=== design 1 ===
Design 1, signal wires on met2:
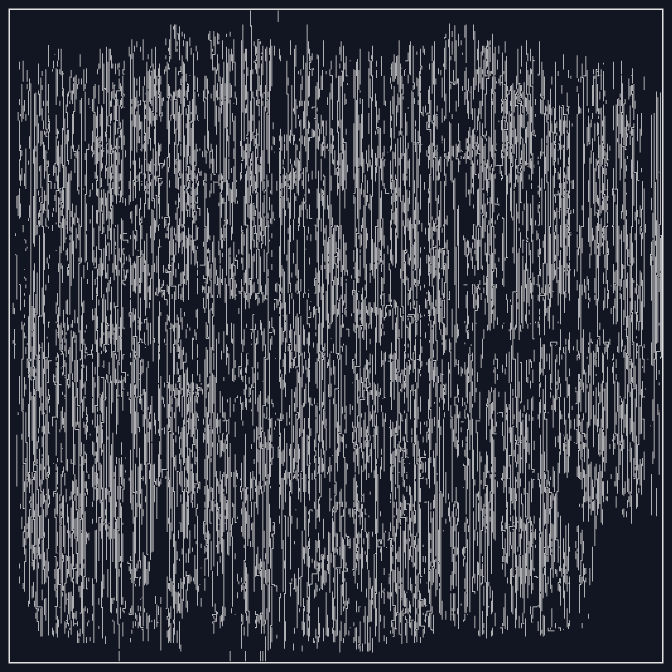

===== src/rtl/mod_pkg.sv =====
// Shared types and defaults for the multi-channel modulation envelope generator.
package mod_pkg;

   localparam int unsigned DEF_CNT_W  = 16;
   localparam int unsigned DEF_NUM_CH = 4;

   typedef struct packed {
      logic [DEF_CNT_W-1:0] period;
      logic [DEF_CNT_W-1:0] high;
      logic [DEF_CNT_W-1:0] phase;
   } mod_cfg_t;

   typedef enum logic {
      IDLE = 1'b0,
      RUN  = 1'b1
   } chan_state_e;

endpackage


===== src/rtl/mod_channel.sv =====
// One modulation channel: shadow/active config, tick counter and registered envelope output.
module mod_channel
   import mod_pkg::*;
#(
   parameter int unsigned CNT_W = DEF_CNT_W
) (
   input  logic             clk,
   input  logic             rst,
   input  logic             tick,
   input  logic             resync,
   input  logic             enable,
   input  logic             wr,
   input  logic [CNT_W-1:0] wr_period,
   input  logic [CNT_W-1:0] wr_high,
   input  logic [CNT_W-1:0] wr_phase,
   output logic             mod_out,
   output logic             wrap_pulse
);

   localparam int unsigned EXT_W = CNT_W + 1;

   typedef struct packed {
      logic [CNT_W-1:0] period;
      logic [CNT_W-1:0] high;
      logic [CNT_W-1:0] phase;
   } cfg_t;

   // A phase outside the period restarts the channel at zero.
   function automatic logic [CNT_W-1:0] start_cnt(input cfg_t c);
      return (c.phase >= c.period) ? '0 : c.phase;
   endfunction

   chan_state_e      state_q, state_d;
   cfg_t             shadow_q, shadow_d;
   cfg_t             active_q, active_d;
   cfg_t             wr_cfg;
   logic [CNT_W-1:0] cnt_q, cnt_d;
   logic [EXT_W-1:0] cnt_inc;
   logic             tick_wrap;
   logic             mod_out_d;
   logic             wrap_d;

   always_ff @(posedge clk) begin
      if (rst) begin
         state_q    <= IDLE;
         shadow_q   <= '0;
         active_q   <= '0;
         cnt_q      <= '0;
         mod_out    <= 1'b1;
         wrap_pulse <= 1'b0;
      end else begin
         state_q    <= state_d;
         shadow_q   <= shadow_d;
         active_q   <= active_d;
         cnt_q      <= cnt_d;
         mod_out    <= mod_out_d;
         wrap_pulse <= wrap_d;
      end
   end

   always_comb begin
      state_d       = state_q;
      shadow_d      = shadow_q;
      active_d      = active_q;
      cnt_d         = cnt_q;
      mod_out_d     = 1'b1;
      wrap_d        = 1'b0;
      wr_cfg.period = wr_period;
      wr_cfg.high   = wr_high;
      wr_cfg.phase  = wr_phase;
      // Extra bit keeps the wrap compare exact at an all-ones period.
      cnt_inc       = {1'b0, cnt_q} + EXT_W'(1);
      tick_wrap     = cnt_inc >= {1'b0, active_q.period};

      if (wr) shadow_d = wr_cfg;

      case (state_q)
         IDLE: if (enable)  state_d = RUN;
         RUN:  if (!enable) state_d = IDLE;
      endcase

      if (state_d == IDLE) begin
         // Disabled: track the shadow (including a same-cycle write) and park at phase.
         active_d = shadow_d;
         cnt_d    = start_cnt(shadow_d);
      end else begin
         if (resync) begin
            cnt_d = start_cnt(active_q);
         end else if (tick) begin
            if (tick_wrap) begin
               cnt_d    = '0;
               active_d = shadow_q;
               wrap_d   = 1'b1;
            end else begin
               cnt_d = cnt_inc[CNT_W-1:0];
            end
         end
         mod_out_d = cnt_d < active_d.high;
      end
   end

endmodule


===== src/rtl/mod_gen.sv =====
// Multi-channel modulation generator: sync edge detect, config decode and channel array.
module mod_gen
   import mod_pkg::*;
#(
   parameter int unsigned NUM_CH = DEF_NUM_CH,
   parameter int unsigned CNT_W  = DEF_CNT_W,
   localparam int unsigned CH_W  = (NUM_CH > 1) ? $clog2(NUM_CH) : 1
) (
   input  logic              clk,
   input  logic              rst,
   input  logic              sync,
   input  logic              resync,
   input  logic [NUM_CH-1:0] mod_enable,
   input  logic              cfg_wr,
   input  logic [CH_W-1:0]   cfg_ch,
   input  logic [CNT_W-1:0]  cfg_period,
   input  logic [CNT_W-1:0]  cfg_high,
   input  logic [CNT_W-1:0]  cfg_phase,
   output logic [NUM_CH-1:0] mod_out,
   output logic [NUM_CH-1:0] wrap_pulse
);

   logic sync_q;
   logic tick;

   // Resets high so a sync already asserted at reset release is not a tick.
   always_ff @(posedge clk) begin
      if (rst) sync_q <= 1'b1;
      else     sync_q <= sync;
   end

   assign tick = sync & ~sync_q;

   for (genvar i = 0; i < NUM_CH; i++) begin : g_ch
      logic ch_wr;

      assign ch_wr = cfg_wr && (cfg_ch == CH_W'(i));

      mod_channel #(
         .CNT_W (CNT_W)
      ) u_ch (
         .clk        (clk),
         .rst        (rst),
         .tick       (tick),
         .resync     (resync),
         .enable     (mod_enable[i]),
         .wr         (ch_wr),
         .wr_period  (cfg_period),
         .wr_high    (cfg_high),
         .wr_phase   (cfg_phase),
         .mod_out    (mod_out[i]),
         .wrap_pulse (wrap_pulse[i])
      );
   end

endmodule


===== config.mk =====
export PLATFORM = sky130hd
export DESIGN_NAME = mod_gen
export DESIGN_NICKNAME = d
export VERILOG_FILES = /design/src/rtl/mod_pkg.sv /design/src/rtl/mod_channel.sv /design/src/rtl/mod_gen.sv
export SDC_FILE = /design/constraint.sdc
export NUM_CORES = 1
export LEC_CHECK = 0
export ABC_AREA = 0
export CORE_MARGIN = 1.5
export CORE_UTILIZATION = 49
export DETAILED_ROUTE_END_ITERATION = 8
export HOLD_SLACK_MARGIN = 0.1
export PLACE_DENSITY = 0.68
export SYNTH_ARGS = -nofsm -noshare
export SYNTH_HDL_FRONTEND = slang
export SYNTH_HIERARCHICAL = 1
export SYNTH_SLANG_ARGS = --single-unit
export TNS_END_PERCENT = 10

===== constraint.sdc =====
create_clock -name clk -period 4.4 [get_ports clk]
set_input_delay 0.66 -clock clk [delete_from_list [all_inputs] [get_ports clk]]
set_output_delay 0.66 -clock clk [all_outputs]
set_load 0.02 [all_outputs]

=== design 2 ===
## src/rtl/audio_pkg.sv

```systemverilog
// Shared types and constants for the audio sample buffer.
package audio_pkg;

    localparam int SAMPLE_W = 11;

    typedef logic [SAMPLE_W-1:0] sample_t;

    // Idle DAC level: half of the 11-bit range
    localparam sample_t MIDSCALE = 11'd1024;

    // PWM counter width; the period is 2**PWM_W clk cycles
    localparam int PWM_W = 11;

endpackage

```

## src/rtl/audio_fifo.sv

```systemverilog
// Synchronous sample FIFO with registered level/full/empty.
// A push into a full FIFO is accepted only when a pop happens in the same cycle;
// otherwise it is dropped and reported on push_drop for that cycle.
module audio_fifo #(
    parameter int DEPTH = 16,
    parameter int WIDTH = 11
) (
    input  logic                       clk,
    input  logic                       rst,
    input  logic                       push,
    input  logic                       pop,
    input  logic [WIDTH-1:0]           wr_data,
    output logic [WIDTH-1:0]           rd_data,
    output logic [$clog2(DEPTH+1)-1:0] level,
    output logic                       full,
    output logic                       empty,
    output logic                       push_drop
);
    import audio_pkg::*;

    localparam int PTR_W = $clog2(DEPTH);
    localparam int LVL_W = $clog2(DEPTH+1);
    localparam logic [LVL_W-1:0] LVL_FULL = LVL_W'(DEPTH);

    logic [WIDTH-1:0] mem_r [DEPTH];
    logic [PTR_W-1:0] wr_ptr_r;
    logic [PTR_W-1:0] rd_ptr_r;
    logic [LVL_W-1:0] level_r;
    logic [LVL_W-1:0] level_nxt_s;
    logic             full_r;
    logic             empty_r;
    logic             do_pop_s;
    logic             do_push_s;

    // Decide which operations take effect and the resulting occupancy
    always_comb begin
        do_pop_s    = pop & ~empty_r;
        do_push_s   = push & (~full_r | do_pop_s);
        push_drop   = push & full_r & ~do_pop_s;
        level_nxt_s = level_r;
        case ({do_push_s, do_pop_s})
            2'b10:   level_nxt_s = level_r + LVL_W'(1);
            2'b01:   level_nxt_s = level_r - LVL_W'(1);
            default: level_nxt_s = level_r;
        endcase
    end

    // Pointers and occupancy; pointers wrap naturally since DEPTH is a power of two
    always_ff @(posedge clk or negedge rst) begin
        if (!rst) begin
            wr_ptr_r <= '0;
            rd_ptr_r <= '0;
            level_r  <= '0;
            full_r   <= 1'b0;
            empty_r  <= 1'b1;
        end else begin
            if (do_push_s) begin
                wr_ptr_r <= wr_ptr_r + PTR_W'(1);
            end
            if (do_pop_s) begin
                rd_ptr_r <= rd_ptr_r + PTR_W'(1);
            end
            level_r <= level_nxt_s;
            full_r  <= (level_nxt_s == LVL_FULL);
            empty_r <= (level_nxt_s == '0);
        end
    end

    // Sample storage; contents are only meaningful between the pointers
    always_ff @(posedge clk) begin
        if (do_push_s) begin
            mem_r[wr_ptr_r] <= wr_data;
        end
    end

    assign rd_data = mem_r[rd_ptr_r];
    assign level   = level_r;
    assign full    = full_r;
    assign empty   = empty_r;

endmodule

```

## src/rtl/audio_sample_buffer.sv

```systemverilog
// Audio sample buffer: captures R6 samples on rising edges of the R14 flag,
// queues them and releases one per SAMPLE_DIV clocks to the DAC side.
// Optional feature macro: AUDIO_PWM_EN adds an 11-bit PWM DAC output (pwm_out).
module audio_sample_buffer #(
    parameter int DEPTH      = 16,
    parameter int SAMPLE_W   = 11,
    parameter int SAMPLE_DIV = 1134
) (
    input  logic                       clk,
    input  logic                       rst,
    input  logic [SAMPLE_W-1:0]        sample_in,
    input  logic                       flag_in,
    output logic [SAMPLE_W-1:0]        sample_out,
    output logic                       sample_valid,
    output logic [$clog2(DEPTH+1)-1:0] level,
    output logic                       full,
    output logic                       empty,
    output logic                       overflow,
    output logic                       underflow
`ifdef AUDIO_PWM_EN
    ,
    output logic                       pwm_out
`endif
);
    import audio_pkg::*;

    localparam int CNT_W = $clog2(SAMPLE_DIV);
    localparam logic [CNT_W-1:0]    CNT_LAST = CNT_W'(SAMPLE_DIV-1);
    localparam logic [SAMPLE_W-1:0] MID_S    = SAMPLE_W'(MIDSCALE);

    logic                flag_q_r;
    logic [CNT_W-1:0]    cnt_r;
    logic [SAMPLE_W-1:0] sample_out_r;
    logic                valid_r;
    logic                overflow_r;
    logic                underflow_r;
    logic                push_s;
    logic                tick_s;
    logic                pop_s;
    logic                fifo_empty_s;
    logic                push_drop_s;
    logic [SAMPLE_W-1:0] head_s;

    // Edge detect on the flag, divider tick, and pop request
    always_comb begin
        push_s = flag_in & ~flag_q_r;
        tick_s = (cnt_r == CNT_LAST);
        pop_s  = tick_s & ~fifo_empty_s;
    end

    audio_fifo #(
        .DEPTH (DEPTH),
        .WIDTH (SAMPLE_W)
    ) u_fifo (
        .clk       (clk),
        .rst       (rst),
        .push      (push_s),
        .pop       (pop_s),
        .wr_data   (sample_in),
        .rd_data   (head_s),
        .level     (level),
        .full      (full),
        .empty     (fifo_empty_s),
        .push_drop (push_drop_s)
    );

    // Flag history (reset high so a flag already high at release is not an edge) and sample-rate divider
    always_ff @(posedge clk or negedge rst) begin
        if (!rst) begin
            flag_q_r <= 1'b1;
            cnt_r    <= '0;
        end else begin
            flag_q_r <= flag_in;
            if (tick_s) begin
                cnt_r <= '0;
            end else begin
                cnt_r <= cnt_r + CNT_W'(1);
            end
        end
    end

    // Output sample register, valid pulse and sticky error flags
    always_ff @(posedge clk or negedge rst) begin
        if (!rst) begin
            sample_out_r <= MID_S;
            valid_r      <= 1'b0;
            overflow_r   <= 1'b0;
            underflow_r  <= 1'b0;
        end else begin
            if (pop_s) begin
                sample_out_r <= head_s;
            end
            valid_r <= pop_s;
            if (push_drop_s) begin
                overflow_r <= 1'b1;
            end
            if (tick_s && fifo_empty_s) begin
                underflow_r <= 1'b1;
            end
        end
    end

    assign sample_out   = sample_out_r;
    assign sample_valid = valid_r;
    assign empty        = fifo_empty_s;
    assign overflow     = overflow_r;
    assign underflow    = underflow_r;

`ifdef AUDIO_PWM_EN
    logic [PWM_W-1:0] pwm_cnt_r;
    logic [PWM_W-1:0] duty_r;
    logic             pwm_r;

    // Free-running PWM; duty only changes at the start of a period to avoid glitchy periods
    always_ff @(posedge clk or negedge rst) begin
        if (!rst) begin
            pwm_cnt_r <= '0;
            duty_r    <= PWM_W'(MIDSCALE);
            pwm_r     <= 1'b0;
        end else begin
            pwm_cnt_r <= pwm_cnt_r + PWM_W'(1);
            if (pwm_cnt_r == '0) begin
                duty_r <= PWM_W'(sample_out_r);
            end
            pwm_r <= (pwm_cnt_r < duty_r);
        end
    end

    assign pwm_out = pwm_r;
`endif

endmodule

```

## config.mk

```make
export PLATFORM = sky130hd
export DESIGN_NAME = audio_sample_buffer
export DESIGN_NICKNAME = d
export VERILOG_FILES = /design/src/rtl/audio_pkg.sv /design/src/rtl/audio_fifo.sv /design/src/rtl/audio_sample_buffer.sv
export SDC_FILE = /design/constraint.sdc
export NUM_CORES = 1
export LEC_CHECK = 0
export CORE_MARGIN = 4
export CORE_UTILIZATION = 54
export CTS_CLUSTER_DIAMETER = 100
export DETAILED_ROUTE_END_ITERATION = 7
export MAX_ROUTING_LAYER = met4
export PLACE_DENSITY = 0.73
export SLEW_MARGIN = 0
export SYNTH_ARGS = -nofsm -noshare
export SYNTH_HDL_FRONTEND = slang
export SYNTH_HIERARCHICAL = 1
export SYNTH_SLANG_ARGS = --single-unit
```

## constraint.sdc

```tcl
create_clock -name clk -period 3.05 [get_ports clk]
set_input_delay 0.61 -clock clk [delete_from_list [all_inputs] [get_ports clk]]
set_output_delay 0.61 -clock clk [all_outputs]
set_load 0.005 [all_outputs]
```

Design 1, routing congestion:
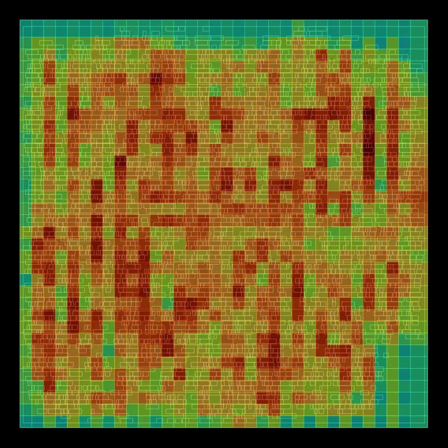
met1 GRT Util: 42.8%
Tot GR Track Use: 32.5%
busiest layer in global routing: met2
Final Util: 60.8%

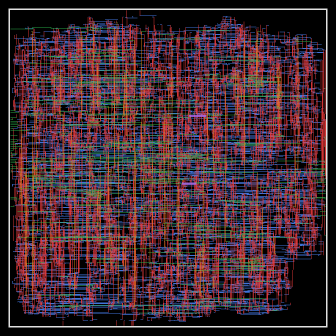
Design 1: metal layers overlaid
orange -> M4  # wire length 4120 um
blue -> M1  # wire length 40.4 mm
purple -> M5  # wire length 20.2 um
green -> M3  # wire length 7740 um
red -> M2  # wire length 41.6 mm

About 'signal wires on met2' of design 1:
wire length on this layer = 41.6 mm
longest straight run = 97.9 um
nets with wire on the layer = 3147
main direction = vertical

==> results.py, design 1 <==
# Metrics from the implementation run
metrics = {
    "timing": {
        "fin_ws_ns": -0.177,
        "setup_viol": 3,
        "fin_crit_sh_pct": 104,
        "hold_ws_ns": 0.476,
    },
    "grt": {
        "grt_max_degree": 82,
        "grt_pass1_vias": 24156,
    },
    "clocking": {
        "post-cts-setup-buffers": 7,
        "clock-sinks": 457,
    },
    "detailed_routing": {
        "drc_errors": 0,
        "wl_per_cell_um": 23.1,
    },
    "run": {
        "openroad.warnings": 29,
    },
    "run_status": {
        "failed_checks": "negative setup slack",
        "status": "complete, but fails checks",
    },
    "synth": {
        "ys.flops": 457,
        "ff_type": "dfxtp_1",
        "yosysUniqueCellTypes": 92,
    },
    "placed_design": {
        "postPlaceCellArea_um2": 30300,
    },
    "setup_path": {
        "cp_num_buf_inv": 0,
    },
}
## design 1: synth_stat cells (all sizes together) (45+ instances only)
library cell	instances
inv	134
a211oi	77
mux2i	308
clkbuf	125
nor2b	70
o21ai	143
mux2	45
ha	256
nand3	62
nor2	409
dfxtp	457
buf	60
nand2	167
a21o	51
a21oi	174
## design 1: power by group
part	switching, mW	internal (mW)	total, mW
clock network	1.86	2.82	4.68
registers	0.149	4.34	4.48
logic	1.37	0.986	2.36
## design 1: cells in the final DEF, fill, tap and decap left out, types with 34 or more instances in the layout
cell type        count
inv_1              134
clkdlybuf4s50_1     60
a22oi_1             34
ha_1               250
nand4_1             36
nor2_1             398
nand3_1             53
buf_4              314
a211oi_1            73
mux2i_1            288
o21ai_0            103
nor2b_1             68
o21ai_1             35
a21o_1              51
dfxtp_1            444
a21oi_1            168
nand2_1            162
mux2_2              44
clkbuf_16           54
## design 1: state kept, by name, summed over array words and instances, names as in the netlist
register / cells
g_ch.u_ch/active_q: 192
g_ch.u_ch/shadow_q: 192
g_ch.u_ch/cnt_q: 64
g_ch.u_ch/mod_out: 4
g_ch.u_ch/wrap_pulse: 4
sync_q: 1
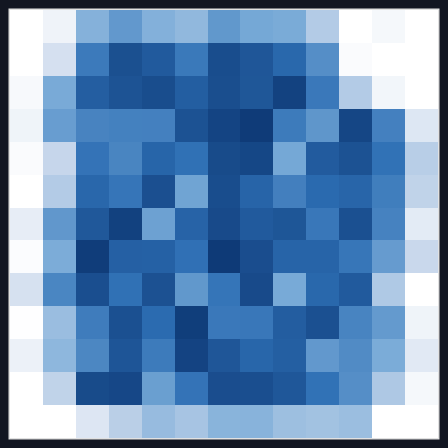
Design 2: cell area per tile
The die is cut into 13 by 13 equal tiles; white is low, dark blue is high, 0 to 100% covered.
tiles over 75% full = 36%
emptiest ninth of the die = top right
nearly empty tiles = 9.5%

==> results.py, design 2 <==
# Metrics from the implementation run
metrics = {
    "synth": {
        "synth_nets": 451,
        "ys.warnings.count": 6,
        "ff_type": "edfxtp_1",
        "synth_area_leader_cell": "edfxtp_1",
    },
    "setup_path": {
        "crit_path_end_kind": "flop",
    },
    "timing": {
        "slew_viol_final": 0,
        "hold_ws_ns": 0.297,
        "fin_ws_ns": -0.106,
        "setup_viol": 3,
    },
    "pwr": {
        "power_density_nw_per_um2": 666,
        "power_switching_share_pct": 22.3,
    },
    "grt": {
        "grt_max_degree": 45,
    },
    "clocking": {
        "insertion_delay_ns": 0.51,
    },
    "finish": {
        "largest_reg_flops": 176,
        "fin_nets": 545,
        "lay_top_count": "edfxtp_1",
    },
    "detailed_routing": {
        "ant_nets": 0,
    },
    "die": {
        "core_area_um2": 15800,
    },
    "min_path": {
        "hold_class": "in2async",
    },
    "run_status": {
        "failed_checks": "negative setup slack",
        "status": "complete, but fails checks",
    },
}
-- design 2: area by class of cell --
type	instances	area (um^2)
flip-flops and latches	217	6320
fillers	1069	5310
multi-input cells	186	2280
repair buffers	86	788
clock buffers	35	673
well taps	216	270
clock inverters	7	113
inverters	6	22.5
-- design 2: routing by layer --
| layer | track usage (%) | vias up |
|---|---|---|
| met5 | - | - |
| met4 | 4.30 | 0 |
| met3 | 2.72 | 12 |
| met2 | 33.8 | 139 |
| met1 | 28.3 | 2281 |
| li1 | - | 1914 |
-- design 2: power groups by stage --
stage | clock network (mW) | registers (mW) | logic, mW
4_1_cts | 2.87 | 3.54 | 0.608
6_report | 2.81 | 3.54 | 0.616
5_1_grt | 3.00 | 3.56 | 0.668
2_1_floorplan | 0 | 3.55 | 0.308
3_5_place_dp | 0 | 3.60 | 0.598
3_3_place_gp | 0 | 3.58 | 0.568
-- design 2: critical path: stages, from the launching register on --
cell	delay, ns
dfrtp_1	0.38
or4b_4	0.56
nor4_4	0.17
nand2b_1	0.15
a21boi_2	0.20
inv_2	0.08
ha_4	0.18
buf_4	0.14
ha_4	0.21
or4b_1	0.51
a311o_1	0.36
nor2b_1	0.15

=== design 3 ===
Design 3, routing congestion:
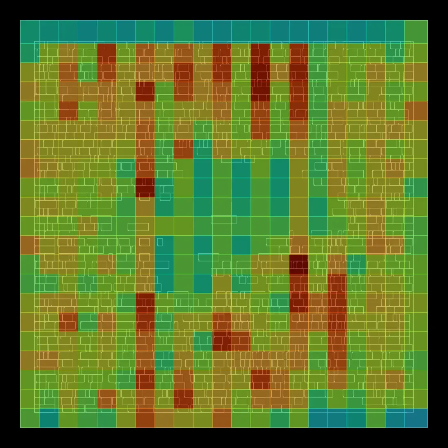

--- config.mk ---
export PLATFORM = sky130hd
export DESIGN_NAME = id_ex_stage
export DESIGN_NICKNAME = d
export VERILOG_FILES = /design/src/rtl/id_ex_stage.sv
export SDC_FILE = /design/constraint.sdc
export NUM_CORES = 1
export LEC_CHECK = 0
export CORE_MARGIN = 5
export CORE_UTILIZATION = 40
export DETAILED_ROUTE_END_ITERATION = 7
export PLACE_DENSITY = 0.8
export RECOVER_POWER = 25
export SYNTH_ARGS = -nofsm -noshare
export SYNTH_HDL_FRONTEND = slang
export SYNTH_SLANG_ARGS = --single-unit
--- constraint.sdc ---
create_clock -name clk -period 2 [get_ports clk]
set_input_delay 0.2 -clock clk [delete_from_list [all_inputs] [get_ports clk]]
set_output_delay 0.2 -clock clk [all_outputs]
set_load 0.02 [all_outputs]
--- src/rtl/id_ex_stage.sv ---
// id_ex_stage: Y86 ID->EX pipeline register with stall/bubble control and saturating event counters
module id_ex_stage #(
  parameter int ICODE_W = 8,
  parameter int WORD_W = 32,
  parameter int PC_W = 32,
  parameter int REG_W = 8,
  parameter int STAT_W = 4,
  parameter logic [ICODE_W-1:0] NOP_ICODE = 8'h1,
  parameter logic [REG_W-1:0] RNONE = 8'hF,
  parameter logic [STAT_W-1:0] STAT_BUB = 4'h0,
  parameter int CNT_W = 16
) (
  input  logic clk,
  input  logic rst,
  input  logic stall,
  input  logic bubble,
  input  logic cnt_clr,
  input  logic [ICODE_W-1:0] id_icode,
  input  logic [ICODE_W-1:0] id_ifun,
  input  logic [STAT_W-1:0] id_stat,
  input  logic [WORD_W-1:0] id_valA,
  input  logic [WORD_W-1:0] id_valB,
  input  logic [WORD_W-1:0] id_valC,
  input  logic [PC_W-1:0] id_valP,
  input  logic [REG_W-1:0] id_dstE,
  input  logic [REG_W-1:0] id_dstM,
  output logic [ICODE_W-1:0] ex_icode,
  output logic [ICODE_W-1:0] ex_ifun,
  output logic [STAT_W-1:0] ex_stat,
  output logic [WORD_W-1:0] ex_valA,
  output logic [WORD_W-1:0] ex_valB,
  output logic [WORD_W-1:0] ex_valC,
  output logic [PC_W-1:0] ex_valP,
  output logic [REG_W-1:0] ex_dstE,
  output logic [REG_W-1:0] ex_dstM,
  output logic ex_valid,
  output logic [CNT_W-1:0] stall_cnt,
  output logic [CNT_W-1:0] bubble_cnt
);
  localparam int BW = 2*ICODE_W + STAT_W + 3*WORD_W + PC_W + 2*REG_W;
  localparam logic [BW-1:0] BUB = {NOP_ICODE, {ICODE_W{1'b0}}, STAT_BUB,
                                   {(3*WORD_W+PC_W){1'b0}}, RNONE, RNONE};
  logic [BW-1:0] ex_q, ex_d, id_bus;
  logic valid_q, valid_d;
  logic [CNT_W-1:0] stall_cnt_q, stall_cnt_d, bubble_cnt_q, bubble_cnt_d;
  assign id_bus = {id_icode, id_ifun, id_stat, id_valA, id_valB, id_valC, id_valP, id_dstE, id_dstM};
  always_comb begin
    ex_d = bubble ? BUB : stall ? ex_q : id_bus;
    valid_d = bubble ? 1'b0 : stall ? valid_q : 1'b1;
    stall_cnt_d = cnt_clr ? '0 : (stall && !bubble && !(&stall_cnt_q)) ? stall_cnt_q + CNT_W'(1) : stall_cnt_q;
    bubble_cnt_d = cnt_clr ? '0 : (bubble && !(&bubble_cnt_q)) ? bubble_cnt_q + CNT_W'(1) : bubble_cnt_q;
  end
  always_ff @(posedge clk) begin
    if (rst) begin
      ex_q <= BUB;
      valid_q <= 1'b0;
      stall_cnt_q <= '0;
      bubble_cnt_q <= '0;
    end else begin
      ex_q <= ex_d;
      valid_q <= valid_d;
      stall_cnt_q <= stall_cnt_d;
      bubble_cnt_q <= bubble_cnt_d;
    end
  end
  assign {ex_icode, ex_ifun, ex_stat, ex_valA, ex_valB, ex_valC, ex_valP, ex_dstE, ex_dstM} = ex_q;
  assign ex_valid = valid_q;
  assign stall_cnt = stall_cnt_q;
  assign bubble_cnt = bubble_cnt_q;
endmodule
=== design 4 ===
--- src/rtl/gpu_pkg.sv ---
// Shared GPU parameters and the fetch tag that travels alongside each IMEM read.
package gpu_pkg;

  localparam int NUM_SIMD_CORES  = 4;
  localparam int LOG2_SIMD_CORES = $clog2(NUM_SIMD_CORES);

  typedef struct packed {
    logic                       valid;
    logic [LOG2_SIMD_CORES-1:0] core_id;
  } fetch_tag_t;

endpackage

--- src/rtl/rr_arbiter.sv ---
// Round-robin pick: first eligible requester at or above rr_ptr_i, wrapping.
// Purely combinational (zero latency); any_grant_o low when nothing is eligible.
module rr_arbiter #(
  parameter int N = 4,
  parameter int W = 2
) (
  input  logic [N-1:0] eligible_i,
  input  logic [W-1:0] rr_ptr_i,
  output logic [N-1:0] grant_o,
  output logic [W-1:0] winner_o,
  output logic         any_grant_o
);

  logic [W-1:0] idx;

  // Walk from farthest to nearest so the requester closest to the pointer wins.
  always_comb begin
    grant_o     = '0;
    winner_o    = '0;
    any_grant_o = 1'b0;
    idx         = '0;
    for (int k = N - 1; k >= 0; k--) begin
      idx = W'((int'(rr_ptr_i) + k) % N);
      if (eligible_i[idx]) begin
        grant_o      = '0;
        grant_o[idx] = 1'b1;
        winner_o     = idx;
        any_grant_o  = 1'b1;
      end
    end
  end

endmodule

--- src/rtl/imem_fetch_arbiter.sv ---
// Shares one IMEM read port among the SIMD cores; grant is combinational, data returns IMEM_LATENCY+1 cycles later.
// No grant while imem_ready is low; in-flight tags keep advancing regardless.
module imem_fetch_arbiter
  import gpu_pkg::*;
#(
  parameter int IMEM_LATENCY = 1
) (
  input  logic                             clk,
  input  logic                             rst,
  input  logic [NUM_SIMD_CORES-1:0]        fetch_req,
  input  logic [NUM_SIMD_CORES-1:0][31:0]  fetch_pc,
  input  logic [NUM_SIMD_CORES-1:0]        flush,
  output logic [NUM_SIMD_CORES-1:0]        fetch_gnt,
  output logic [NUM_SIMD_CORES-1:0]        instr_valid,
  output logic [31:0]                      instr_out,
  output logic                             imem_req,
  output logic [31:0]                      imem_addr,
  input  logic                             imem_ready,
  input  logic [31:0]                      instruction_from_imem,
  output logic [NUM_SIMD_CORES-1:0]        misalign_err,
  output logic                             busy
);

  logic [LOG2_SIMD_CORES-1:0] rr_ptr_q, rr_ptr_d;
  logic [NUM_SIMD_CORES-1:0]  inflight_q, inflight_d;
  logic [NUM_SIMD_CORES-1:0]  instr_valid_q, instr_valid_d;
  logic [31:0]                instr_out_q, instr_out_d;
  logic [NUM_SIMD_CORES-1:0]  misalign_q, misalign_d;
  fetch_tag_t                 tag_q [IMEM_LATENCY];
  fetch_tag_t                 tag_d [IMEM_LATENCY];

  logic [NUM_SIMD_CORES-1:0]  eligible;
  logic [NUM_SIMD_CORES-1:0]  arb_grant;
  logic [LOG2_SIMD_CORES-1:0] arb_winner;
  logic                       arb_any;
  fetch_tag_t                 exit_tag;
  logic                       deliver;
  logic [NUM_SIMD_CORES-1:0]  deliver_vec;

  assign eligible = fetch_req & ~inflight_q & ~flush & {NUM_SIMD_CORES{imem_ready}};

  rr_arbiter #(
    .N (NUM_SIMD_CORES),
    .W (LOG2_SIMD_CORES)
  ) u_rr_arbiter (
    .eligible_i  (eligible),
    .rr_ptr_i    (rr_ptr_q),
    .grant_o     (arb_grant),
    .winner_o    (arb_winner),
    .any_grant_o (arb_any)
  );

  assign fetch_gnt = arb_grant;
  assign imem_req  = arb_any;
  assign imem_addr = arb_any ? {fetch_pc[arb_winner][31:2], 2'b00} : 32'h0;

  always_comb begin
    tag_d[0].valid   = arb_any;
    tag_d[0].core_id = arb_winner;
    // Flushed cores lose their tags as they shift, so stale data is never delivered.
    for (int s = 1; s < IMEM_LATENCY; s++) begin
      tag_d[s] = tag_q[s-1];
      if (flush[tag_q[s-1].core_id]) tag_d[s].valid = 1'b0;
    end

    exit_tag    = tag_q[IMEM_LATENCY-1];
    deliver     = exit_tag.valid && inflight_q[exit_tag.core_id] && !flush[exit_tag.core_id];
    deliver_vec = '0;
    deliver_vec[exit_tag.core_id] = deliver;

    instr_valid_d = deliver_vec;
    instr_out_d   = deliver ? instruction_from_imem : instr_out_q;
    inflight_d    = (inflight_q & ~flush & ~deliver_vec) | arb_grant;

    misalign_d = misalign_q;
    if (arb_any && (fetch_pc[arb_winner][1:0] != 2'b00)) misalign_d = misalign_q | arb_grant;

    rr_ptr_d = rr_ptr_q;
    if (arb_any) begin
      rr_ptr_d = (arb_winner == LOG2_SIMD_CORES'(NUM_SIMD_CORES - 1)) ? '0 : arb_winner + 1'b1;
    end
  end

  always_ff @(posedge clk or negedge rst) begin
    if (!rst) begin
      rr_ptr_q      <= '0;
      inflight_q    <= '0;
      instr_valid_q <= '0;
      instr_out_q   <= '0;
      misalign_q    <= '0;
      for (int s = 0; s < IMEM_LATENCY; s++) tag_q[s] <= '0;
    end else begin
      rr_ptr_q      <= rr_ptr_d;
      inflight_q    <= inflight_d;
      instr_valid_q <= instr_valid_d;
      instr_out_q   <= instr_out_d;
      misalign_q    <= misalign_d;
      for (int s = 0; s < IMEM_LATENCY; s++) tag_q[s] <= tag_d[s];
    end
  end

  assign instr_valid  = instr_valid_q;
  assign instr_out    = instr_out_q;
  assign misalign_err = misalign_q;
  assign busy         = |inflight_q;

endmodule

--- config.mk ---
export PLATFORM = sky130hd
export DESIGN_NAME = imem_fetch_arbiter
export DESIGN_NICKNAME = d
export VERILOG_FILES = /design/src/rtl/gpu_pkg.sv /design/src/rtl/rr_arbiter.sv /design/src/rtl/imem_fetch_arbiter.sv
export SDC_FILE = /design/constraint.sdc
export NUM_CORES = 1
export LEC_CHECK = 0
export ABC_CLOCK_PERIOD_IN_PS = 3800
export CAP_MARGIN = 30
export CORE_MARGIN = 4
export CORE_UTILIZATION = 36
export DETAILED_ROUTE_END_ITERATION = 7
export GPL_TIMING_DRIVEN = 0
export PLACE_DENSITY = 0.83
export SKIP_LAST_GASP = 1
export SYNTH_ARGS = -nofsm -noshare
export SYNTH_HDL_FRONTEND = slang
export SYNTH_SLANG_ARGS = --single-unit
--- constraint.sdc ---
create_clock -name clk -period 3.8 [get_ports clk]
set_input_delay 0.76 -clock clk [delete_from_list [all_inputs] [get_ports clk]]
set_output_delay 0.76 -clock clk [all_outputs]
set_load 0.01 [all_outputs]
Design 4, logic cells by family:
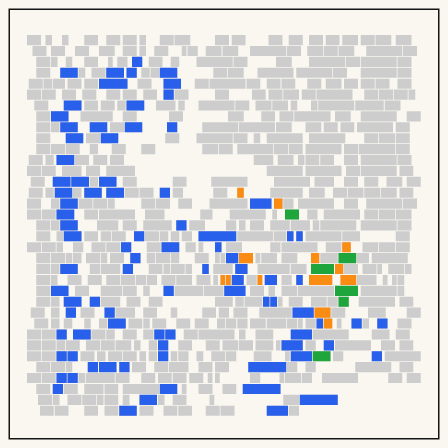
blue -> aoi and oai cells  # cells 87, most used a211oi_2
orange -> nand cells  # cells 13, most used nand2b_1
green -> and/or cells  # cells 6

==> results.py, design 4 <==
# Metrics from the implementation run
metrics = {
    "run_status": {
        "status": "complete, but fails checks",
        "failed_checks": "negative setup slack",
    },
    "synth": {
        "synthTopCellsByCount": "dfrtp_1 (49), a211oi_1 (45), mux2i_1 (38)",
        "synth_area_leader_cell": "dfrtp_1",
        "ff_type": "dfrtp_1",
        "edf_count": 0,
        "ys_seq_share_pct": 34.9,
        "syn_inst": 326,
        "ys.flops": 49,
        "top_area_share_pct": 34.9,
    },
    "pwr": {
        "p_comb_share_pct": 65.1,
    },
    "finish": {
        "seq_area_um2": 1230,
        "drive_gt1_share_pct": 28.4,
        "syn2layout_area_growth_pct": 93.4,
    },
    "grt": {
        "grt_pass1_wl_mm": 22.6,
        "overflow": 0,
    },
    "detailed_routing": {
        "drt_pass1_iterations": 6,
        "ant_nets": 0,
        "vias": 3901,
        "wl_mm": 15.4,
        "wl_met3_mm": 1.41,
        "top_layer_used": "met4",
    },
    "setup_path": {
        "cpPeakStageDelay_ns": 0.49,
        "critPathMostFrequentCell": "buf_12",
        "reg2reg_from": "rr_ptr_q[0]",
        "r2r_end": "misalign_err[1]",
        "worstPathRequired_ns": 3.04,
        "cp_num_buf_inv": 5,
    },
    "timing": {
        "max_freq_ghz": 0.262,
        "hold_ws_ns": 0.400,
        "fin_ws_ns": -0.0209,
        "maxSlewHeadroom_pct": 41.1,
        "skew_ns": 0.00689,
        "setup_viol": 1,
    },
    "placed_design": {
        "gp_congestion": 0.866,
        "dp.cells": 703,
    },
    "die": {
        "fp-utilization_pct": 37.5,
        "die_area_um2": 11400,
    },
    "clocking": {
        "cts_resized": 199,
        "cts-htree-levels": 2,
    },
}
==> design 4: cell type report <==
| cell class | instances | share of cell area, % |
|---|---|---|
| timing repair buffer | 276 | 38.4 |
| multi-input combinational | 240 | 34.7 |
| sequential | 49 | 18.1 |
| buffer | 29 | 4.60 |
| tap | 129 | 2.37 |
| clock buffer | 5 | 1.01 |
| inverter | 8 | 0.479 |
| clock inverter | 3 | 0.313 |
| antenna | 2 | 0.0736 |
==> design 4: worst max path at each step <==
stage / startpoint / endpoint / slack [ns] / cells after the start
5_1_grt: rr_ptr_q[0] / imem_addr[21] / -0.07 / 12
3_5_place_dp: imem_ready / imem_addr[26] / -0.72 / 8
6_report: flush[1] / imem_addr[8] / -0.02 / 10
4_1_cts: flush[0] / imem_addr[26] / -0.13 / 10
3_3_place_gp: imem_ready / imem_addr[14] / -0.66 / 8
2_1_floorplan: rr_ptr_q[0] / imem_addr[5] / 0.60 / 11
==> design 4: logic make-up after synthesis <==
family | share of synthesized area [%]
compound gates | 21.0
xor+xnor | 0.249
fa+ha+maj | 1.42
buf+inv | 5.80
flops | 34.9
mux | 23.3
other cells | 0.107
simple gates | 13.2
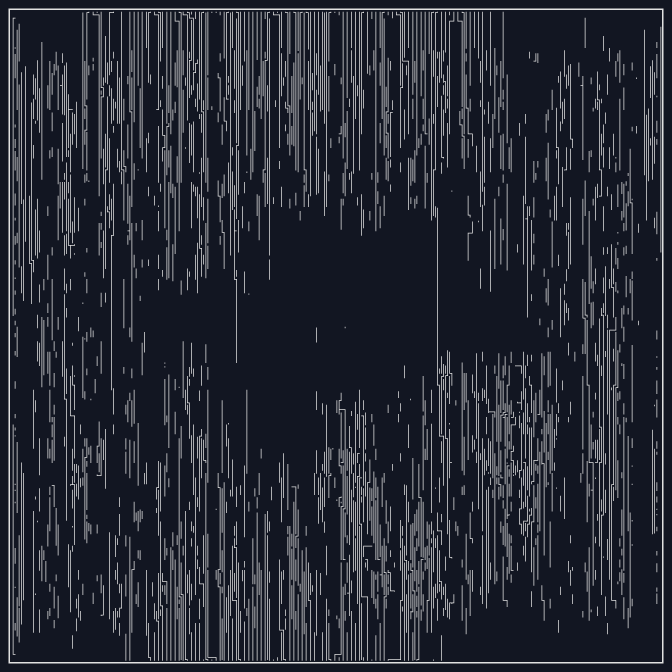
Design 3: signal wires on met2
share of all routed wire = 50%
nets with wire on the layer = 1099

Notes on 'routing congestion' of design 3 above:
met1 GRT Util: 23.7%
busiest layer in global routing: met2
Final Util: 66.2%
WL per Instance: 17.6 um
Tot GR Track Use: 21.4%

==> results.py, design 3 <==
# Metrics from the implementation run
metrics = {
    "run_status": {
        "status": "finished, final reports clean",
    },
    "clocking": {
        "clk_pin_slew_ns": 0.07,
        "insertion_delay_ns": 0.42,
        "ctsHoldBuffers": 0,
        "cts_buffers": 17,
    },
    "finish": {
        "most-common-layout-cells": "clkdlybuf4s50_1 (363), dfxtp_1 (197), nor2_1 (169), mux2i_1 (168), nand2_1 (31)",
    },
    "setup_path": {
        "crit_type": "reg2reg",
    },
    "detailed_routing": {
        "dr.first_iter.drc_count": 350,
        "wl_mm": 23.6,
    },
    "pwr": {
        "power_density_nw_per_um2": 736,
        "peakVddDrop_mv": 0.551,
    },
    "placed_design": {
        "dp.cells": 1307,
    },
    "synth": {
        "synth_nets": 904,
    },
    "die": {
        "die_y_um": 146,
        "die_area_um2": 21400,
    },
}
design 3: registers in the layout, summed over array words and instances, names as in the netlist:
name and flops:
bubble_cnt 16, ex_q 164, ex_valid 1, stall_cnt 16
design 3: cells in the mapped netlist, types with 7 or more instances:
cell type and number:
a21oi_1 13, buf_2 9, clkbuf_1 29, dfxtp_1 197
mux2i_1 168, nand2_1 31, nand3_1 9, nand4_1 8
nor2_1 169, o21ai_0 7, o31ai_1 7, or3_1 8
or4_1 9
design 3: routing by layer:
metal	vias to the layer above	wire length, um
met5	-	0
met4	0	439
met3	30	2370
met2	291	11700
met1	3091	9040
li1	3272	-
design 3: cell families after synthesis:
group,after synthesis,share of synthesized area [%]
mux,168,22.6
xor+xnor,3,0.354
flops,197,53.1
compound gates,53,4.97
buf+inv,49,2.73
simple gates,261,15.9
fa+ha+maj,2,0.337
design 3: critical path: stages (launching register included):
cell	delay [ns]
dfxtp_1	0.42
nand3_2	0.15
or3_1	0.48
or4_1	0.53
mux2i_1	0.14
design 3: area by class of cell:
type,instances,area [um^2]
antenna,1,2.50
clock buffer,20,457
clock inverter,11,163
fill,1431,6130
inverter,4,15.0
multi-input combinational,487,3290
sequential,197,3940
tap,229,287
timing repair buffer,390,3860

==> layout pictures side by side <==
Metal layers overlaid.
Plate I
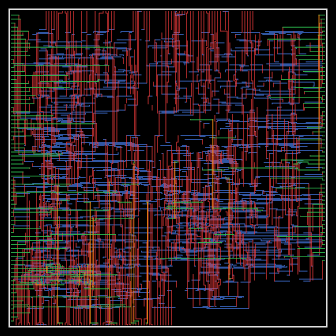
Plate II
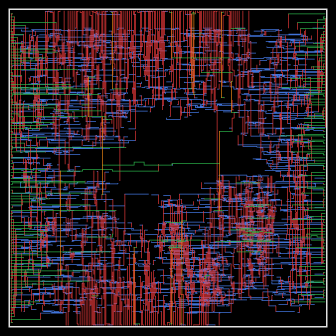
The one with the most wire is Plate II.
Plate I: design 4
Plate II: design 3


=== design 5 ===
Design 5, signal wires on met2:
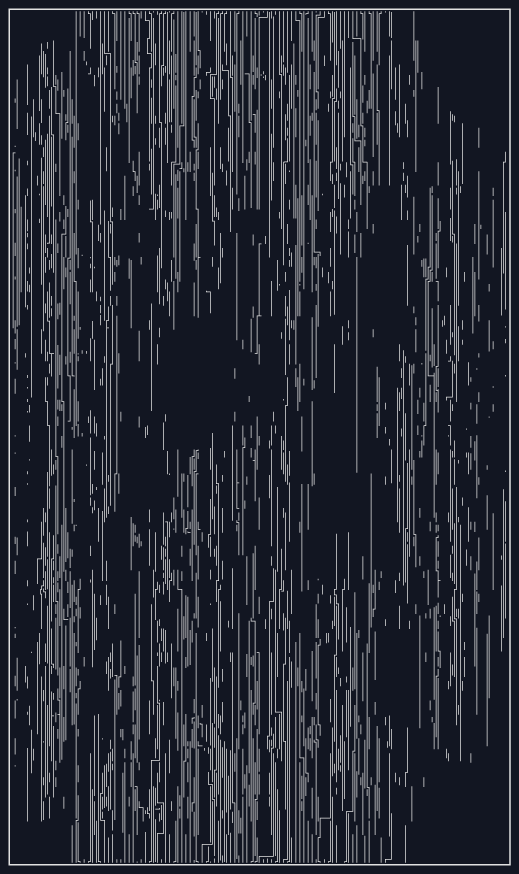

<file path="src/rtl/alu_arbiter.sv">
// Round-robin controller that shares one combinational 32-bit ALU between two
// requesters, decoding MIPS R-type funct codes and returning each result to its owner.
module alu_arbiter #(
  parameter int unsigned MUL_LAT = 2
) (
  input  logic        clk,
  input  logic        rst_n,
  input  logic        req0_valid,
  output logic        req0_ready,
  input  logic [31:0] req0_a,
  input  logic [31:0] req0_b,
  input  logic [5:0]  req0_funct,
  input  logic        req1_valid,
  output logic        req1_ready,
  input  logic [31:0] req1_a,
  input  logic [31:0] req1_b,
  input  logic [5:0]  req1_funct,
  output logic        rsp0_valid,
  output logic [31:0] rsp0_data,
  output logic        rsp0_err,
  output logic        rsp1_valid,
  output logic [31:0] rsp1_data,
  output logic        rsp1_err,
  output logic [31:0] alu_a,
  output logic [31:0] alu_b,
  output logic [2:0]  alu_sel,
  input  logic [31:0] alu_out,
  output logic        busy
);

  typedef enum logic [1:0] {IDLE, EXEC, RESP} state_t;

  localparam logic [5:0] FN_SLL = 6'd0,  FN_SRL = 6'd2,  FN_MUL = 6'd24,
                         FN_ADD = 6'd32, FN_AND = 6'd36, FN_OR  = 6'd37,
                         FN_XOR = 6'd38, FN_NOR = 6'd39;
  localparam logic [3:0] MUL_COUNT = 4'(MUL_LAT - 1);

  state_t      state, state_nxt;
  logic        last_grant;
  logic        owner;
  logic        err_q;
  logic [3:0]  count;

  logic        grant_valid;
  logic        grant;
  logic [5:0]  hs_funct;
  logic [31:0] hs_a, hs_b;
  logic [2:0]  dec_sel;
  logic        dec_err;

  // Grant only exists in IDLE; a tie goes to whoever did not win last time.
  // NOTE: every signal written in an always_comb gets a default first so no latch is inferred.
  always_comb begin
    grant_valid = 1'b0;
    grant       = 1'b0;
    if (state == IDLE) begin
      unique case ({req1_valid, req0_valid})
        2'b01:   begin grant_valid = 1'b1; grant = 1'b0;        end
        2'b10:   begin grant_valid = 1'b1; grant = 1'b1;        end
        2'b11:   begin grant_valid = 1'b1; grant = ~last_grant; end
        default: ;
      endcase
    end
  end

  assign req0_ready = grant_valid && !grant;
  assign req1_ready = grant_valid &&  grant;

  assign hs_funct = grant ? req1_funct : req0_funct;
  assign hs_a     = grant ? req1_a     : req0_a;
  assign hs_b     = grant ? req1_b     : req0_b;

  always_comb begin
    dec_err = 1'b0;
    unique case (hs_funct)
      FN_ADD:  dec_sel = 3'b000;
      FN_MUL:  dec_sel = 3'b001;
      FN_AND:  dec_sel = 3'b010;
      FN_OR:   dec_sel = 3'b011;
      FN_XOR:  dec_sel = 3'b100;
      FN_NOR:  dec_sel = 3'b101;
      FN_SLL:  dec_sel = 3'b110;
      FN_SRL:  dec_sel = 3'b111;
      default: begin dec_sel = 3'b000; dec_err = 1'b1; end
    endcase
  end

  always_comb begin
    state_nxt = state;
    unique case (state)
      IDLE:    if (grant_valid) state_nxt = EXEC;
      EXEC:    if (count == 4'd0) state_nxt = RESP;
      RESP:    state_nxt = IDLE;
      default: state_nxt = IDLE;
    endcase
  end

  // NOTE: sequential state uses non-blocking assignments so every register samples pre-edge values.
  always_ff @(posedge clk) begin
    if (!rst_n) begin
      state      <= IDLE;
      last_grant <= 1'b1;
      owner      <= 1'b0;
      err_q      <= 1'b0;
      count      <= 4'd0;
      alu_a      <= '0;
      alu_b      <= '0;
      alu_sel    <= '0;
      rsp0_data  <= '0;
      rsp0_err   <= 1'b0;
      rsp1_data  <= '0;
      rsp1_err   <= 1'b0;
    end else begin
      state <= state_nxt;
      unique case (state)
        IDLE: begin
          if (grant_valid) begin
            alu_a      <= hs_a;
            alu_b      <= hs_b;
            alu_sel    <= dec_sel;
            err_q      <= dec_err;
            owner      <= grant;
            last_grant <= grant;
            count      <= (hs_funct == FN_MUL) ? MUL_COUNT : 4'd0;
          end
        end
        EXEC: begin
          // The per-requester data registers double as the result register,
          // so each requester's last result survives the other's traffic.
          if (count == 4'd0) begin
            if (owner) begin
              rsp1_data <= err_q ? 32'd0 : alu_out;
              rsp1_err  <= err_q;
            end else begin
              rsp0_data <= err_q ? 32'd0 : alu_out;
              rsp0_err  <= err_q;
            end
          end else begin
            count <= count - 4'd1;
          end
        end
        default: ;
      endcase
    end
  end

  assign rsp0_valid = (state == RESP) && !owner;
  assign rsp1_valid = (state == RESP) &&  owner;
  assign busy       = (state != IDLE);

endmodule
</file>
<file path="config.mk">
export PLATFORM = sky130hd
export DESIGN_NAME = alu_arbiter
export DESIGN_NICKNAME = d
export VERILOG_FILES = /design/src/rtl/alu_arbiter.sv
export SDC_FILE = /design/constraint.sdc
export NUM_CORES = 1
export LEC_CHECK = 0
export CORE_ASPECT_RATIO = 1.75
export CORE_MARGIN = 3
export CORE_UTILIZATION = 30
export DETAILED_ROUTE_END_ITERATION = 7
export SLEW_MARGIN = 10
export SYNTH_ARGS = -nofsm -noshare
export SYNTH_HDL_FRONTEND = slang
export SYNTH_SLANG_ARGS = --single-unit
</file>
<file path="constraint.sdc">
create_clock -name clk -period 2.61 [get_ports clk]
set_clock_uncertainty 0.15 [all_clocks]
set_input_delay 0.522 -clock clk [delete_from_list [all_inputs] [get_ports clk]]
set_output_delay 0.522 -clock clk [all_outputs]
set_load 0.01 [all_outputs]
</file>
=== design 6 ===
<file path="config.mk">
export PLATFORM = sky130hd
export DESIGN_NAME = prog_mem_loader_flat
export DESIGN_NICKNAME = d
export VERILOG_FILES = /design/src/rtl/prog_mem_loader_if.sv /design/src/rtl/prog_mem_loader.sv /design/src/flat_wrapper.sv
export SDC_FILE = /design/constraint.sdc
export NUM_CORES = 1
export LEC_CHECK = 0
export ABC_AREA = 0
export CAP_MARGIN = 20
export CORE_ASPECT_RATIO = 0.75
export CORE_UTILIZATION = 55
export DETAILED_ROUTE_END_ITERATION = 10
export PLACE_DENSITY = 0.73
export SYNTH_ARGS = -nofsm -noshare
export SYNTH_HDL_FRONTEND = slang
export SYNTH_SLANG_ARGS = --single-unit
</file>
<file path="constraint.sdc">
create_clock -name clk -period 3.1 [get_ports clk]
set_clock_uncertainty 0.1 [all_clocks]
set_input_delay 0.465 -clock clk [delete_from_list [all_inputs] [get_ports clk]]
set_output_delay 0.465 -clock clk [all_outputs]
set_load 0.1 [all_outputs]
</file>
<file path="src/rtl/prog_mem_loader_if.sv">
// Fetch port and byte-stream load port of the program memory.
// master = fetch stage / host byte source, slave = prog_mem_loader.
interface prog_mem_loader_if #(
    parameter int DATA_W = 16,
    parameter int ADDR_W = 4
);
    logic              fetch_en;
    logic [ADDR_W-1:0] fetch_addr;
    logic [DATA_W-1:0] instruction;
    logic              inst_valid;
    logic              load_start;
    logic [ADDR_W-1:0] load_base;
    logic [ADDR_W:0]   load_len;
    logic [7:0]        load_byte;
    logic              load_valid;
    logic              load_ready;
    logic              busy;
    logic              load_done;
    logic              parity_err;

    modport master (
        output fetch_en, fetch_addr, load_start, load_base, load_len, load_byte, load_valid,
        input  instruction, inst_valid, load_ready, busy, load_done, parity_err
    );

    modport slave (
        input  fetch_en, fetch_addr, load_start, load_base, load_len, load_byte, load_valid,
        output instruction, inst_valid, load_ready, busy, load_done, parity_err
    );
endinterface

</file>
<file path="src/rtl/prog_mem_loader.sv">
// Program memory with registered fetch and big-endian byte-stream loader.
// Optional per-word even parity enabled by PROG_MEM_PARITY_EN.
//
// state | meaning
// IDLE  | fetches serviced, waiting for load_start
// LOAD  | accepting bytes, assembling and writing words
// DONE  | one-cycle load_done pulse, still busy
module prog_mem_loader #(
    parameter int DATA_W = 16,
    parameter int ADDR_W = 4
) (
    input logic              clk,
    input logic              rst_n,
    prog_mem_loader_if.slave bus
);
    localparam int DEPTH = 2 ** ADDR_W;
    localparam int BYTES = DATA_W / 8;
    localparam int ASM_W = (DATA_W > 8) ? DATA_W - 8 : 1;
    localparam logic [2:0] LAST_BYTE = 3'(BYTES - 1);

    typedef enum logic [1:0] {IDLE, LOAD, DONE} state_t;
    state_t state_q, state_d;

    logic [DATA_W-1:0] mem [DEPTH];
    logic [ADDR_W-1:0] wr_ptr;
    logic [ADDR_W:0]   words_left;
    logic [2:0]        byte_cnt;
    logic [ASM_W-1:0]  asm_q;
    logic [DATA_W-1:0] asm_word;
    logic              xfer;
    logic              byte_last;
    logic              word_wr;
    logic              last_word;
    logic              fetch_rd;

    // Word as it would stand once the current byte is shifted in.
    generate
        if (BYTES == 1) begin : g_single
            assign asm_word = bus.load_byte;
        end else begin : g_multi
            assign asm_word = {asm_q, bus.load_byte};
        end
    endgenerate

    assign xfer      = (state_q == LOAD) && bus.load_valid;
    assign byte_last = (byte_cnt == LAST_BYTE);
    assign word_wr   = xfer && byte_last;
    assign last_word = (words_left == (ADDR_W + 1)'(1));
    assign fetch_rd  = (state_q == IDLE) && bus.fetch_en;

    always_ff @(posedge clk) begin
        if (!rst_n) state_q <= IDLE;
        else        state_q <= state_d;
    end

    always_comb begin
        state_d = state_q;
        case (state_q)
            IDLE: begin
                if (bus.load_start)
                    state_d = (bus.load_len == '0) ? DONE : LOAD;
            end
            LOAD: begin
                if (word_wr && last_word) state_d = DONE;
            end
            DONE:    state_d = IDLE;
            default: state_d = IDLE;
        endcase
    end

    always_comb begin
        bus.busy       = 1'b0;
        bus.load_ready = 1'b0;
        bus.load_done  = 1'b0;
        case (state_q)
            LOAD: begin
                bus.busy       = 1'b1;
                bus.load_ready = 1'b1;
            end
            DONE: begin
                bus.busy      = 1'b1;
                bus.load_done = 1'b1;
            end
            default: ;
        endcase
    end

    always_ff @(posedge clk) begin
        if (!rst_n) begin
            bus.instruction <= '0;
            bus.inst_valid  <= 1'b0;
            wr_ptr          <= '0;
            words_left      <= '0;
            byte_cnt        <= '0;
            asm_q           <= '0;
        end else begin
            bus.inst_valid <= fetch_rd;
            if (fetch_rd) bus.instruction <= mem[bus.fetch_addr];

            if (state_q == IDLE && bus.load_start) begin
                wr_ptr     <= bus.load_base;
                words_left <= bus.load_len;
                byte_cnt   <= '0;
            end else if (xfer) begin
                if (byte_last) begin
                    wr_ptr     <= wr_ptr + 1'b1;
                    words_left <= words_left - 1'b1;
                    byte_cnt   <= '0;
                end else begin
                    byte_cnt <= byte_cnt + 1'b1;
                    asm_q    <= asm_word[ASM_W-1:0];
                end
            end
        end
    end

    // Memory is deliberately outside reset; a write racing reset is dropped.
    always_ff @(posedge clk) begin
        if (rst_n && word_wr) mem[wr_ptr] <= asm_word;
    end

`ifdef PROG_MEM_PARITY_EN
    logic mem_par [DEPTH];

    always_ff @(posedge clk) begin
        if (rst_n && word_wr) mem_par[wr_ptr] <= ^asm_word;
    end

    always_ff @(posedge clk) begin
        if (!rst_n)        bus.parity_err <= 1'b0;
        else if (fetch_rd) bus.parity_err <= (^mem[bus.fetch_addr]) ^ mem_par[bus.fetch_addr];
        else               bus.parity_err <= 1'b0;
    end
`else
    assign bus.parity_err = 1'b0;
`endif

endmodule

</file>
<file path="src/flat_wrapper.sv">
// flat-port wrapper written by rule: the top's interface ports become plain ports
module prog_mem_loader_flat 
#(
    parameter int DATA_W = 16,
    parameter int ADDR_W = 4
)
  (clk, rst_n, bus_fetch_en, bus_fetch_addr, bus_load_start, bus_load_base, bus_load_len, bus_load_byte, bus_load_valid, bus_instruction, bus_inst_valid, bus_load_ready, bus_busy, bus_load_done, bus_parity_err);
  prog_mem_loader_if #(.DATA_W(DATA_W), .ADDR_W(ADDR_W)) bus_i ();
  input logic clk;
  input logic rst_n;
  input wire logic [$bits(bus_i.fetch_en)-1:0] bus_fetch_en;
  input wire logic [$bits(bus_i.fetch_addr)-1:0] bus_fetch_addr;
  input wire logic [$bits(bus_i.load_start)-1:0] bus_load_start;
  input wire logic [$bits(bus_i.load_base)-1:0] bus_load_base;
  input wire logic [$bits(bus_i.load_len)-1:0] bus_load_len;
  input wire logic [$bits(bus_i.load_byte)-1:0] bus_load_byte;
  input wire logic [$bits(bus_i.load_valid)-1:0] bus_load_valid;
  output wire logic [$bits(bus_i.instruction)-1:0] bus_instruction;
  output wire logic [$bits(bus_i.inst_valid)-1:0] bus_inst_valid;
  output wire logic [$bits(bus_i.load_ready)-1:0] bus_load_ready;
  output wire logic [$bits(bus_i.busy)-1:0] bus_busy;
  output wire logic [$bits(bus_i.load_done)-1:0] bus_load_done;
  output wire logic [$bits(bus_i.parity_err)-1:0] bus_parity_err;
  assign bus_i.fetch_en = bus_fetch_en;
  assign bus_i.fetch_addr = bus_fetch_addr;
  assign bus_i.load_start = bus_load_start;
  assign bus_i.load_base = bus_load_base;
  assign bus_i.load_len = bus_load_len;
  assign bus_i.load_byte = bus_load_byte;
  assign bus_i.load_valid = bus_load_valid;
  assign bus_instruction = bus_i.instruction;
  assign bus_inst_valid = bus_i.inst_valid;
  assign bus_load_ready = bus_i.load_ready;
  assign bus_busy = bus_i.busy;
  assign bus_load_done = bus_i.load_done;
  assign bus_parity_err = bus_i.parity_err;
  prog_mem_loader #(.DATA_W(DATA_W), .ADDR_W(ADDR_W)) u_core (.clk(clk), .rst_n(rst_n), .bus(bus_i));
endmodule
</file>
=== design 7 ===
File: src/rtl/pipeline_ctrl.sv
// Stall/flush controller for the five-stage pipeline, with a multi-cycle EX handshake and a stall counter.
// Optional EX_WAIT watchdog is enabled by defining PIPELINE_CTRL_WDOG_EN.
module pipeline_ctrl #(
  parameter int unsigned WDOG_CYCLES = 255
) (
  input  logic        clk,
  input  logic        rst,
  input  logic        stallreq_id,
  input  logic        ex_start,
  input  logic        ex_done,
  input  logic        stallreq_mem,
  input  logic        excp_valid,
  input  logic [31:0] excp_pc,
  output logic [5:0]  stall,
  output logic        flush,
  output logic [31:0] new_pc,
  output logic        busy,
  output logic [31:0] stall_cnt,
  output logic        wdog_timeout
);

  localparam logic [0:0] ST_RUN     = 1'b0;
  localparam logic [0:0] ST_EX_WAIT = 1'b1;

  logic [0:0]  state_q, state_d;
  logic [31:0] stall_cnt_q, stall_cnt_d;
  logic        wdog_fire_s;

  // Zero-latency stall/flush decode; outputs are held quiet while in reset
  always_comb begin
    stall  = 6'b000000;
    flush  = 1'b0;
    new_pc = 32'h0000_0000;
    if (rst) begin
      stall = 6'b000000;
    end else if (excp_valid) begin
      flush  = 1'b1;
      new_pc = excp_pc;
    end else if (stallreq_mem) begin
      stall = 6'b011111;
    end else if (((state_q == ST_EX_WAIT) && !ex_done) ||
                 ((state_q == ST_RUN) && ex_start)) begin
      stall = 6'b001111;
    end else if (stallreq_id) begin
      stall = 6'b000111;
    end else begin
      stall = 6'b000000;
    end
  end

  // Next state; a start that completes in the same cycle never leaves RUN
  always_comb begin
    state_d = state_q;
    case (state_q)
      ST_RUN: begin
        if (ex_start && !excp_valid && !ex_done) begin
          state_d = ST_EX_WAIT;
        end else begin
          state_d = ST_RUN;
        end
      end
      ST_EX_WAIT: begin
        if (ex_done || excp_valid || wdog_fire_s) begin
          state_d = ST_RUN;
        end else begin
          state_d = ST_EX_WAIT;
        end
      end
      default: state_d = ST_RUN;
    endcase
  end

  // Saturating count of stalled cycles
  always_comb begin
    stall_cnt_d = stall_cnt_q;
    if ((stall != 6'b000000) && (stall_cnt_q != 32'hFFFF_FFFF)) begin
      stall_cnt_d = stall_cnt_q + 32'd1;
    end else begin
      stall_cnt_d = stall_cnt_q;
    end
  end

  // State and counter registers
  always_ff @(posedge clk) begin
    if (rst) begin
      state_q     <= ST_RUN;
      stall_cnt_q <= 32'h0000_0000;
    end else begin
      state_q     <= state_d;
      stall_cnt_q <= stall_cnt_d;
    end
  end

  assign busy      = (state_q == ST_EX_WAIT);
  assign stall_cnt = stall_cnt_q;

`ifdef PIPELINE_CTRL_WDOG_EN
  localparam int WW = ($clog2(WDOG_CYCLES + 1) > 8) ? $clog2(WDOG_CYCLES + 1) : 8;

  logic [WW-1:0] wdog_cnt_q;
  logic          wdog_timeout_q;

  // wdog_cnt_q holds the number of EX_WAIT cycles already completed
  assign wdog_fire_s = (state_q == ST_EX_WAIT) && !ex_done &&
                       (wdog_cnt_q == WW'(WDOG_CYCLES - 1));

  // Watchdog counter and sticky timeout flag
  always_ff @(posedge clk) begin
    if (rst) begin
      wdog_cnt_q     <= '0;
      wdog_timeout_q <= 1'b0;
    end else begin
      if (state_q == ST_EX_WAIT) begin
        wdog_cnt_q <= wdog_cnt_q + {{(WW-1){1'b0}}, 1'b1};
      end else begin
        wdog_cnt_q <= '0;
      end
      if (wdog_fire_s) begin
        wdog_timeout_q <= 1'b1;
      end
    end
  end

  assign wdog_timeout = wdog_timeout_q;
`else
  assign wdog_fire_s  = 1'b0;
  assign wdog_timeout = 1'b0;
`endif

endmodule
File: config.mk
export PLATFORM = sky130hd
export DESIGN_NAME = pipeline_ctrl
export DESIGN_NICKNAME = d
export VERILOG_FILES = /design/src/rtl/pipeline_ctrl.sv
export SDC_FILE = /design/constraint.sdc
export NUM_CORES = 1
export LEC_CHECK = 0
export ABC_AREA = 1
export CORE_UTILIZATION = 46
export DETAILED_ROUTE_END_ITERATION = 10
export GPL_ROUTABILITY_DRIVEN = 1
export PLACE_DENSITY_LB_ADDON = 0.25
export SLEW_MARGIN = 25
export SYNTH_ARGS = -nofsm -noshare
export SYNTH_HDL_FRONTEND = slang
export SYNTH_SLANG_ARGS = --single-unit
File: constraint.sdc
create_clock -name clk -period 4.25 [get_ports clk]
set_clock_uncertainty 0.05 [all_clocks]
set_input_delay 0.85 -clock clk [delete_from_list [all_inputs] [get_ports clk]]
set_output_delay 0.85 -clock clk [all_outputs]
set_load 0.1 [all_outputs]
=== design 8 ===
File: config.mk
export PLATFORM = sky130hd
export DESIGN_NAME = residue_check_scheduler
export DESIGN_NICKNAME = d
export VERILOG_FILES = /design/src/rtl/residue_check_scheduler.sv
export SDC_FILE = /design/constraint.sdc
export NUM_CORES = 1
export LEC_CHECK = 0
export CAP_MARGIN = 20
export CORE_MARGIN = 5
export CORE_UTILIZATION = 47
export DETAILED_ROUTE_END_ITERATION = 12
export GPL_TIMING_DRIVEN = 0
export PLACE_DENSITY = 0.94
export SLEW_MARGIN = 20
export SYNTH_ARGS = -nofsm -noshare
export SYNTH_HDL_FRONTEND = slang
export SYNTH_SLANG_ARGS = --single-unit
File: constraint.sdc
create_clock -name clk -period 4.1 [get_ports clk]
set_input_delay 0.82 -clock clk [delete_from_list [all_inputs] [get_ports clk]]
set_output_delay 0.82 -clock clk [all_outputs]
set_load 0.02 [all_outputs]
File: src/rtl/residue_check_scheduler.sv
// Round-robin scheduler that time-shares one modulo-419 residue checker among
// NUM_REQ requesters, checks each result against an expected residue and reports it.
module residue_check_scheduler #(
    parameter int NUM_REQ    = 4,
    parameter int DATA_WIDTH = 16,
    parameter int RES_WIDTH  = 9,
    parameter int TIMEOUT    = 65600,
    localparam int ID_W      = $clog2(NUM_REQ),
    localparam int CNT_W     = $clog2(TIMEOUT + 1)
) (
    input  logic                            clk,
    input  logic                            rst,
    input  logic [NUM_REQ-1:0]              req,
    input  logic [NUM_REQ*DATA_WIDTH-1:0]   req_data,
    input  logic [NUM_REQ*RES_WIDTH-1:0]    req_residue,
    output logic [NUM_REQ-1:0]              grant,
    output logic                            chk_rst_n,
    output logic [DATA_WIDTH-1:0]           chk_data,
    input  logic [15:0]                     chk_out,
    input  logic                            chk_done,
    output logic                            resp_valid,
    output logic [ID_W-1:0]                 resp_id,
    output logic [RES_WIDTH-1:0]            resp_residue,
    output logic                            resp_err,
    output logic                            resp_timeout,
    output logic                            busy,
    output logic [15:0]                     err_count
);

    typedef enum logic [1:0] {IDLE, ISSUE, WAIT, REPORT} state_t;

    state_t                 state, state_nxt;
    logic [ID_W-1:0]        rr_ptr;
    logic [ID_W-1:0]        lat_id;
    logic [DATA_WIDTH-1:0]  lat_data;
    logic [RES_WIDTH-1:0]   lat_exp;
    logic [RES_WIDTH-1:0]   cap_res;
    logic                   to_flag;
    logic [CNT_W-1:0]       wd_cnt;
    logic                   win_found;
    logic [ID_W-1:0]        win_id;
    logic                   wd_expired;
    logic                   unused_chk_bits;

    assign unused_chk_bits = ^chk_out;
    assign wd_expired      = (wd_cnt == CNT_W'(TIMEOUT - 1));

    // Round-robin search: first requester at or after rr_ptr, wrapping around.
    always_comb begin
        int               idx;
        logic [ID_W-1:0]  cand;
        // NOTE: every always_comb output gets a default first so no path leaves it
        // unassigned; a missing default would infer a latch.
        win_found = 1'b0;
        win_id    = '0;
        idx       = 0;
        cand      = '0;
        for (int k = 0; k < NUM_REQ; k++) begin
            idx = int'(rr_ptr) + k;
            if (idx >= NUM_REQ) idx = idx - NUM_REQ;
            cand = ID_W'(idx);
            if (!win_found && req[cand]) begin
                win_found = 1'b1;
                win_id    = cand;
            end
        end
    end

    // NOTE: sequential state uses non-blocking assignments so every register
    // samples the pre-edge values of the others.
    always_ff @(posedge clk) begin
        if (rst) state <= IDLE;
        else     state <= state_nxt;
    end

    always_comb begin
        state_nxt = state;
        case (state)
            IDLE:    if (win_found) state_nxt = ISSUE;
            ISSUE:   state_nxt = WAIT;
            WAIT:    if (chk_done || wd_expired) state_nxt = REPORT;
            REPORT:  state_nxt = IDLE;
            default: state_nxt = IDLE;
        endcase
    end

    // Outputs decoded from state; the checker is held in reset together with us.
    always_comb begin
        busy         = (state != IDLE);
        chk_rst_n    = !rst && (state != ISSUE);
        chk_data     = lat_data;
        resp_valid   = 1'b0;
        resp_id      = '0;
        resp_residue = '0;
        resp_timeout = 1'b0;
        resp_err     = 1'b0;
        if (state == REPORT) begin
            resp_valid   = 1'b1;
            resp_id      = lat_id;
            resp_residue = cap_res;
            resp_timeout = to_flag;
            resp_err     = to_flag || (cap_res != lat_exp);
        end
    end

    always_ff @(posedge clk) begin
        if (rst) begin
            grant     <= '0;
            rr_ptr    <= '0;
            lat_id    <= '0;
            lat_data  <= '0;
            lat_exp   <= '0;
            cap_res   <= '0;
            to_flag   <= 1'b0;
            wd_cnt    <= '0;
            err_count <= '0;
        end else begin
            grant <= '0;
            case (state)
                IDLE: begin
                    if (win_found) begin
                        lat_id   <= win_id;
                        lat_data <= req_data[int'(win_id)*DATA_WIDTH +: DATA_WIDTH];
                        lat_exp  <= req_residue[int'(win_id)*RES_WIDTH +: RES_WIDTH];
                        grant    <= {{(NUM_REQ-1){1'b0}}, 1'b1} << win_id;
                    end
                end
                ISSUE: begin
                    wd_cnt  <= '0;
                    to_flag <= 1'b0;
                    cap_res <= '0;
                end
                WAIT: begin
                    if (chk_done) begin
                        cap_res <= chk_out[RES_WIDTH-1:0];
                    end else if (wd_expired) begin
                        to_flag <= 1'b1;
                        cap_res <= '0;
                    end else begin
                        wd_cnt <= wd_cnt + 1'b1;
                    end
                end
                REPORT: begin
                    rr_ptr <= (lat_id == ID_W'(NUM_REQ - 1)) ? '0 : lat_id + 1'b1;
                    if (resp_err && (err_count != 16'hFFFF))
                        err_count <= err_count + 16'd1;
                end
                default: ;
            endcase
        end
    end

endmodule

Design 5, cell area per tile:
The die is cut into 11 by 19 equal tiles; white is low, dark blue is high, 0 to 100% covered.
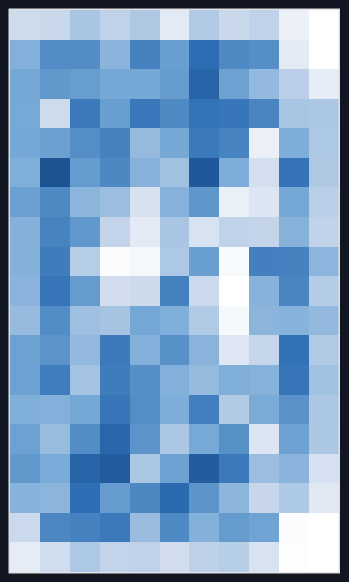
tiles over 75% full = 4.3%
nearly empty tiles = 2.9%
mean over tiles = 45%
fullest tile = 86%

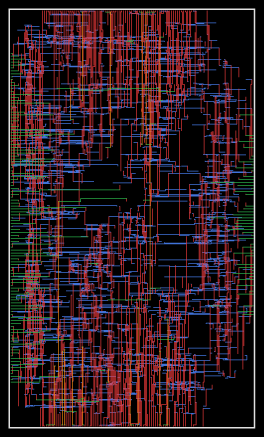
Design 5: metal layers overlaid
orange -> M4  # wire length 785 um
blue -> M1  # wire length 8050 um
green -> M3  # wire length 1440 um
red -> M2  # wire length 12100 um

Notes on 'signal wires on met2' of design 5 above:
main direction = vertical
nets with wire on the layer = 1004
wire length on this layer = 12100 um
longest straight run = 63.4 um
share of all routed wire = 54%

==> results.py, design 5 <==
# Metrics from the implementation run
metrics = {
    "run_status": {
        "status": "finished, final reports clean",
    },
    "clocking": {
        "insertion_delay_ns": 0.41,
    },
    "synth": {
        "yosys-top-cells-area": "dfxtp_1 (47%), nand2_1 (13%), a21boi_0 (8.8%), a22oi_1 (8.0%), a21boi_1 (7.6%)",
        "top_area_share_pct": 47.4,
        "ff_type": "dfxtp_1",
        "ys_sh_xor_pct": 0.292,
        "syn_area_per_cell_um2": 8.65,
        "synth-area-yosys_um2": 6000,
        "ys.flops": 142,
    },
    "timing": {
        "tightestPinTransition_ns": 0.571,
        "fin_crit_sh_pct": 94.5,
        "hold_ws_ns": 0.307,
    },
    "die": {
        "taps": 241,
        "die_x_um": 113,
        "fp-utilization_pct": 31.0,
        "ios": 314,
        "die_area_um2": 21800,
    },
    "pwr": {
        "p_clk_share_pct": 34.9,
        "p_int_mw": 5.13,
        "pg_clk_mw": 2.55,
        "peakVddDrop_mv": 0.406,
        "p_sw_mw": 2.18,
        "p_seq_mw": 2.60,
        "power_density_nw_per_um2": 731,
    },
    "finish": {
        "seq_share_pct": 28.4,
        "nNonClkBuffers": 340,
        "nNonClkInverters": 3,
        "lay_top_count": "clkdlybuf4s50_1",
        "clkCellAreaFrac_pct": 6.04,
        "syn2layout_area_growth_pct": 66.7,
        "comb_cells": 493,
        "fin_util_pct": 51.7,
        "combGateArea_um2": 2890,
    },
    "placed_design": {
        "gp_congestion": 0.815,
        "dp_hpwl_mm": 16.3,
    },
    "setup_path": {
        "crit_type": "in2out",
        "worstPathRequired_ns": 1.94,
    },
    "detailed_routing": {
        "vias": 6092,
        "drc_errors": 0,
        "wl_mm": 22.3,
    },
    "grt": {
        "grt_max_degree": 74,
        "track_usage_pct": 19.9,
    },
    "min_path": {
        "hold_class": "reg2reg",
    },
}
-- design 5: routing by layer --
metal  routed length [um]  share of wire [%]  vias to the layer above  track usage, %
li1                     -                  -                     2974               -
met1                 8050                 36                     2847            20.2
met2                12100                 54                      232            37.6
met3                 1440                6.4                       39            5.25
met4                  784                3.5                        0            8.93
met5                    0                  0                        -               0
-- design 5: registers in the layout (all words and copies together), names as in the netlist --
name / cells
alu_a: 32
rsp0_err: 1
rsp1_err: 1
alu_sel: 3
rsp0_data: 32
count: 4
owner: 1
err_q: 1
last_grant: 1
alu_b: 32
state: 2
rsp1_data: 32
-- design 5: cells by family after synthesis --
logic type,count (synthesis)
xor gates and xnor gates,2
buffers and inverters,59
AOI/OAI and AO/OA,208
muxes,5
and+or+nand+nor,276
adders and majority gates,2
DFF,142
-- design 5: critical path: stages --
cell and delay [ns]:
clkdlybuf4s50_1 0.42, buf_4 0.15, a211oi_4 0.35, nor2_4 0.07, dlygate4sd2_1 0.29
-- design 5: final timing paths --
path	end	slack, ns	cells past startpoint
min	rsp0_data[20]	0.31	2
min reg2reg	rsp0_data[20]	0.31	2
max reg2reg	alu_a[12]	0.41	7
max	req0_ready	0.14	5
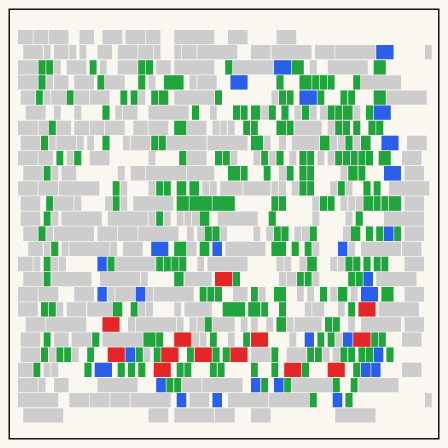
Design 7: logic cells by family
red -> xor and xnor cells  # cells 13, most used xor2_1
blue -> aoi and oai cells  # cells 29, most used a21oi_1, where all over the die
green -> nand cells  # cells 218, most used nand2_1, where all over the die

==> results.py, design 7 <==
# Metrics from the implementation run
metrics = {
    "pwr": {
        "total_power_mw": 0.874,
        "p_clk_share_pct": 30.6,
        "power_switching_share_pct": 38.0,
        "powerComb_mw": 0.292,
        "pg_clk_mw": 0.267,
    },
    "timing": {
        "hold_viol_final": 0,
        "slew_viol_final": 0,
        "max_freq_ghz": 0.311,
        "tightestPinTransition_ns": 0.997,
    },
    "finish": {
        "fin_area_um2": 3830,
        "fill_cells": 450,
        "fin_util_pct": 72.6,
        "fin_nets": 594,
        "largest_cell_class": "logic gates",
    },
    "die": {
        "taps": 70,
    },
    "synth": {
        "yosys_cells": 454,
        "ys_sh_mux_pct": 0,
        "synth_area_leader_cell": "nand2_1",
        "syn_area_per_cell_um2": 5.69,
        "yosys.area_share.simple_pct": 52.2,
    },
    "setup_path": {
        "cp_max_fo": 34,
        "arrival_ns": 2.31,
    },
    "detailed_routing": {
        "vias": 3068,
        "via_per_inst": 4.91,
    },
    "run_status": {
        "status": "finished, final reports clean",
    },
    "clocking": {
        "cts-root-buf": "clkbuf_8",
        "clock-sinks": 33,
    },
    "run": {
        "openroad.warnings": 26,
    },
    "grt": {
        "track_usage_pct": 27.4,
    },
}
[design 7: sequential cells by signal (all words and copies together), names as in the netlist]
name / flops
stall_cnt: 32
busy: 1
[design 7: critical path, cell delays in order]
cell and delay [ns]:
buf_2 0.49, nor2_1 0.20, nand2_1 0.17, nand3_2 0.31
buf_12 0.29
[design 7: how the worst max path moves through the flow]
stage | startpoint | endpoint | cells after the start
3_5_place_dp | rst | stall[1] | 5
5_1_grt | rst | stall[0] | 5
6_report | rst | stall[1] | 5
3_3_place_gp | rst | stall[1] | 5
4_1_cts | rst | stall[1] | 5
2_1_floorplan | rst | new_pc[11] | 4
[design 7: cell usage after synthesis (all sizes together)]
master    n
inv      36
nand3b    1
nand3    19
o21ai     4
conb      1
nor2    102
buf      12
dfxtp    33
xor2      7
ha        1
a21oi    25
nand2   193
clkbuf    8
xnor2     6
nand4     5
nor3      1
[design 7: metal layers]
| layer | GRT usage [%] | part of all wire, % | vias to the layer above |
|---|---|---|---|
| li1 | - | - | 1579 |
| met1 | 30.6 | 41 | 1365 |
| met2 | 47.9 | 49 | 108 |
| met3 | 8.21 | 6.7 | 16 |
| met4 | 11.3 | 2.9 | 0 |
| met5 | 0 | 0 | - |
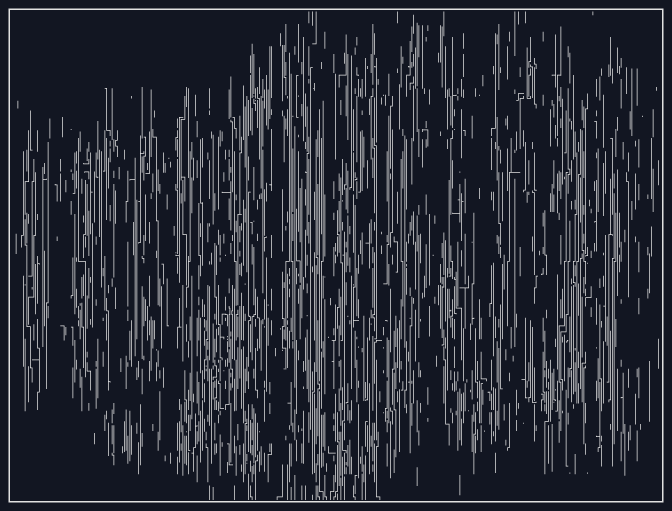
Design 6: signal wires on met2
wire length on this layer = 11200 um
nets with wire on the layer = 616
longest straight run = 93.8 um
main direction = vertical

==> results.py, design 6 <==
# Metrics from the implementation run
metrics = {
    "run_status": {
        "status": "finished, final reports clean",
    },
    "timing": {
        "slew_viol_final": 0,
        "hold_ws_ns": 0.418,
        "rsz0062_at_grt": "no",
        "maxSlewHeadroom_pct": 54.3,
    },
    "detailed_routing": {
        "wl_mm": 23.5,
        "vias": 5716,
        "wl_per_cell_um": 24.2,
        "top_layer_used": "met4",
    },
    "synth": {
        "ys_sh_xor_pct": 0.685,
        "async_flop_share_pct": 0,
        "yosysUniqueCellTypes": 46,
        "syn_area_per_cell_um2": 19.7,
        "yosys_cells": 585,
    },
    "setup_path": {
        "crit_chain": "or3b_1, nor2_4, nand3_1, nor3_2, buf_4",
        "cp-startpoint": "u_core.byte_cnt[0]",
        "cp_max_fo": 10,
    },
    "pwr": {
        "power_switching_share_pct": 23.8,
    },
    "run": {
        "openroad.warnings": 32,
    },
    "grt": {
        "grt_pass1_vias": 5871,
    },
    "die": {
        "row_count": 45,
    },
    "clocking": {
        "clock-sinks": 295,
        "cts_buffers": 27,
    },
    "placed_design": {
        "dp.cells": 920,
        "postPlaceCellArea_um2": 12400,
    },
    "min_path": {
        "hold_class": "reg2reg",
    },
}
[design 6: registers in the layout (all words and copies together), names as in the netlist]
signal                  flops
u_core.asm_q                8
u_core.bus.inst_valid       1
u_core.byte_cnt             3
u_core.wr_ptr               4
u_core.state_q              2
u_core.bus.instruction     16
u_core.words_left           5
u_core.mem                256
[design 6: tightest hold or removal path, stage by stage, from the launching register on]
cell	delay, ns
dfxtp_1	0.33
a22oi_1	0.08
o21ai_1	0.07
[design 6: synthesized netlist by cell type (all sizes together) (6+ instances only)]
cell type | count | area share (%)
a21oi | 10 | 0.43
a22oi | 15 | 0.98
buf | 18 | 1.1
clkbuf | 12 | 0.39
dfxtp | 39 | 6.8
edfxtp | 256 | 67
ha | 9 | 0.98
inv | 9 | 0.29
mux2 | 16 | 1.6
mux2i | 26 | 2.3
mux4 | 62 | 13
nand2 | 8 | 0.26
nand3 | 9 | 0.39
nor2 | 29 | 1.0
nor3 | 6 | 0.30
o21ai | 20 | 0.87
[design 6: area by class of cell]
cell class | count | area share (%)
multi-input cells | 251 | 21.8
well taps | 282 | 2.66
inverters | 9 | 0.254
clock buffers | 40 | 5.68
clock inverters | 10 | 0.613
repair buffers | 83 | 5.16
flip-flops and latches | 295 | 63.8
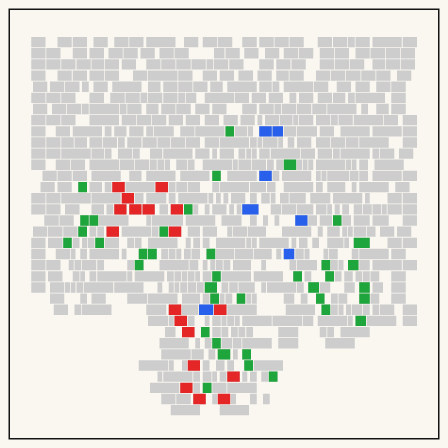
Design 8: logic cells by family
blue -> non-inverting ao/oa cells  # cells 7, where middle
red -> xor and xnor cells  # cells 18, most used xnor2_1
green -> and/or cells  # cells 38, most used and2_1

==> results.py, design 8 <==
# Metrics from the implementation run
metrics = {
    "clocking": {
        "cts_buffers": 9,
        "cts_max_path_buffers": 2,
        "cts-htree-levels": 3,
    },
    "run": {
        "maxCapViolCount": 0,
    },
    "finish": {
        "largest_cell_class": "logic gates",
        "drive_gt1_share_pct": 6.27,
        "seq_cells": 78,
    },
    "timing": {
        "fin_crit_sh_pct": 97.1,
        "slew_viol_final": 0,
        "tightestPinTransition_ns": 0.577,
    },
    "synth": {
        "edf_count": 0,
        "ff_type": "dfxtp_1",
        "syn_area_per_cell_um2": 8.87,
    },
    "pwr": {
        "power.leakage_nw": 2.35,
        "p_comb_share_pct": 42.6,
        "power_switching_share_pct": 38.3,
        "p_clk_share_pct": 20.4,
    },
    "run_status": {
        "status": "finished, final reports clean",
    },
    "detailed_routing": {
        "ant_nets": 0,
    },
}
==> design 8: registers in the layout (all words and copies together) (netlist names) <==
register and flops:
wd_cnt 17, chk_data 16, err_count 16, cap_res 9, lat_exp 9, grant 4, lat_id 2, rr_ptr 2
state 2, to_flag 1
==> design 8: worst max-delay path: stages <==
cell and delay (ns):
clkdlybuf4s50_1 0.51, clkbuf_1 0.35, clkbuf_2 0.33, buf_1 0.43, nor2_1 0.15, clkdlybuf4s50_1 0.57
==> design 8: layout by cell type (no fill, tap or decap), types with 7 or more instances in the layout <==
cell	instances
dfxtp_1	78
nor2_1	29
ha_1	7
clkdlybuf4s50_1	167
o21ai_0	18
nor2b_1	7
or3_1	8
nor4_1	7
o221ai_1	25
and2_1	16
clkbuf_1	14
nand3_1	37
mux2i_1	56
a21oi_1	34
buf_4	7
clkbuf_8	11
nand4_1	13
xnor2_1	15
nand2_1	31
==> design 8: timing repair <==
action                     CTS  global route
buffers inserted             0             0
setup endpoints to repair    0             1
gates resized                0             1
==> design 8: routing by layer <==
metal	GRT usage, %	vias to the layer above	share of wire (%)
li1	-	2101	-
met1	30.0	2165	38
met2	42.1	248	50
met3	5.15	54	8.1
met4	12.2	0	4.1
met5	0	-	0

=== design 9 ===
Design 9, metal layers overlaid:
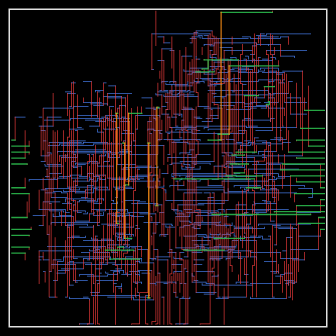

[config.mk]
export PLATFORM = sky130hd
export DESIGN_NAME = bird_game_ctrl
export DESIGN_NICKNAME = d
export VERILOG_FILES = /design/src/rtl/bird_game_ctrl.sv
export SDC_FILE = /design/constraint.sdc
export NUM_CORES = 1
export LEC_CHECK = 0
export ABC_AREA = 1
export CAP_MARGIN = 20
export CORE_MARGIN = 3
export CORE_UTILIZATION = 45
export DETAILED_ROUTE_END_ITERATION = 7
export PLACE_DENSITY = 0.88
export REMOVE_ABC_BUFFERS = 1
export SETUP_SLACK_MARGIN = 0.02
export SLEW_MARGIN = 20
export SYNTH_ARGS = -nofsm -noshare
export SYNTH_HDL_FRONTEND = slang
export SYNTH_SLANG_ARGS = --single-unit
[constraint.sdc]
create_clock -name clk_2ms -period 1.5 [get_ports clk_2ms]
set_input_delay 0.15 -clock clk_2ms [delete_from_list [all_inputs] [get_ports clk_2ms]]
set_output_delay 0.15 -clock clk_2ms [all_outputs]
set_load 0.02 [all_outputs]
[src/rtl/bird_game_ctrl.sv]
// Game-state controller for the bird game: collision detection against the
// pipe slot and ground, IDLE/PLAY/DEAD sequencing and best-score latch.
module bird_game_ctrl #(
  parameter int unsigned slot_width   = 60,
  parameter int unsigned slot_height  = 100,
  parameter int unsigned bird_HPos    = 320,
  parameter int unsigned bird_Xwidth  = 34,
  parameter int unsigned bird_Yheight = 24,
  parameter int unsigned ground_Y     = 436,
  parameter int unsigned dead_hold    = 500
) (
  input  logic       clk_2ms,
  input  logic       rst_n,
  input  logic       btn_jump,
  input  logic [8:0] bird_Y,
  input  logic [9:0] pip_X,
  input  logic [8:0] pip_Y,
  input  logic [7:0] score,
  output logic [1:0] state,
  output logic       collide,
  output logic [7:0] best_score
);

  typedef enum logic [1:0] {
    S_IDLE = 2'd0,
    S_PLAY = 2'd1,
    S_DEAD = 2'd2
  } state_t;

  localparam int HOLD_W = $clog2(dead_hold + 1);
  localparam logic [HOLD_W-1:0] HOLD_MAX = HOLD_W'(dead_hold);
  localparam logic [10:0] X_LO = 11'(bird_HPos - bird_Xwidth);
  localparam logic [10:0] X_HI = 11'(bird_HPos + slot_width);
  localparam logic [11:0] SLOT_H = 12'(slot_height);
  localparam logic [11:0] BIRD_H = 12'(bird_Yheight);
  localparam logic [11:0] GROUND = 12'(ground_Y);

  state_t              state_reg, state_next;
  logic                collide_reg, collide_next;
  logic [7:0]          best_reg, best_next;
  logic [HOLD_W-1:0]   hold_reg, hold_next;
  logic                btn_prev_reg;

  logic                jump_rise;
  logic [10:0]         pip_x_ext;
  logic [11:0]         bird_y_ext, pip_y_ext;
  logic                h_overlap, v_safe, ground_hit, hit;

  assign jump_rise = btn_jump & ~btn_prev_reg;

  // Widened compares only; pip_Y - slot_height would underflow near the top.
  assign pip_x_ext  = {1'b0, pip_X};
  assign bird_y_ext = {3'b000, bird_Y};
  assign pip_y_ext  = {3'b000, pip_Y};
  assign h_overlap  = (pip_x_ext > X_LO) && (pip_x_ext < X_HI);
  assign v_safe     = ((bird_y_ext + SLOT_H) >= pip_y_ext) &&
                      ((bird_y_ext + BIRD_H) <= pip_y_ext);
  assign ground_hit = (bird_y_ext + BIRD_H) >= GROUND;
  assign hit        = ground_hit | (h_overlap & ~v_safe);

  always_ff @(posedge clk_2ms or negedge rst_n) begin
    if (!rst_n) begin
      state_reg    <= S_IDLE;
      collide_reg  <= 1'b0;
      best_reg     <= 8'd0;
      hold_reg     <= '0;
      btn_prev_reg <= 1'b0;
    end else begin
      state_reg    <= state_next;
      collide_reg  <= collide_next;
      best_reg     <= best_next;
      hold_reg     <= hold_next;
      btn_prev_reg <= btn_jump;
    end
  end

  always_comb begin
    state_next   = state_reg;
    collide_next = 1'b0;
    best_next    = best_reg;
    hold_next    = hold_reg;
    case (state_reg)
      S_IDLE: begin
        if (jump_rise) state_next = S_PLAY;
      end
      S_PLAY: begin
        if (hit) begin
          state_next   = S_DEAD;
          collide_next = 1'b1;
          hold_next    = '0;
          if (score > best_reg) best_next = score;
        end
      end
      S_DEAD: begin
        // Exit test uses the pre-increment count, so a press on the tick the
        // count saturates is still ignored.
        if (hold_reg != HOLD_MAX) hold_next = hold_reg + 1'b1;
        if (jump_rise && (hold_reg == HOLD_MAX)) state_next = S_IDLE;
      end
      default: state_next = S_IDLE;
    endcase
  end

  assign state      = state_reg;
  assign collide    = collide_reg;
  assign best_score = best_reg;

endmodule
=== design 10 ===
File: src/rtl/noc_route_pkg.sv
// Shared helpers for the hypercube route stage: codeword sizing, Hamming syndrome, set-bit search.
package noc_route_pkg;

    // Largest supported parity width and the matching codeword / address bounds for the helpers.
    localparam int unsigned MAX_PAR_W  = 8;
    localparam int unsigned MAX_CODE_W = (1 << MAX_PAR_W) - 1;
    localparam int unsigned MAX_ADDR_W = 32;

    // Default router dimension; the core port always sits just above the router ports.
    localparam int unsigned DEFAULT_ADDR_W = 4;
    localparam int unsigned CORE_PORT      = DEFAULT_ADDR_W;

    // Codeword width for a Hamming code with par_w parity bits.
    function automatic int unsigned code_width(input int unsigned par_w);
        return (32'd1 << par_w) - 32'd1;
    endfunction

    // Syndrome: XOR of the 1-based positions of every set bit (unused upper bits are zero).
    function automatic logic [MAX_PAR_W-1:0] calc_syndrome(input logic [MAX_CODE_W-1:0] code);
        logic [MAX_PAR_W-1:0] s;
        s = '0;
        for (int j = 0; j < MAX_CODE_W; j++) begin
            if (code[j]) begin
                s = s ^ MAX_PAR_W'(j + 1);
            end
        end
        return s;
    endfunction

    // Index of the lowest set bit; -1 when x is zero.
    function automatic int lowest_set_idx(input logic [MAX_ADDR_W-1:0] x);
        int idx;
        idx = -1;
        for (int i = MAX_ADDR_W - 1; i >= 0; i--) begin
            if (x[i]) begin
                idx = i;
            end
        end
        return idx;
    endfunction

    // Index of the highest set bit; -1 when x is zero.
    function automatic int highest_set_idx(input logic [MAX_ADDR_W-1:0] x);
        int idx;
        idx = -1;
        for (int i = 0; i < MAX_ADDR_W; i++) begin
            if (x[i]) begin
                idx = i;
            end
        end
        return idx;
    endfunction

endpackage

File: src/rtl/hamming_correct.sv
// Combinational single-error Hamming corrector; also usable at the core network interface.
module hamming_correct
    import noc_route_pkg::*;
#(
    parameter int unsigned PAR_W = 3,
    localparam int unsigned CODE_W = code_width(PAR_W)
) (
    input  logic [CODE_W-1:0] code_in,
    output logic [CODE_W-1:0] code_out,
    output logic [PAR_W-1:0]  syndrome
);

    // Syndrome names the 1-based position of a single flipped bit, zero when clean.
    assign syndrome = PAR_W'(calc_syndrome(MAX_CODE_W'(code_in)));

    // Flip the bit the syndrome points at; a nonzero syndrome always lands inside the word.
    always_comb begin
        code_out = code_in;
        for (int j = 0; j < int'(CODE_W); j++) begin
            if (syndrome == PAR_W'(j + 1)) begin
                code_out[j] = ~code_in[j];
            end
        end
    end

endmodule

File: src/rtl/hypercube_route_stage.sv
// Hypercube route stage: ECC-correct the flit, pick an output dimension, hold it in a one-entry register.
module hypercube_route_stage
    import noc_route_pkg::*;
#(
    parameter int unsigned        ADDR_W    = 4,
    parameter logic [ADDR_W-1:0]  NODE_ADDR = '0,
    parameter int unsigned        PAR_W     = 3,
    parameter int unsigned        ID        = 0,
    parameter int unsigned        ID_W      = 3,
    parameter int unsigned        CNT_W     = 8,
    localparam int unsigned       CODE_W    = code_width(PAR_W),
    localparam int unsigned       FLIT_W    = CODE_W + ADDR_W,
    localparam int unsigned       SEL_W     = ADDR_W + 1
) (
    input  logic              clk,
    input  logic              reset,
    input  logic              in_valid,
    output logic              in_ready,
    input  logic [FLIT_W-1:0] in_flit,
    input  logic              mode_msb_first,
    output logic [SEL_W-1:0]  out_valid,
    input  logic [SEL_W-1:0]  out_ready,
    output logic [FLIT_W-1:0] out_flit,
    output logic [ID_W-1:0]   out_src_id,
    output logic [CNT_W-1:0]  err_count,
    output logic              err_flag
);

    localparam int unsigned CORE_BIT = ADDR_W;

    logic              ready_en;
    logic              held_c;
    logic              xfer_c;
    logic              accept_c;
    logic [ADDR_W-1:0] dest_c;
    logic [ADDR_W-1:0] diff_c;
    logic [CODE_W-1:0] code_fix_c;
    logic [PAR_W-1:0]  syn_c;
    int                dim_c;
    logic [SEL_W-1:0]  sel_c;

    // Correct the incoming codeword before it is registered.
    hamming_correct #(
        .PAR_W (PAR_W)
    ) u_ecc (
        .code_in  (in_flit[FLIT_W-1:ADDR_W]),
        .code_out (code_fix_c),
        .syndrome (syn_c)
    );

    // Handshake: the register frees up in the same cycle its flit is taken.
    assign held_c   = |out_valid;
    assign xfer_c   = |(out_valid & out_ready);
    assign in_ready = ready_en && (!held_c || xfer_c);
    assign accept_c = in_valid && in_ready;

    // Differing dimensions between destination and this node.
    assign dest_c = in_flit[ADDR_W-1:0];
    assign diff_c = dest_c ^ NODE_ADDR;

    // Dimension order chosen per flit at accept time.
    always_comb begin
        if (mode_msb_first) begin
            dim_c = highest_set_idx(MAX_ADDR_W'(diff_c));
        end else begin
            dim_c = lowest_set_idx(MAX_ADDR_W'(diff_c));
        end
    end

    // One-hot destination: core when already home, else the chosen dimension's port.
    always_comb begin
        sel_c = '0;
        if (diff_c == '0) begin
            sel_c[CORE_BIT] = 1'b1;
        end else begin
            for (int k = 0; k < int'(ADDR_W); k++) begin
                if (dim_c == k) begin
                    sel_c[k] = 1'b1;
                end
            end
        end
    end

    // Pipeline register plus error statistics; ready only comes up one edge after reset drops.
    always_ff @(posedge clk or posedge reset) begin
        if (reset) begin
            ready_en   <= 1'b0;
            out_valid  <= '0;
            out_flit   <= '0;
            out_src_id <= '0;
            err_count  <= '0;
            err_flag   <= 1'b0;
        end else begin
            ready_en <= 1'b1;
            if (accept_c) begin
                out_valid  <= sel_c;
                out_flit   <= {code_fix_c, dest_c};
                out_src_id <= ID_W'(ID);
            end else if (xfer_c) begin
                out_valid <= '0;
            end
            if (accept_c && (syn_c != '0)) begin
                err_flag <= 1'b1;
                if (err_count != '1) begin
                    err_count <= err_count + CNT_W'(1);
                end
            end
        end
    end

endmodule

File: config.mk
export PLATFORM = sky130hd
export DESIGN_NAME = hypercube_route_stage
export DESIGN_NICKNAME = d
export VERILOG_FILES = /design/src/rtl/noc_route_pkg.sv /design/src/rtl/hamming_correct.sv /design/src/rtl/hypercube_route_stage.sv
export SDC_FILE = /design/constraint.sdc
export NUM_CORES = 1
export LEC_CHECK = 0
export ABC_AREA = 1
export CORE_MARGIN = 4
export CORE_UTILIZATION = 40
export DETAILED_ROUTE_END_ITERATION = 10
export MAX_ROUTING_LAYER = met4
export PLACE_DENSITY_LB_ADDON = 0.3
export SLEW_MARGIN = 5
export SYNTH_ARGS = -nofsm -noshare
export SYNTH_HDL_FRONTEND = slang
export SYNTH_HIERARCHICAL = 1
export SYNTH_SLANG_ARGS = --single-unit
File: constraint.sdc
create_clock -name clk -period 1.55 [get_ports clk]
set_input_delay 0.2325 -clock clk [delete_from_list [all_inputs] [get_ports clk]]
set_output_delay 0.2325 -clock clk [all_outputs]
set_load 0.01 [all_outputs]
Design 10, metal layers overlaid:
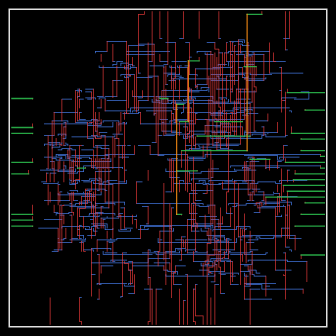
orange -> M4  # wire length 72.1 um
blue -> M1  # wire length 1790 um
red -> M2  # wire length 2070 um
green -> M3  # wire length 210 um

==> results.py, design 10 <==
# Metrics from the implementation run
metrics = {
    "finish": {
        "fill_cells": 396,
        "drive_gt1_share_pct": 22.2,
    },
    "setup_path": {
        "critPathLaunchType": "flop",
        "crit_type": "reg2out",
        "reg2regPathDepth": 8,
        "r2r_end": "err_count[2]",
    },
    "detailed_routing": {
        "via_per_inst": 4.82,
        "drt_pass1_iterations": 4,
    },
    "synth": {
        "yosys_cells": 248,
        "ys.warnings.count": 6,
        "ys_seq_share_pct": 37.2,
    },
    "pwr": {
        "power.leakage_nw": 1.37,
        "peakVddDrop_mv": 0.563,
        "p_seq_share_pct": 32.5,
    },
    "clocking": {
        "cts_buffers": 3,
        "cts_resized": 13,
        "clock-sinks": 26,
        "insertion_delay_ns": 0.27,
    },
    "die": {
        "row_count": 23,
        "core_area_um2": 4120,
    },
    "timing": {
        "rsz0062_at_grt": "yes",
        "skew_ns": 0.00242,
        "fin_tns_setup_ns": 0,
    },
    "run_status": {
        "status": "finished, final reports clean",
    },
}
[design 10: state kept, by name, summed over array words and instances (netlist names)]
register and cells:
ready_en 1, out_valid 5, err_count 8, err_flag 1, out_flit 11
[design 10: layout make-up]
| cell class | instances | area share (%) |
|---|---|---|
| Tap cell | 50 | 2.47 |
| Timing Repair Buffer | 71 | 25.9 |
| Clock buffer | 3 | 1.63 |
| Inverter | 38 | 5.93 |
| Sequential cell | 26 | 25.7 |
| Multi-Input combinational cell | 182 | 38.4 |
[design 10: per-layer routing]
layer	vias up	track usage, %	wire length [um]
met5	-	-	0
met4	0	5.43	72
met3	7	2.16	209
met2	45	27.4	2070
met1	812	18.8	1790
li1	918	-	-
[design 10: cells in the final DEF (no fill, tap or decap), drive strengths merged]
cell / n
nand2: 104
inv: 38
clkdlybuf4s50: 35
buf: 27
dfrtp: 26
nand3: 25
nor2: 15
o21bai: 8
nand4: 8
o21ai: 8
dlygate4sd2: 6
xor2: 4
conb: 4
clkbuf: 3
dlymetal6s2s: 3
a22oi: 1
nor3: 1
or2: 1
a21oi: 1
ha: 1
xnor2: 1
[design 10: worst min-delay path: stages]
cell and delay [ns]:
clkdlybuf4s50_1 0.40, inv_1 0.05, buf_4 0.30
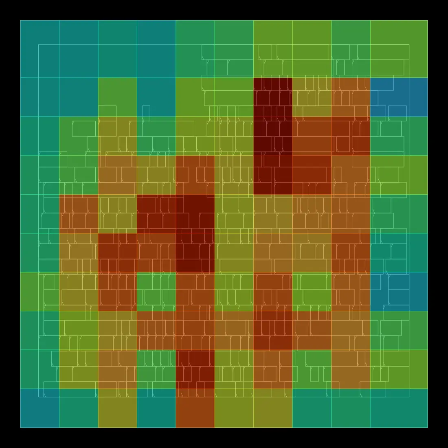
Design 9: routing congestion
GRT met3 Usage: 2.08%
GR Util met2: 47.4%
busiest layer in global routing: met2

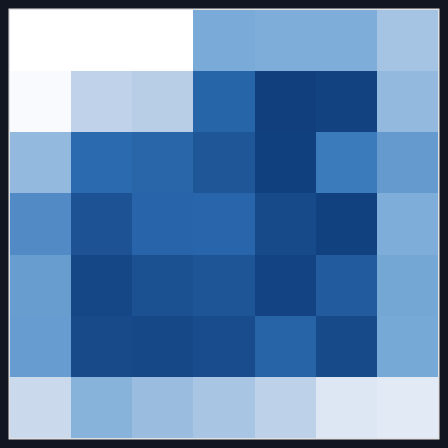
Design 9: cell area per tile
The die is cut into 7 by 7 equal tiles; white is low, dark blue is high, 0 to 100% covered.
mean over tiles = 59%
tiles over 75% full = 45%
fullest tile = 94%

About 'metal layers overlaid' of design 9:
orange -> M4  # wire length 166 um
blue -> M1  # wire length 2150 um
red -> M2  # wire length 3190 um
green -> M3  # wire length 297 um

==> results.py, design 9 <==
# Metrics from the implementation run
metrics = {
    "die": {
        "core_area_um2": 4120,
        "row_count": 23,
    },
    "timing": {
        "hold_ws_ns": 0.232,
        "fin_ws_ns": -0.347,
        "setup_viol": 20,
    },
    "synth": {
        "ys_seq_share_pct": 26.6,
        "syn_inst": 275,
        "ys_sh_xor_pct": 4.87,
        "async_flop_share_pct": 100,
        "ys_sh_mux_pct": 0.506,
        "yosys.area_share.simple_pct": 32.2,
    },
    "finish": {
        "fin_nets": 447,
    },
    "clocking": {
        "cts_tree": "done",
    },
    "detailed_routing": {
        "dr.first_iter.drc_count": 176,
        "wl_mm": 5.80,
        "vias": 2187,
    },
    "setup_path": {
        "cp_num_buf_inv": 3,
        "crit_path_top_delay_cell": "clkdlybuf4s50_1",
    },
    "run_status": {
        "status": "complete, but fails checks",
        "failed_checks": "negative setup slack",
    },
    "placed_design": {
        "dp_hpwl_mm": 4.06,
    },
}
[design 9: cells in the final DEF, fill, tap and decap left out, drive strengths merged, types with 4 or more instances in the layout]
master and instances:
a21oi 11, buf 56, clkbuf 4, clkdlybuf4s50 32, dfrtp 21, dlygate4sd2 6
dlymetal6s2s 4, ha 30, inv 50, nand2 75, nand3 12, nand4 13
nor2 27, nor3 6, o21ai 5, xor2 10
[design 9: final cells by class]
| class | instances | area (um^2) | share of cell area, % |
|---|---|---|---|
| multi-input combinational | 201 | 1400 | 44.6 |
| timing repair buffer | 101 | 901 | 28.8 |
| sequential | 21 | 526 | 16.8 |
| inverter | 50 | 200 | 6.39 |
| tap | 50 | 62.6 | 2.00 |
| clock buffer | 3 | 41.3 | 1.32 |
| clock inverter | 1 | 5.00 | 0.160 |
[design 9: final timing paths]
kind / end / slack, ns / depth (start not counted)
max: best_score[3] / -0.35 / 16
min: best_score[1] / 0.23 / 2
max reg2reg: best_score[3] / -0.33 / 9
min reg2reg: hold_reg[1] / 0.54 / 2
max in group asynchronous: hold_reg[6] / 1.05 / 2
min in group clk_2ms: btn_prev_reg / 0.36 / 1

## Gallery

Signal wires on met2.
image #1
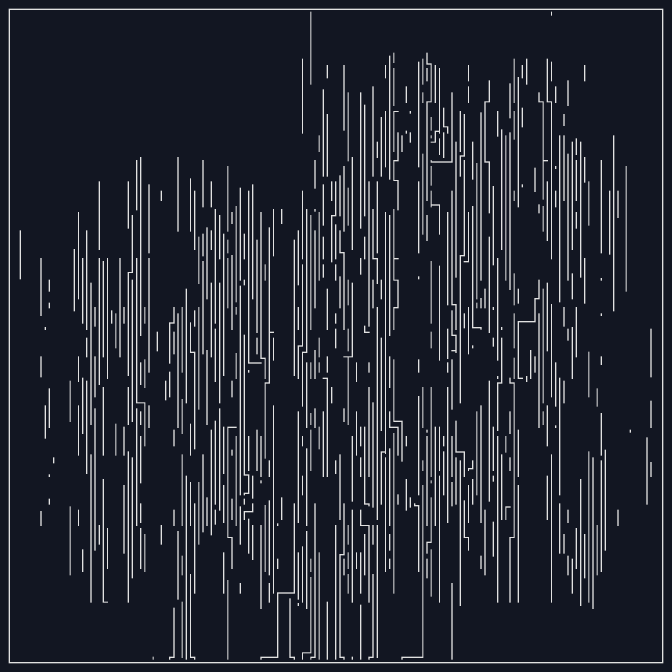
image #2
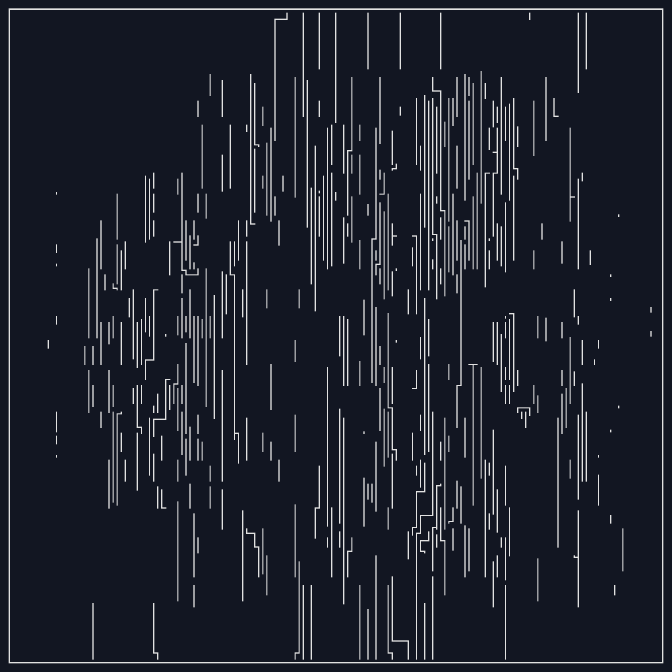
image #1 -> design 9
image #2 -> design 10


=== design 11 ===
Design 11, metal layers overlaid:
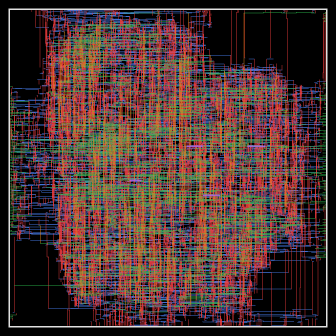

File: src/rtl/rocc_accum_pkg.sv
// Shared opcodes and cache-port constants for the RoCC accumulator bank.
package rocc_accum_pkg;

    typedef enum logic [6:0] {
        FN_WRITE = 7'd0,
        FN_READ  = 7'd1,
        FN_LOAD  = 7'd2,
        FN_ACCUM = 7'd3,
        FN_STORE = 7'd4,
        FN_CLEAR = 7'd5
    } funct_e;

    localparam logic [4:0] M_XRD = 5'd0;
    localparam logic [4:0] M_XWR = 5'd1;
    localparam logic [2:0] MT_D  = 3'd3;

endpackage

File: src/rtl/accum_alu.sv
// Combinational accumulate adder: wraps mod 2^XLEN, or clamps on signed overflow.
module accum_alu #(
    parameter int unsigned XLEN     = 64,
    parameter int unsigned SATURATE = 0
) (
    input  logic [XLEN-1:0] a,
    input  logic [XLEN-1:0] b,
    output logic [XLEN-1:0] sum
);

    logic [XLEN-1:0] raw;
    logic            ovf;

    always_comb begin
        raw = a + b;
        // Signed overflow: operands share a sign that the result does not.
        ovf = (a[XLEN-1] == b[XLEN-1]) && (raw[XLEN-1] != a[XLEN-1]);
        sum = raw;
        if (SATURATE != 0 && ovf) begin
            sum = a[XLEN-1] ? {1'b1, {(XLEN-1){1'b0}}} : {1'b0, {(XLEN-1){1'b1}}};
        end
    end

endmodule

File: src/rtl/rocc_accum_bank.sv
// RoCC accumulator bank: one-entry command register, register file, load scoreboard
// and L1 cache request/response handling.
module rocc_accum_bank
    import rocc_accum_pkg::*;
#(
    parameter int unsigned NUM_REGS = 8,
    parameter int unsigned XLEN     = 64,
    parameter int unsigned PADDR_W  = 40,
    parameter int unsigned TAG_W    = 10,
    parameter int unsigned SATURATE = 0
) (
    input  logic               clk,
    input  logic               reset,
    input  logic               cmd_valid,
    output logic               cmd_ready,
    input  logic [6:0]         cmd_funct,
    input  logic               cmd_xd,
    input  logic [4:0]         cmd_rd,
    input  logic [XLEN-1:0]    cmd_rs1,
    input  logic [XLEN-1:0]    cmd_rs2,
    output logic               resp_valid,
    input  logic               resp_ready,
    output logic [4:0]         resp_rd,
    output logic [XLEN-1:0]    resp_data,
    output logic               mem_req_valid,
    input  logic               mem_req_ready,
    output logic [PADDR_W-1:0] mem_req_addr,
    output logic [TAG_W-1:0]   mem_req_tag,
    output logic [4:0]         mem_req_cmd,
    output logic [2:0]         mem_req_typ,
    output logic [XLEN-1:0]    mem_req_data,
    input  logic               mem_resp_valid,
    input  logic [TAG_W-1:0]   mem_resp_tag,
    input  logic               mem_resp_has_data,
    input  logic [XLEN-1:0]    mem_resp_data,
    output logic               busy,
    output logic               interrupt
);

    localparam int unsigned IDX_W = $clog2(NUM_REGS);

    logic              valid_q, valid_d;
    logic [6:0]        funct_q;
    logic              xd_q;
    logic [4:0]        rd_q;
    logic [XLEN-1:0]   rs1_q;
    logic [IDX_W-1:0]  idx_q;

    logic [XLEN-1:0]     regs_q [NUM_REGS];
    logic [XLEN-1:0]     regs_d [NUM_REGS];
    logic [NUM_REGS-1:0] busy_sb_q, busy_sb_d;

    logic             is_mem, stall_reg, stall_resp, stall_mem, retire, cmd_fire;
    logic             load_done;
    logic [IDX_W-1:0] resp_idx;
    logic [XLEN-1:0]  cur_val, acc_sum;
    logic             unused_bits;

    assign unused_bits = ^{cmd_rs2[XLEN-1:IDX_W], mem_resp_tag[TAG_W-1:IDX_W+1]};

    assign cur_val = regs_q[idx_q];
    assign is_mem  = (funct_q == FN_LOAD) || (funct_q == FN_STORE);

    always_comb begin
        case (funct_q)
            FN_WRITE, FN_READ, FN_LOAD, FN_ACCUM, FN_STORE: stall_reg = busy_sb_q[idx_q];
            FN_CLEAR: stall_reg = |busy_sb_q;
            default:  stall_reg = 1'b0;
        endcase
    end

    assign stall_resp = xd_q & ~resp_ready;
    assign stall_mem  = is_mem & ~mem_req_ready;
    assign retire     = valid_q & ~stall_reg & ~stall_resp & ~stall_mem;
    assign cmd_ready  = ~valid_q | retire;
    assign cmd_fire   = cmd_valid & cmd_ready;
    assign valid_d    = cmd_fire ? 1'b1 : (retire ? 1'b0 : valid_q);

    assign resp_valid = valid_q & xd_q & ~stall_reg & ~stall_mem;
    assign resp_rd    = rd_q;
    assign resp_data  = cur_val;

    assign mem_req_valid = valid_q & is_mem & ~stall_reg & ~stall_resp;
    assign mem_req_addr  = rs1_q[PADDR_W-1:0];
    assign mem_req_cmd   = (funct_q == FN_STORE) ? M_XWR : M_XRD;
    assign mem_req_typ   = MT_D;
    assign mem_req_data  = cur_val;

    always_comb begin
        mem_req_tag            = '0;
        mem_req_tag[IDX_W:0]   = {funct_q == FN_STORE, idx_q};
    end

    assign busy      = valid_q | (|busy_sb_q);
    assign interrupt = 1'b0;

    // Store acks carry the is_store tag bit or no data and never touch the bank.
    assign load_done = mem_resp_valid & mem_resp_has_data & ~mem_resp_tag[IDX_W];
    assign resp_idx  = mem_resp_tag[IDX_W-1:0];

    accum_alu #(
        .XLEN     (XLEN),
        .SATURATE (SATURATE)
    ) u_alu (
        .a   (cur_val),
        .b   (rs1_q),
        .sum (acc_sum)
    );

    always_comb begin
        regs_d    = regs_q;
        busy_sb_d = busy_sb_q;
        if (load_done) begin
            regs_d[resp_idx]    = mem_resp_data;
            busy_sb_d[resp_idx] = 1'b0;
        end
        if (retire) begin
            case (funct_q)
                FN_WRITE: regs_d[idx_q] = rs1_q;
                FN_ACCUM: regs_d[idx_q] = acc_sum;
                FN_LOAD:  busy_sb_d[idx_q] = 1'b1;
                FN_CLEAR: begin
                    for (int i = 0; i < NUM_REGS; i++) begin
                        regs_d[i] = '0;
                    end
                end
                default: ;
            endcase
        end
    end

    always_ff @(posedge clk or posedge reset) begin
        if (reset) begin
            valid_q   <= 1'b0;
            funct_q   <= '0;
            xd_q      <= 1'b0;
            rd_q      <= '0;
            rs1_q     <= '0;
            idx_q     <= '0;
            busy_sb_q <= '0;
            for (int i = 0; i < NUM_REGS; i++) begin
                regs_q[i] <= '0;
            end
        end else begin
            valid_q   <= valid_d;
            busy_sb_q <= busy_sb_d;
            regs_q    <= regs_d;
            if (cmd_fire) begin
                funct_q <= cmd_funct;
                xd_q    <= cmd_xd;
                rd_q    <= cmd_rd;
                rs1_q   <= cmd_rs1;
                idx_q   <= cmd_rs2[IDX_W-1:0];
            end
        end
    end

endmodule

File: config.mk
export PLATFORM = sky130hd
export DESIGN_NAME = rocc_accum_bank
export DESIGN_NICKNAME = d
export VERILOG_FILES = /design/src/rtl/rocc_accum_pkg.sv /design/src/rtl/accum_alu.sv /design/src/rtl/rocc_accum_bank.sv
export SDC_FILE = /design/constraint.sdc
export NUM_CORES = 2
export LEC_CHECK = 0
export ABC_CLOCK_PERIOD_IN_PS = 16890
export CORE_UTILIZATION = 45
export CTS_CLUSTER_DIAMETER = 200
export CTS_CLUSTER_SIZE = 16
export DETAILED_ROUTE_END_ITERATION = 7
export GPL_ROUTABILITY_DRIVEN = 0
export PLACE_DENSITY = 0.69
export SYNTH_ARGS = -nofsm -noshare
export SYNTH_HDL_FRONTEND = slang
export SYNTH_SLANG_ARGS = --single-unit
File: constraint.sdc
create_clock -name clk -period 16.89 [get_ports clk]
set_input_delay 1.689 -clock clk [delete_from_list [all_inputs] [get_ports clk]]
set_output_delay 1.689 -clock clk [all_outputs]
set_load 0.005 [all_outputs]
=== design 12 ===
===== src/rtl/syn_current.sv =====
// Synapse stage: delays presynaptic spikes, adds the stored weight into a
// saturating current accumulator that decays geometrically on a prescaled tick.
module syn_current #(
  parameter int W_INIT       = 64,
  parameter int DELAY        = 2,
  parameter int DECAY_SHIFT  = 3,
  parameter int DECAY_PERIOD = 4
) (
  input  logic       clk,
  input  logic       rst_n,
  input  logic       pre_spike,
  input  logic [7:0] weight_in,
  input  logic       weight_valid,
  output logic [7:0] current_out,
  output logic [7:0] weight_q,
  output logic       syn_event,
  output logic       sat_flag
);

  logic [DELAY-1:0] d;
  logic [8:0]       cnt;
  logic             tick;
  logic             arrival;
  logic [7:0]       shifted;
  logic [7:0]       dec;
  logic [7:0]       add;
  logic [8:0]       sum;

  always_comb begin
    tick    = (cnt == 9'(DECAY_PERIOD - 1));
    arrival = d[DELAY-1];
    shifted = current_out >> DECAY_SHIFT;
    dec     = '0;
    // Minimum decrement of 1 so a small current always reaches zero.
    if (tick) dec = (shifted != '0) ? shifted : {7'd0, current_out != '0};
    add     = arrival ? weight_q : '0;
    sum     = {1'b0, current_out - dec} + {1'b0, add};
  end

  always_ff @(posedge clk) begin
    if (!rst_n) begin
      d           <= '0;
      cnt         <= '0;
      weight_q    <= 8'(W_INIT);
      current_out <= '0;
      syn_event   <= 1'b0;
      sat_flag    <= 1'b0;
    end else begin
      d[0] <= pre_spike;
      for (int unsigned i = 1; i < DELAY; i++) d[i] <= d[i-1];
      cnt <= tick ? '0 : cnt + 9'd1;
      if (weight_valid) weight_q <= weight_in;
      current_out <= sum[8] ? 8'hFF : sum[7:0];
      sat_flag    <= sum[8];
      syn_event   <= arrival;
    end
  end

endmodule


===== config.mk =====
export PLATFORM = sky130hd
export DESIGN_NAME = syn_current
export DESIGN_NICKNAME = d
export VERILOG_FILES = /design/src/rtl/syn_current.sv
export SDC_FILE = /design/constraint.sdc
export NUM_CORES = 1
export LEC_CHECK = 0
export ABC_AREA = 0
export CAP_MARGIN = 20
export CELL_PAD_IN_SITES_DETAIL_PLACEMENT = 0
export CELL_PAD_IN_SITES_GLOBAL_PLACEMENT = 1
export CORE_ASPECT_RATIO = 1.2
export CORE_MARGIN = 10
export CORE_UTILIZATION = 42
export DETAILED_ROUTE_END_ITERATION = 6
export GPL_TIMING_DRIVEN = 0
export PLACE_DENSITY_LB_ADDON = 0.1
export SLEW_MARGIN = 20
export SYNTH_ARGS = -nofsm -noshare
export SYNTH_HDL_FRONTEND = slang
export SYNTH_SLANG_ARGS = --single-unit

===== constraint.sdc =====
create_clock -name clk -period 7.31 [get_ports clk]
set_input_delay 0.731 -clock clk [delete_from_list [all_inputs] [get_ports clk]]
set_output_delay 0.731 -clock clk [all_outputs]
set_load 0.02 [all_outputs]


==> screenshots <==
Routing congestion.
shot_01.png
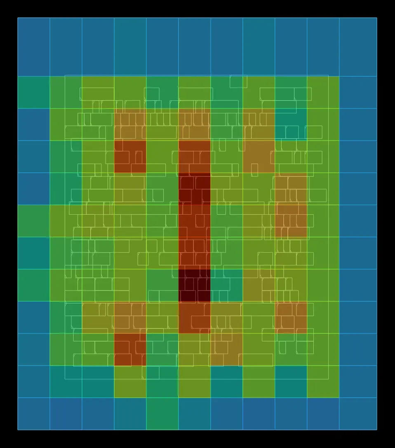
shot_02.png
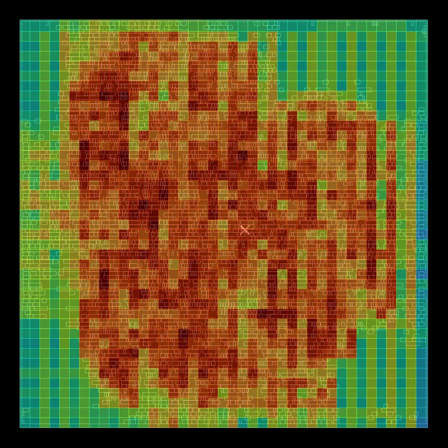
shot_01.png comes from design 12.
shot_02.png comes from design 11.
Of these, most wire per cell: shot_02.png
Of these, highest track usage: shot_02.png

Design 12, signal wires on met2:
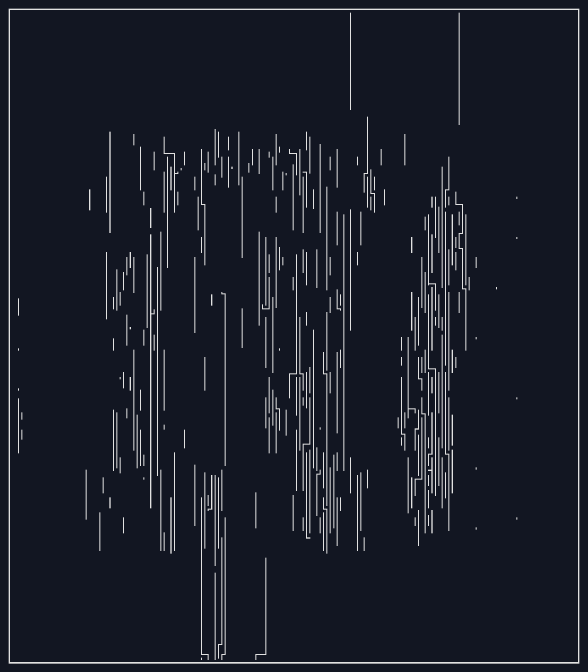
nets with wire on the layer = 205
share of all routed wire = 46%
wire length on this layer = 1600 um

==> results.py, design 12 <==
# Metrics from the implementation run
metrics = {
    "run_status": {
        "status": "finished, final reports clean",
    },
    "finish": {
        "largest_reg_flops": 9,
        "top_register": "cnt",
        "num_antenna_cells": 0,
        "largestRegisters": "cnt (9), current_out (8), weight_q (8)",
        "nNonClkInverters": 9,
    },
    "grt": {
        "grt_pass1_vias": 1373,
        "grt.busiest_layer": "met2",
        "grtUsageMet1_pct": 11.3,
    },
    "min_path": {
        "hold_start": "d[0]",
    },
    "clocking": {
        "cts-htree-levels": 2,
        "cts-root-buf": "clkbuf_8",
    },
    "detailed_routing": {
        "wl_met3_um": 306,
    },
    "synth": {
        "fa_ha_area_share_pct": 13.1,
        "syn_area_per_cell_um2": 8.97,
    },
    "die": {
        "die_y_um": 88.5,
        "die_x_um": 77.1,
    },
    "setup_path": {
        "r2r_end": "current_out[4]",
        "crit_path_end_kind": "flop",
        "reg2reg_from": "cnt[2]",
    },
    "placed_design": {
        "postPlaceCellArea_um2": 1990,
    },
    "timing": {
        "max_freq_ghz": 0.254,
        "min_period_ns": 3.94,
        "tightestPinTransition_ns": 0.576,
    },
}
-- design 12: report_power, final --
part	internal (mW)	switching, mW	leakage [nW]
Combinational	0.124	0.140	0.598
Sequential	0.177	0.0203	0.238
Clock	0.0623	0.0574	0.0399
Total	0.363	0.217	0.876
-- design 12: cells in the mapped netlist (all sizes together) --
cell | number | share of area, %
nand2 | 13 | 3.0
nor2b | 2 | 0.76
nor2 | 24 | 5.5
mux2i | 9 | 5.5
a211oi | 3 | 1.4
xnor2 | 7 | 3.7
or3 | 1 | 0.38
a21boi | 1 | 0.69
and2 | 12 | 4.6
a21o | 3 | 1.4
ha | 14 | 11
a32oi | 1 | 0.53
nand4b | 1 | 0.53
buf | 3 | 1.4
o31a | 1 | 0.53
a2111oi | 1 | 0.53
o21bai | 1 | 0.46
xor2 | 7 | 3.7
o21a | 4 | 1.8
o31ai | 1 | 1.3
nor4 | 3 | 1.1
clkbuf | 2 | 0.46
nor3 | 4 | 1.2
o21ai | 8 | 2.7
nand3 | 6 | 1.8
fa | 2 | 2.4
a21oi | 7 | 2.6
nand4 | 1 | 0.38
nand2b | 1 | 0.38
inv | 9 | 2.1
o211ai | 1 | 0.46
dfxtp | 29 | 35
and4b | 1 | 0.61
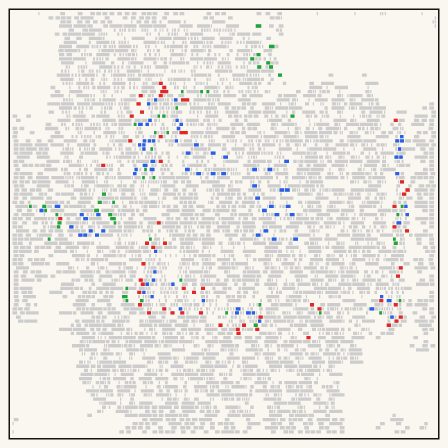
Design 11: logic cells by family
red -> xor and xnor cells  # cells 55, most used xnor2_1
green -> and/or cells  # cells 52, most used and3_1
blue -> non-inverting ao/oa cells  # cells 84, most used a21o_1

Notes on 'metal layers overlaid' of design 11 above:
green -> M3  # wire length 22.3 mm
red -> M2  # wire length 64.3 mm
purple -> M5  # wire length 50.6 um
orange -> M4  # wire length 8940 um
blue -> M1  # wire length 56.7 mm

==> results.py, design 11 <==
# Metrics from the implementation run
metrics = {
    "detailed_routing": {
        "drc_errors": 14,
        "wl_mm": 152,
        "vias": 35824,
    },
    "clocking": {
        "cts-root-buf": "clkbuf_16",
        "post-cts-setup-buffers": 0,
        "cts_resized": 0,
    },
    "synth": {
        "ys.flops": 601,
        "synth.cellmix.compoundShare_pct": 27.3,
    },
    "finish": {
        "stdcell_count": 5086,
        "fill_cells": 7413,
    },
    "setup_path": {
        "critPathLaunchType": "flop",
    },
    "placed_design": {
        "portBuffers": 336,
    },
    "run_status": {
        "failed_checks": "design-rule violations",
        "status": "complete, but fails checks",
    },
    "die": {
        "core_area_um2": 78900,
    },
}
## design 11: layout make-up
cell class              count  share of cell area, %
multi-input cells        2971                   46.4
flip-flops and latches    601                   37.8
repair buffers            398                   9.62
well taps                1050                   3.30
clock buffers              43                   2.70
inverters                  18                  0.179
clock inverters             2                 0.0440
diodes                      3                 0.0189
## design 11: registers in the layout, indices dropped and copies added (netlist names)
signal	count
idx_q	3
resp_rd	5
xd_q	1
busy_sb_q	8
regs_q	512
rs1_q	64
funct_q	7
valid_q	1
## design 11: report_power, final
part           switching (mW)  leakage (nW)  total (mW)  internal, mW
combinational            1.98          7.47        3.38          1.39
clock                   0.546         0.539       0.999         0.454
sequential              0.392          7.71        2.38          1.99
total                    2.92          15.7        6.76          3.84
## design 11: worst max path at each step
stage                    to  depth (start not counted)  slack, ns
2_1_floorplan  busy_sb_q[0]                          1       7.00
3_3_place_gp     regs_q[60]                         16      10.36
3_5_place_dp     regs_q[61]                         17      10.29
4_1_cts         regs_q[316]                         16      10.26
5_1_grt         regs_q[446]                         18       9.78
6_report        regs_q[316]                         16       9.83
## design 11: routing by layer
metal,share of wire (%),up-vias
li1,-,14787
met1,37,17246
met2,42,3098
met3,15,685
met4,5.9,8
met5,0.033,-


==> screenshots <==
Metal layers overlaid.
panel A
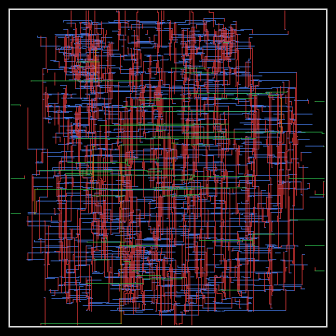
panel B
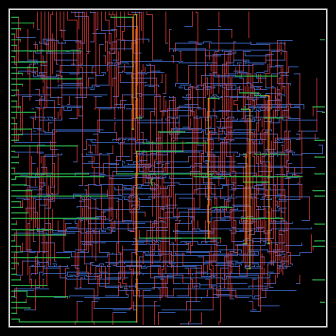
panel C
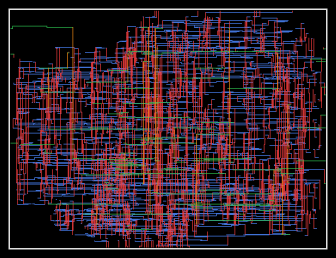
panel D
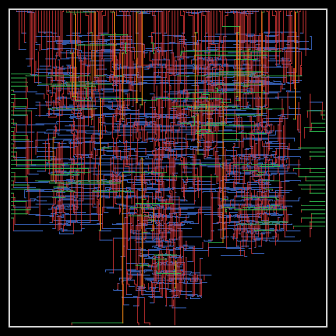
panel E
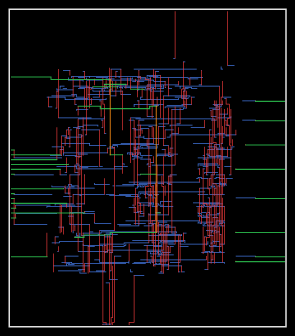
- most wire: panel C
- panel D = design 8
- panel B = design 7
- panel C = design 6
- panel E = design 12
- panel A = design 2

Key to panel C:
blue -> M1  # wire length 10200 um
orange -> M4  # wire length 683 um
red -> M2  # wire length 11200 um
green -> M3  # wire length 1340 um


==> notes/layouts.md <==
Pictures saved along the way, in no particular order.

Logic cells by family.
picture 1
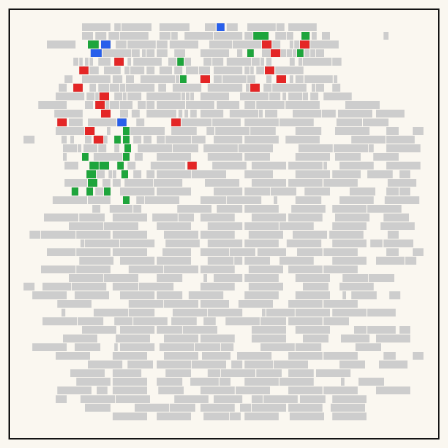
picture 2
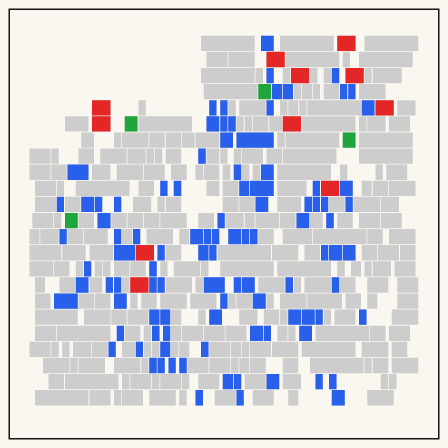
picture 3
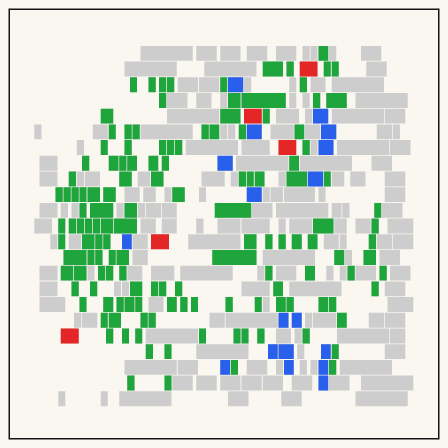
picture 4
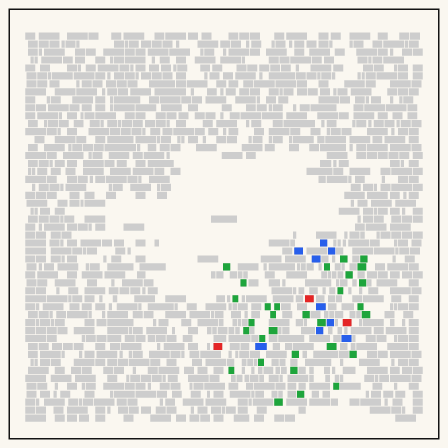
picture 5
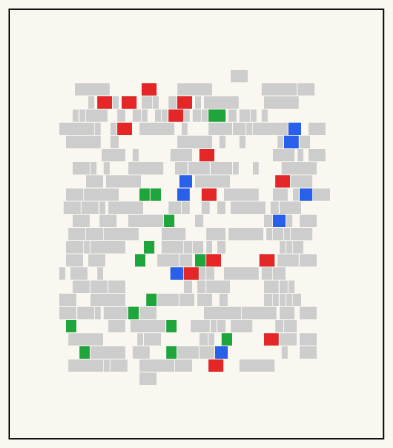
picture 6
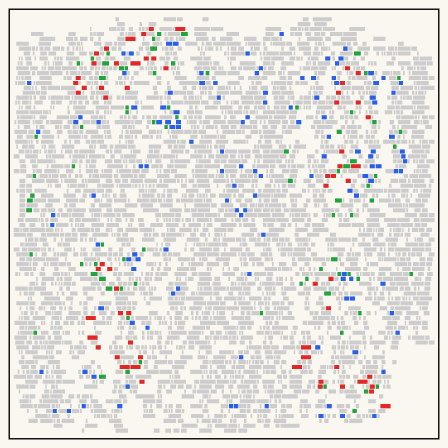
Design 12 is picture 5.
Design 9 is picture 2.
Design 1 is picture 6.
Design 3 is picture 4.
Design 10 is picture 3.
Design 2 is picture 1.
- fewest cells: picture 5

Power is estimated from default activity; no workload was simulated.
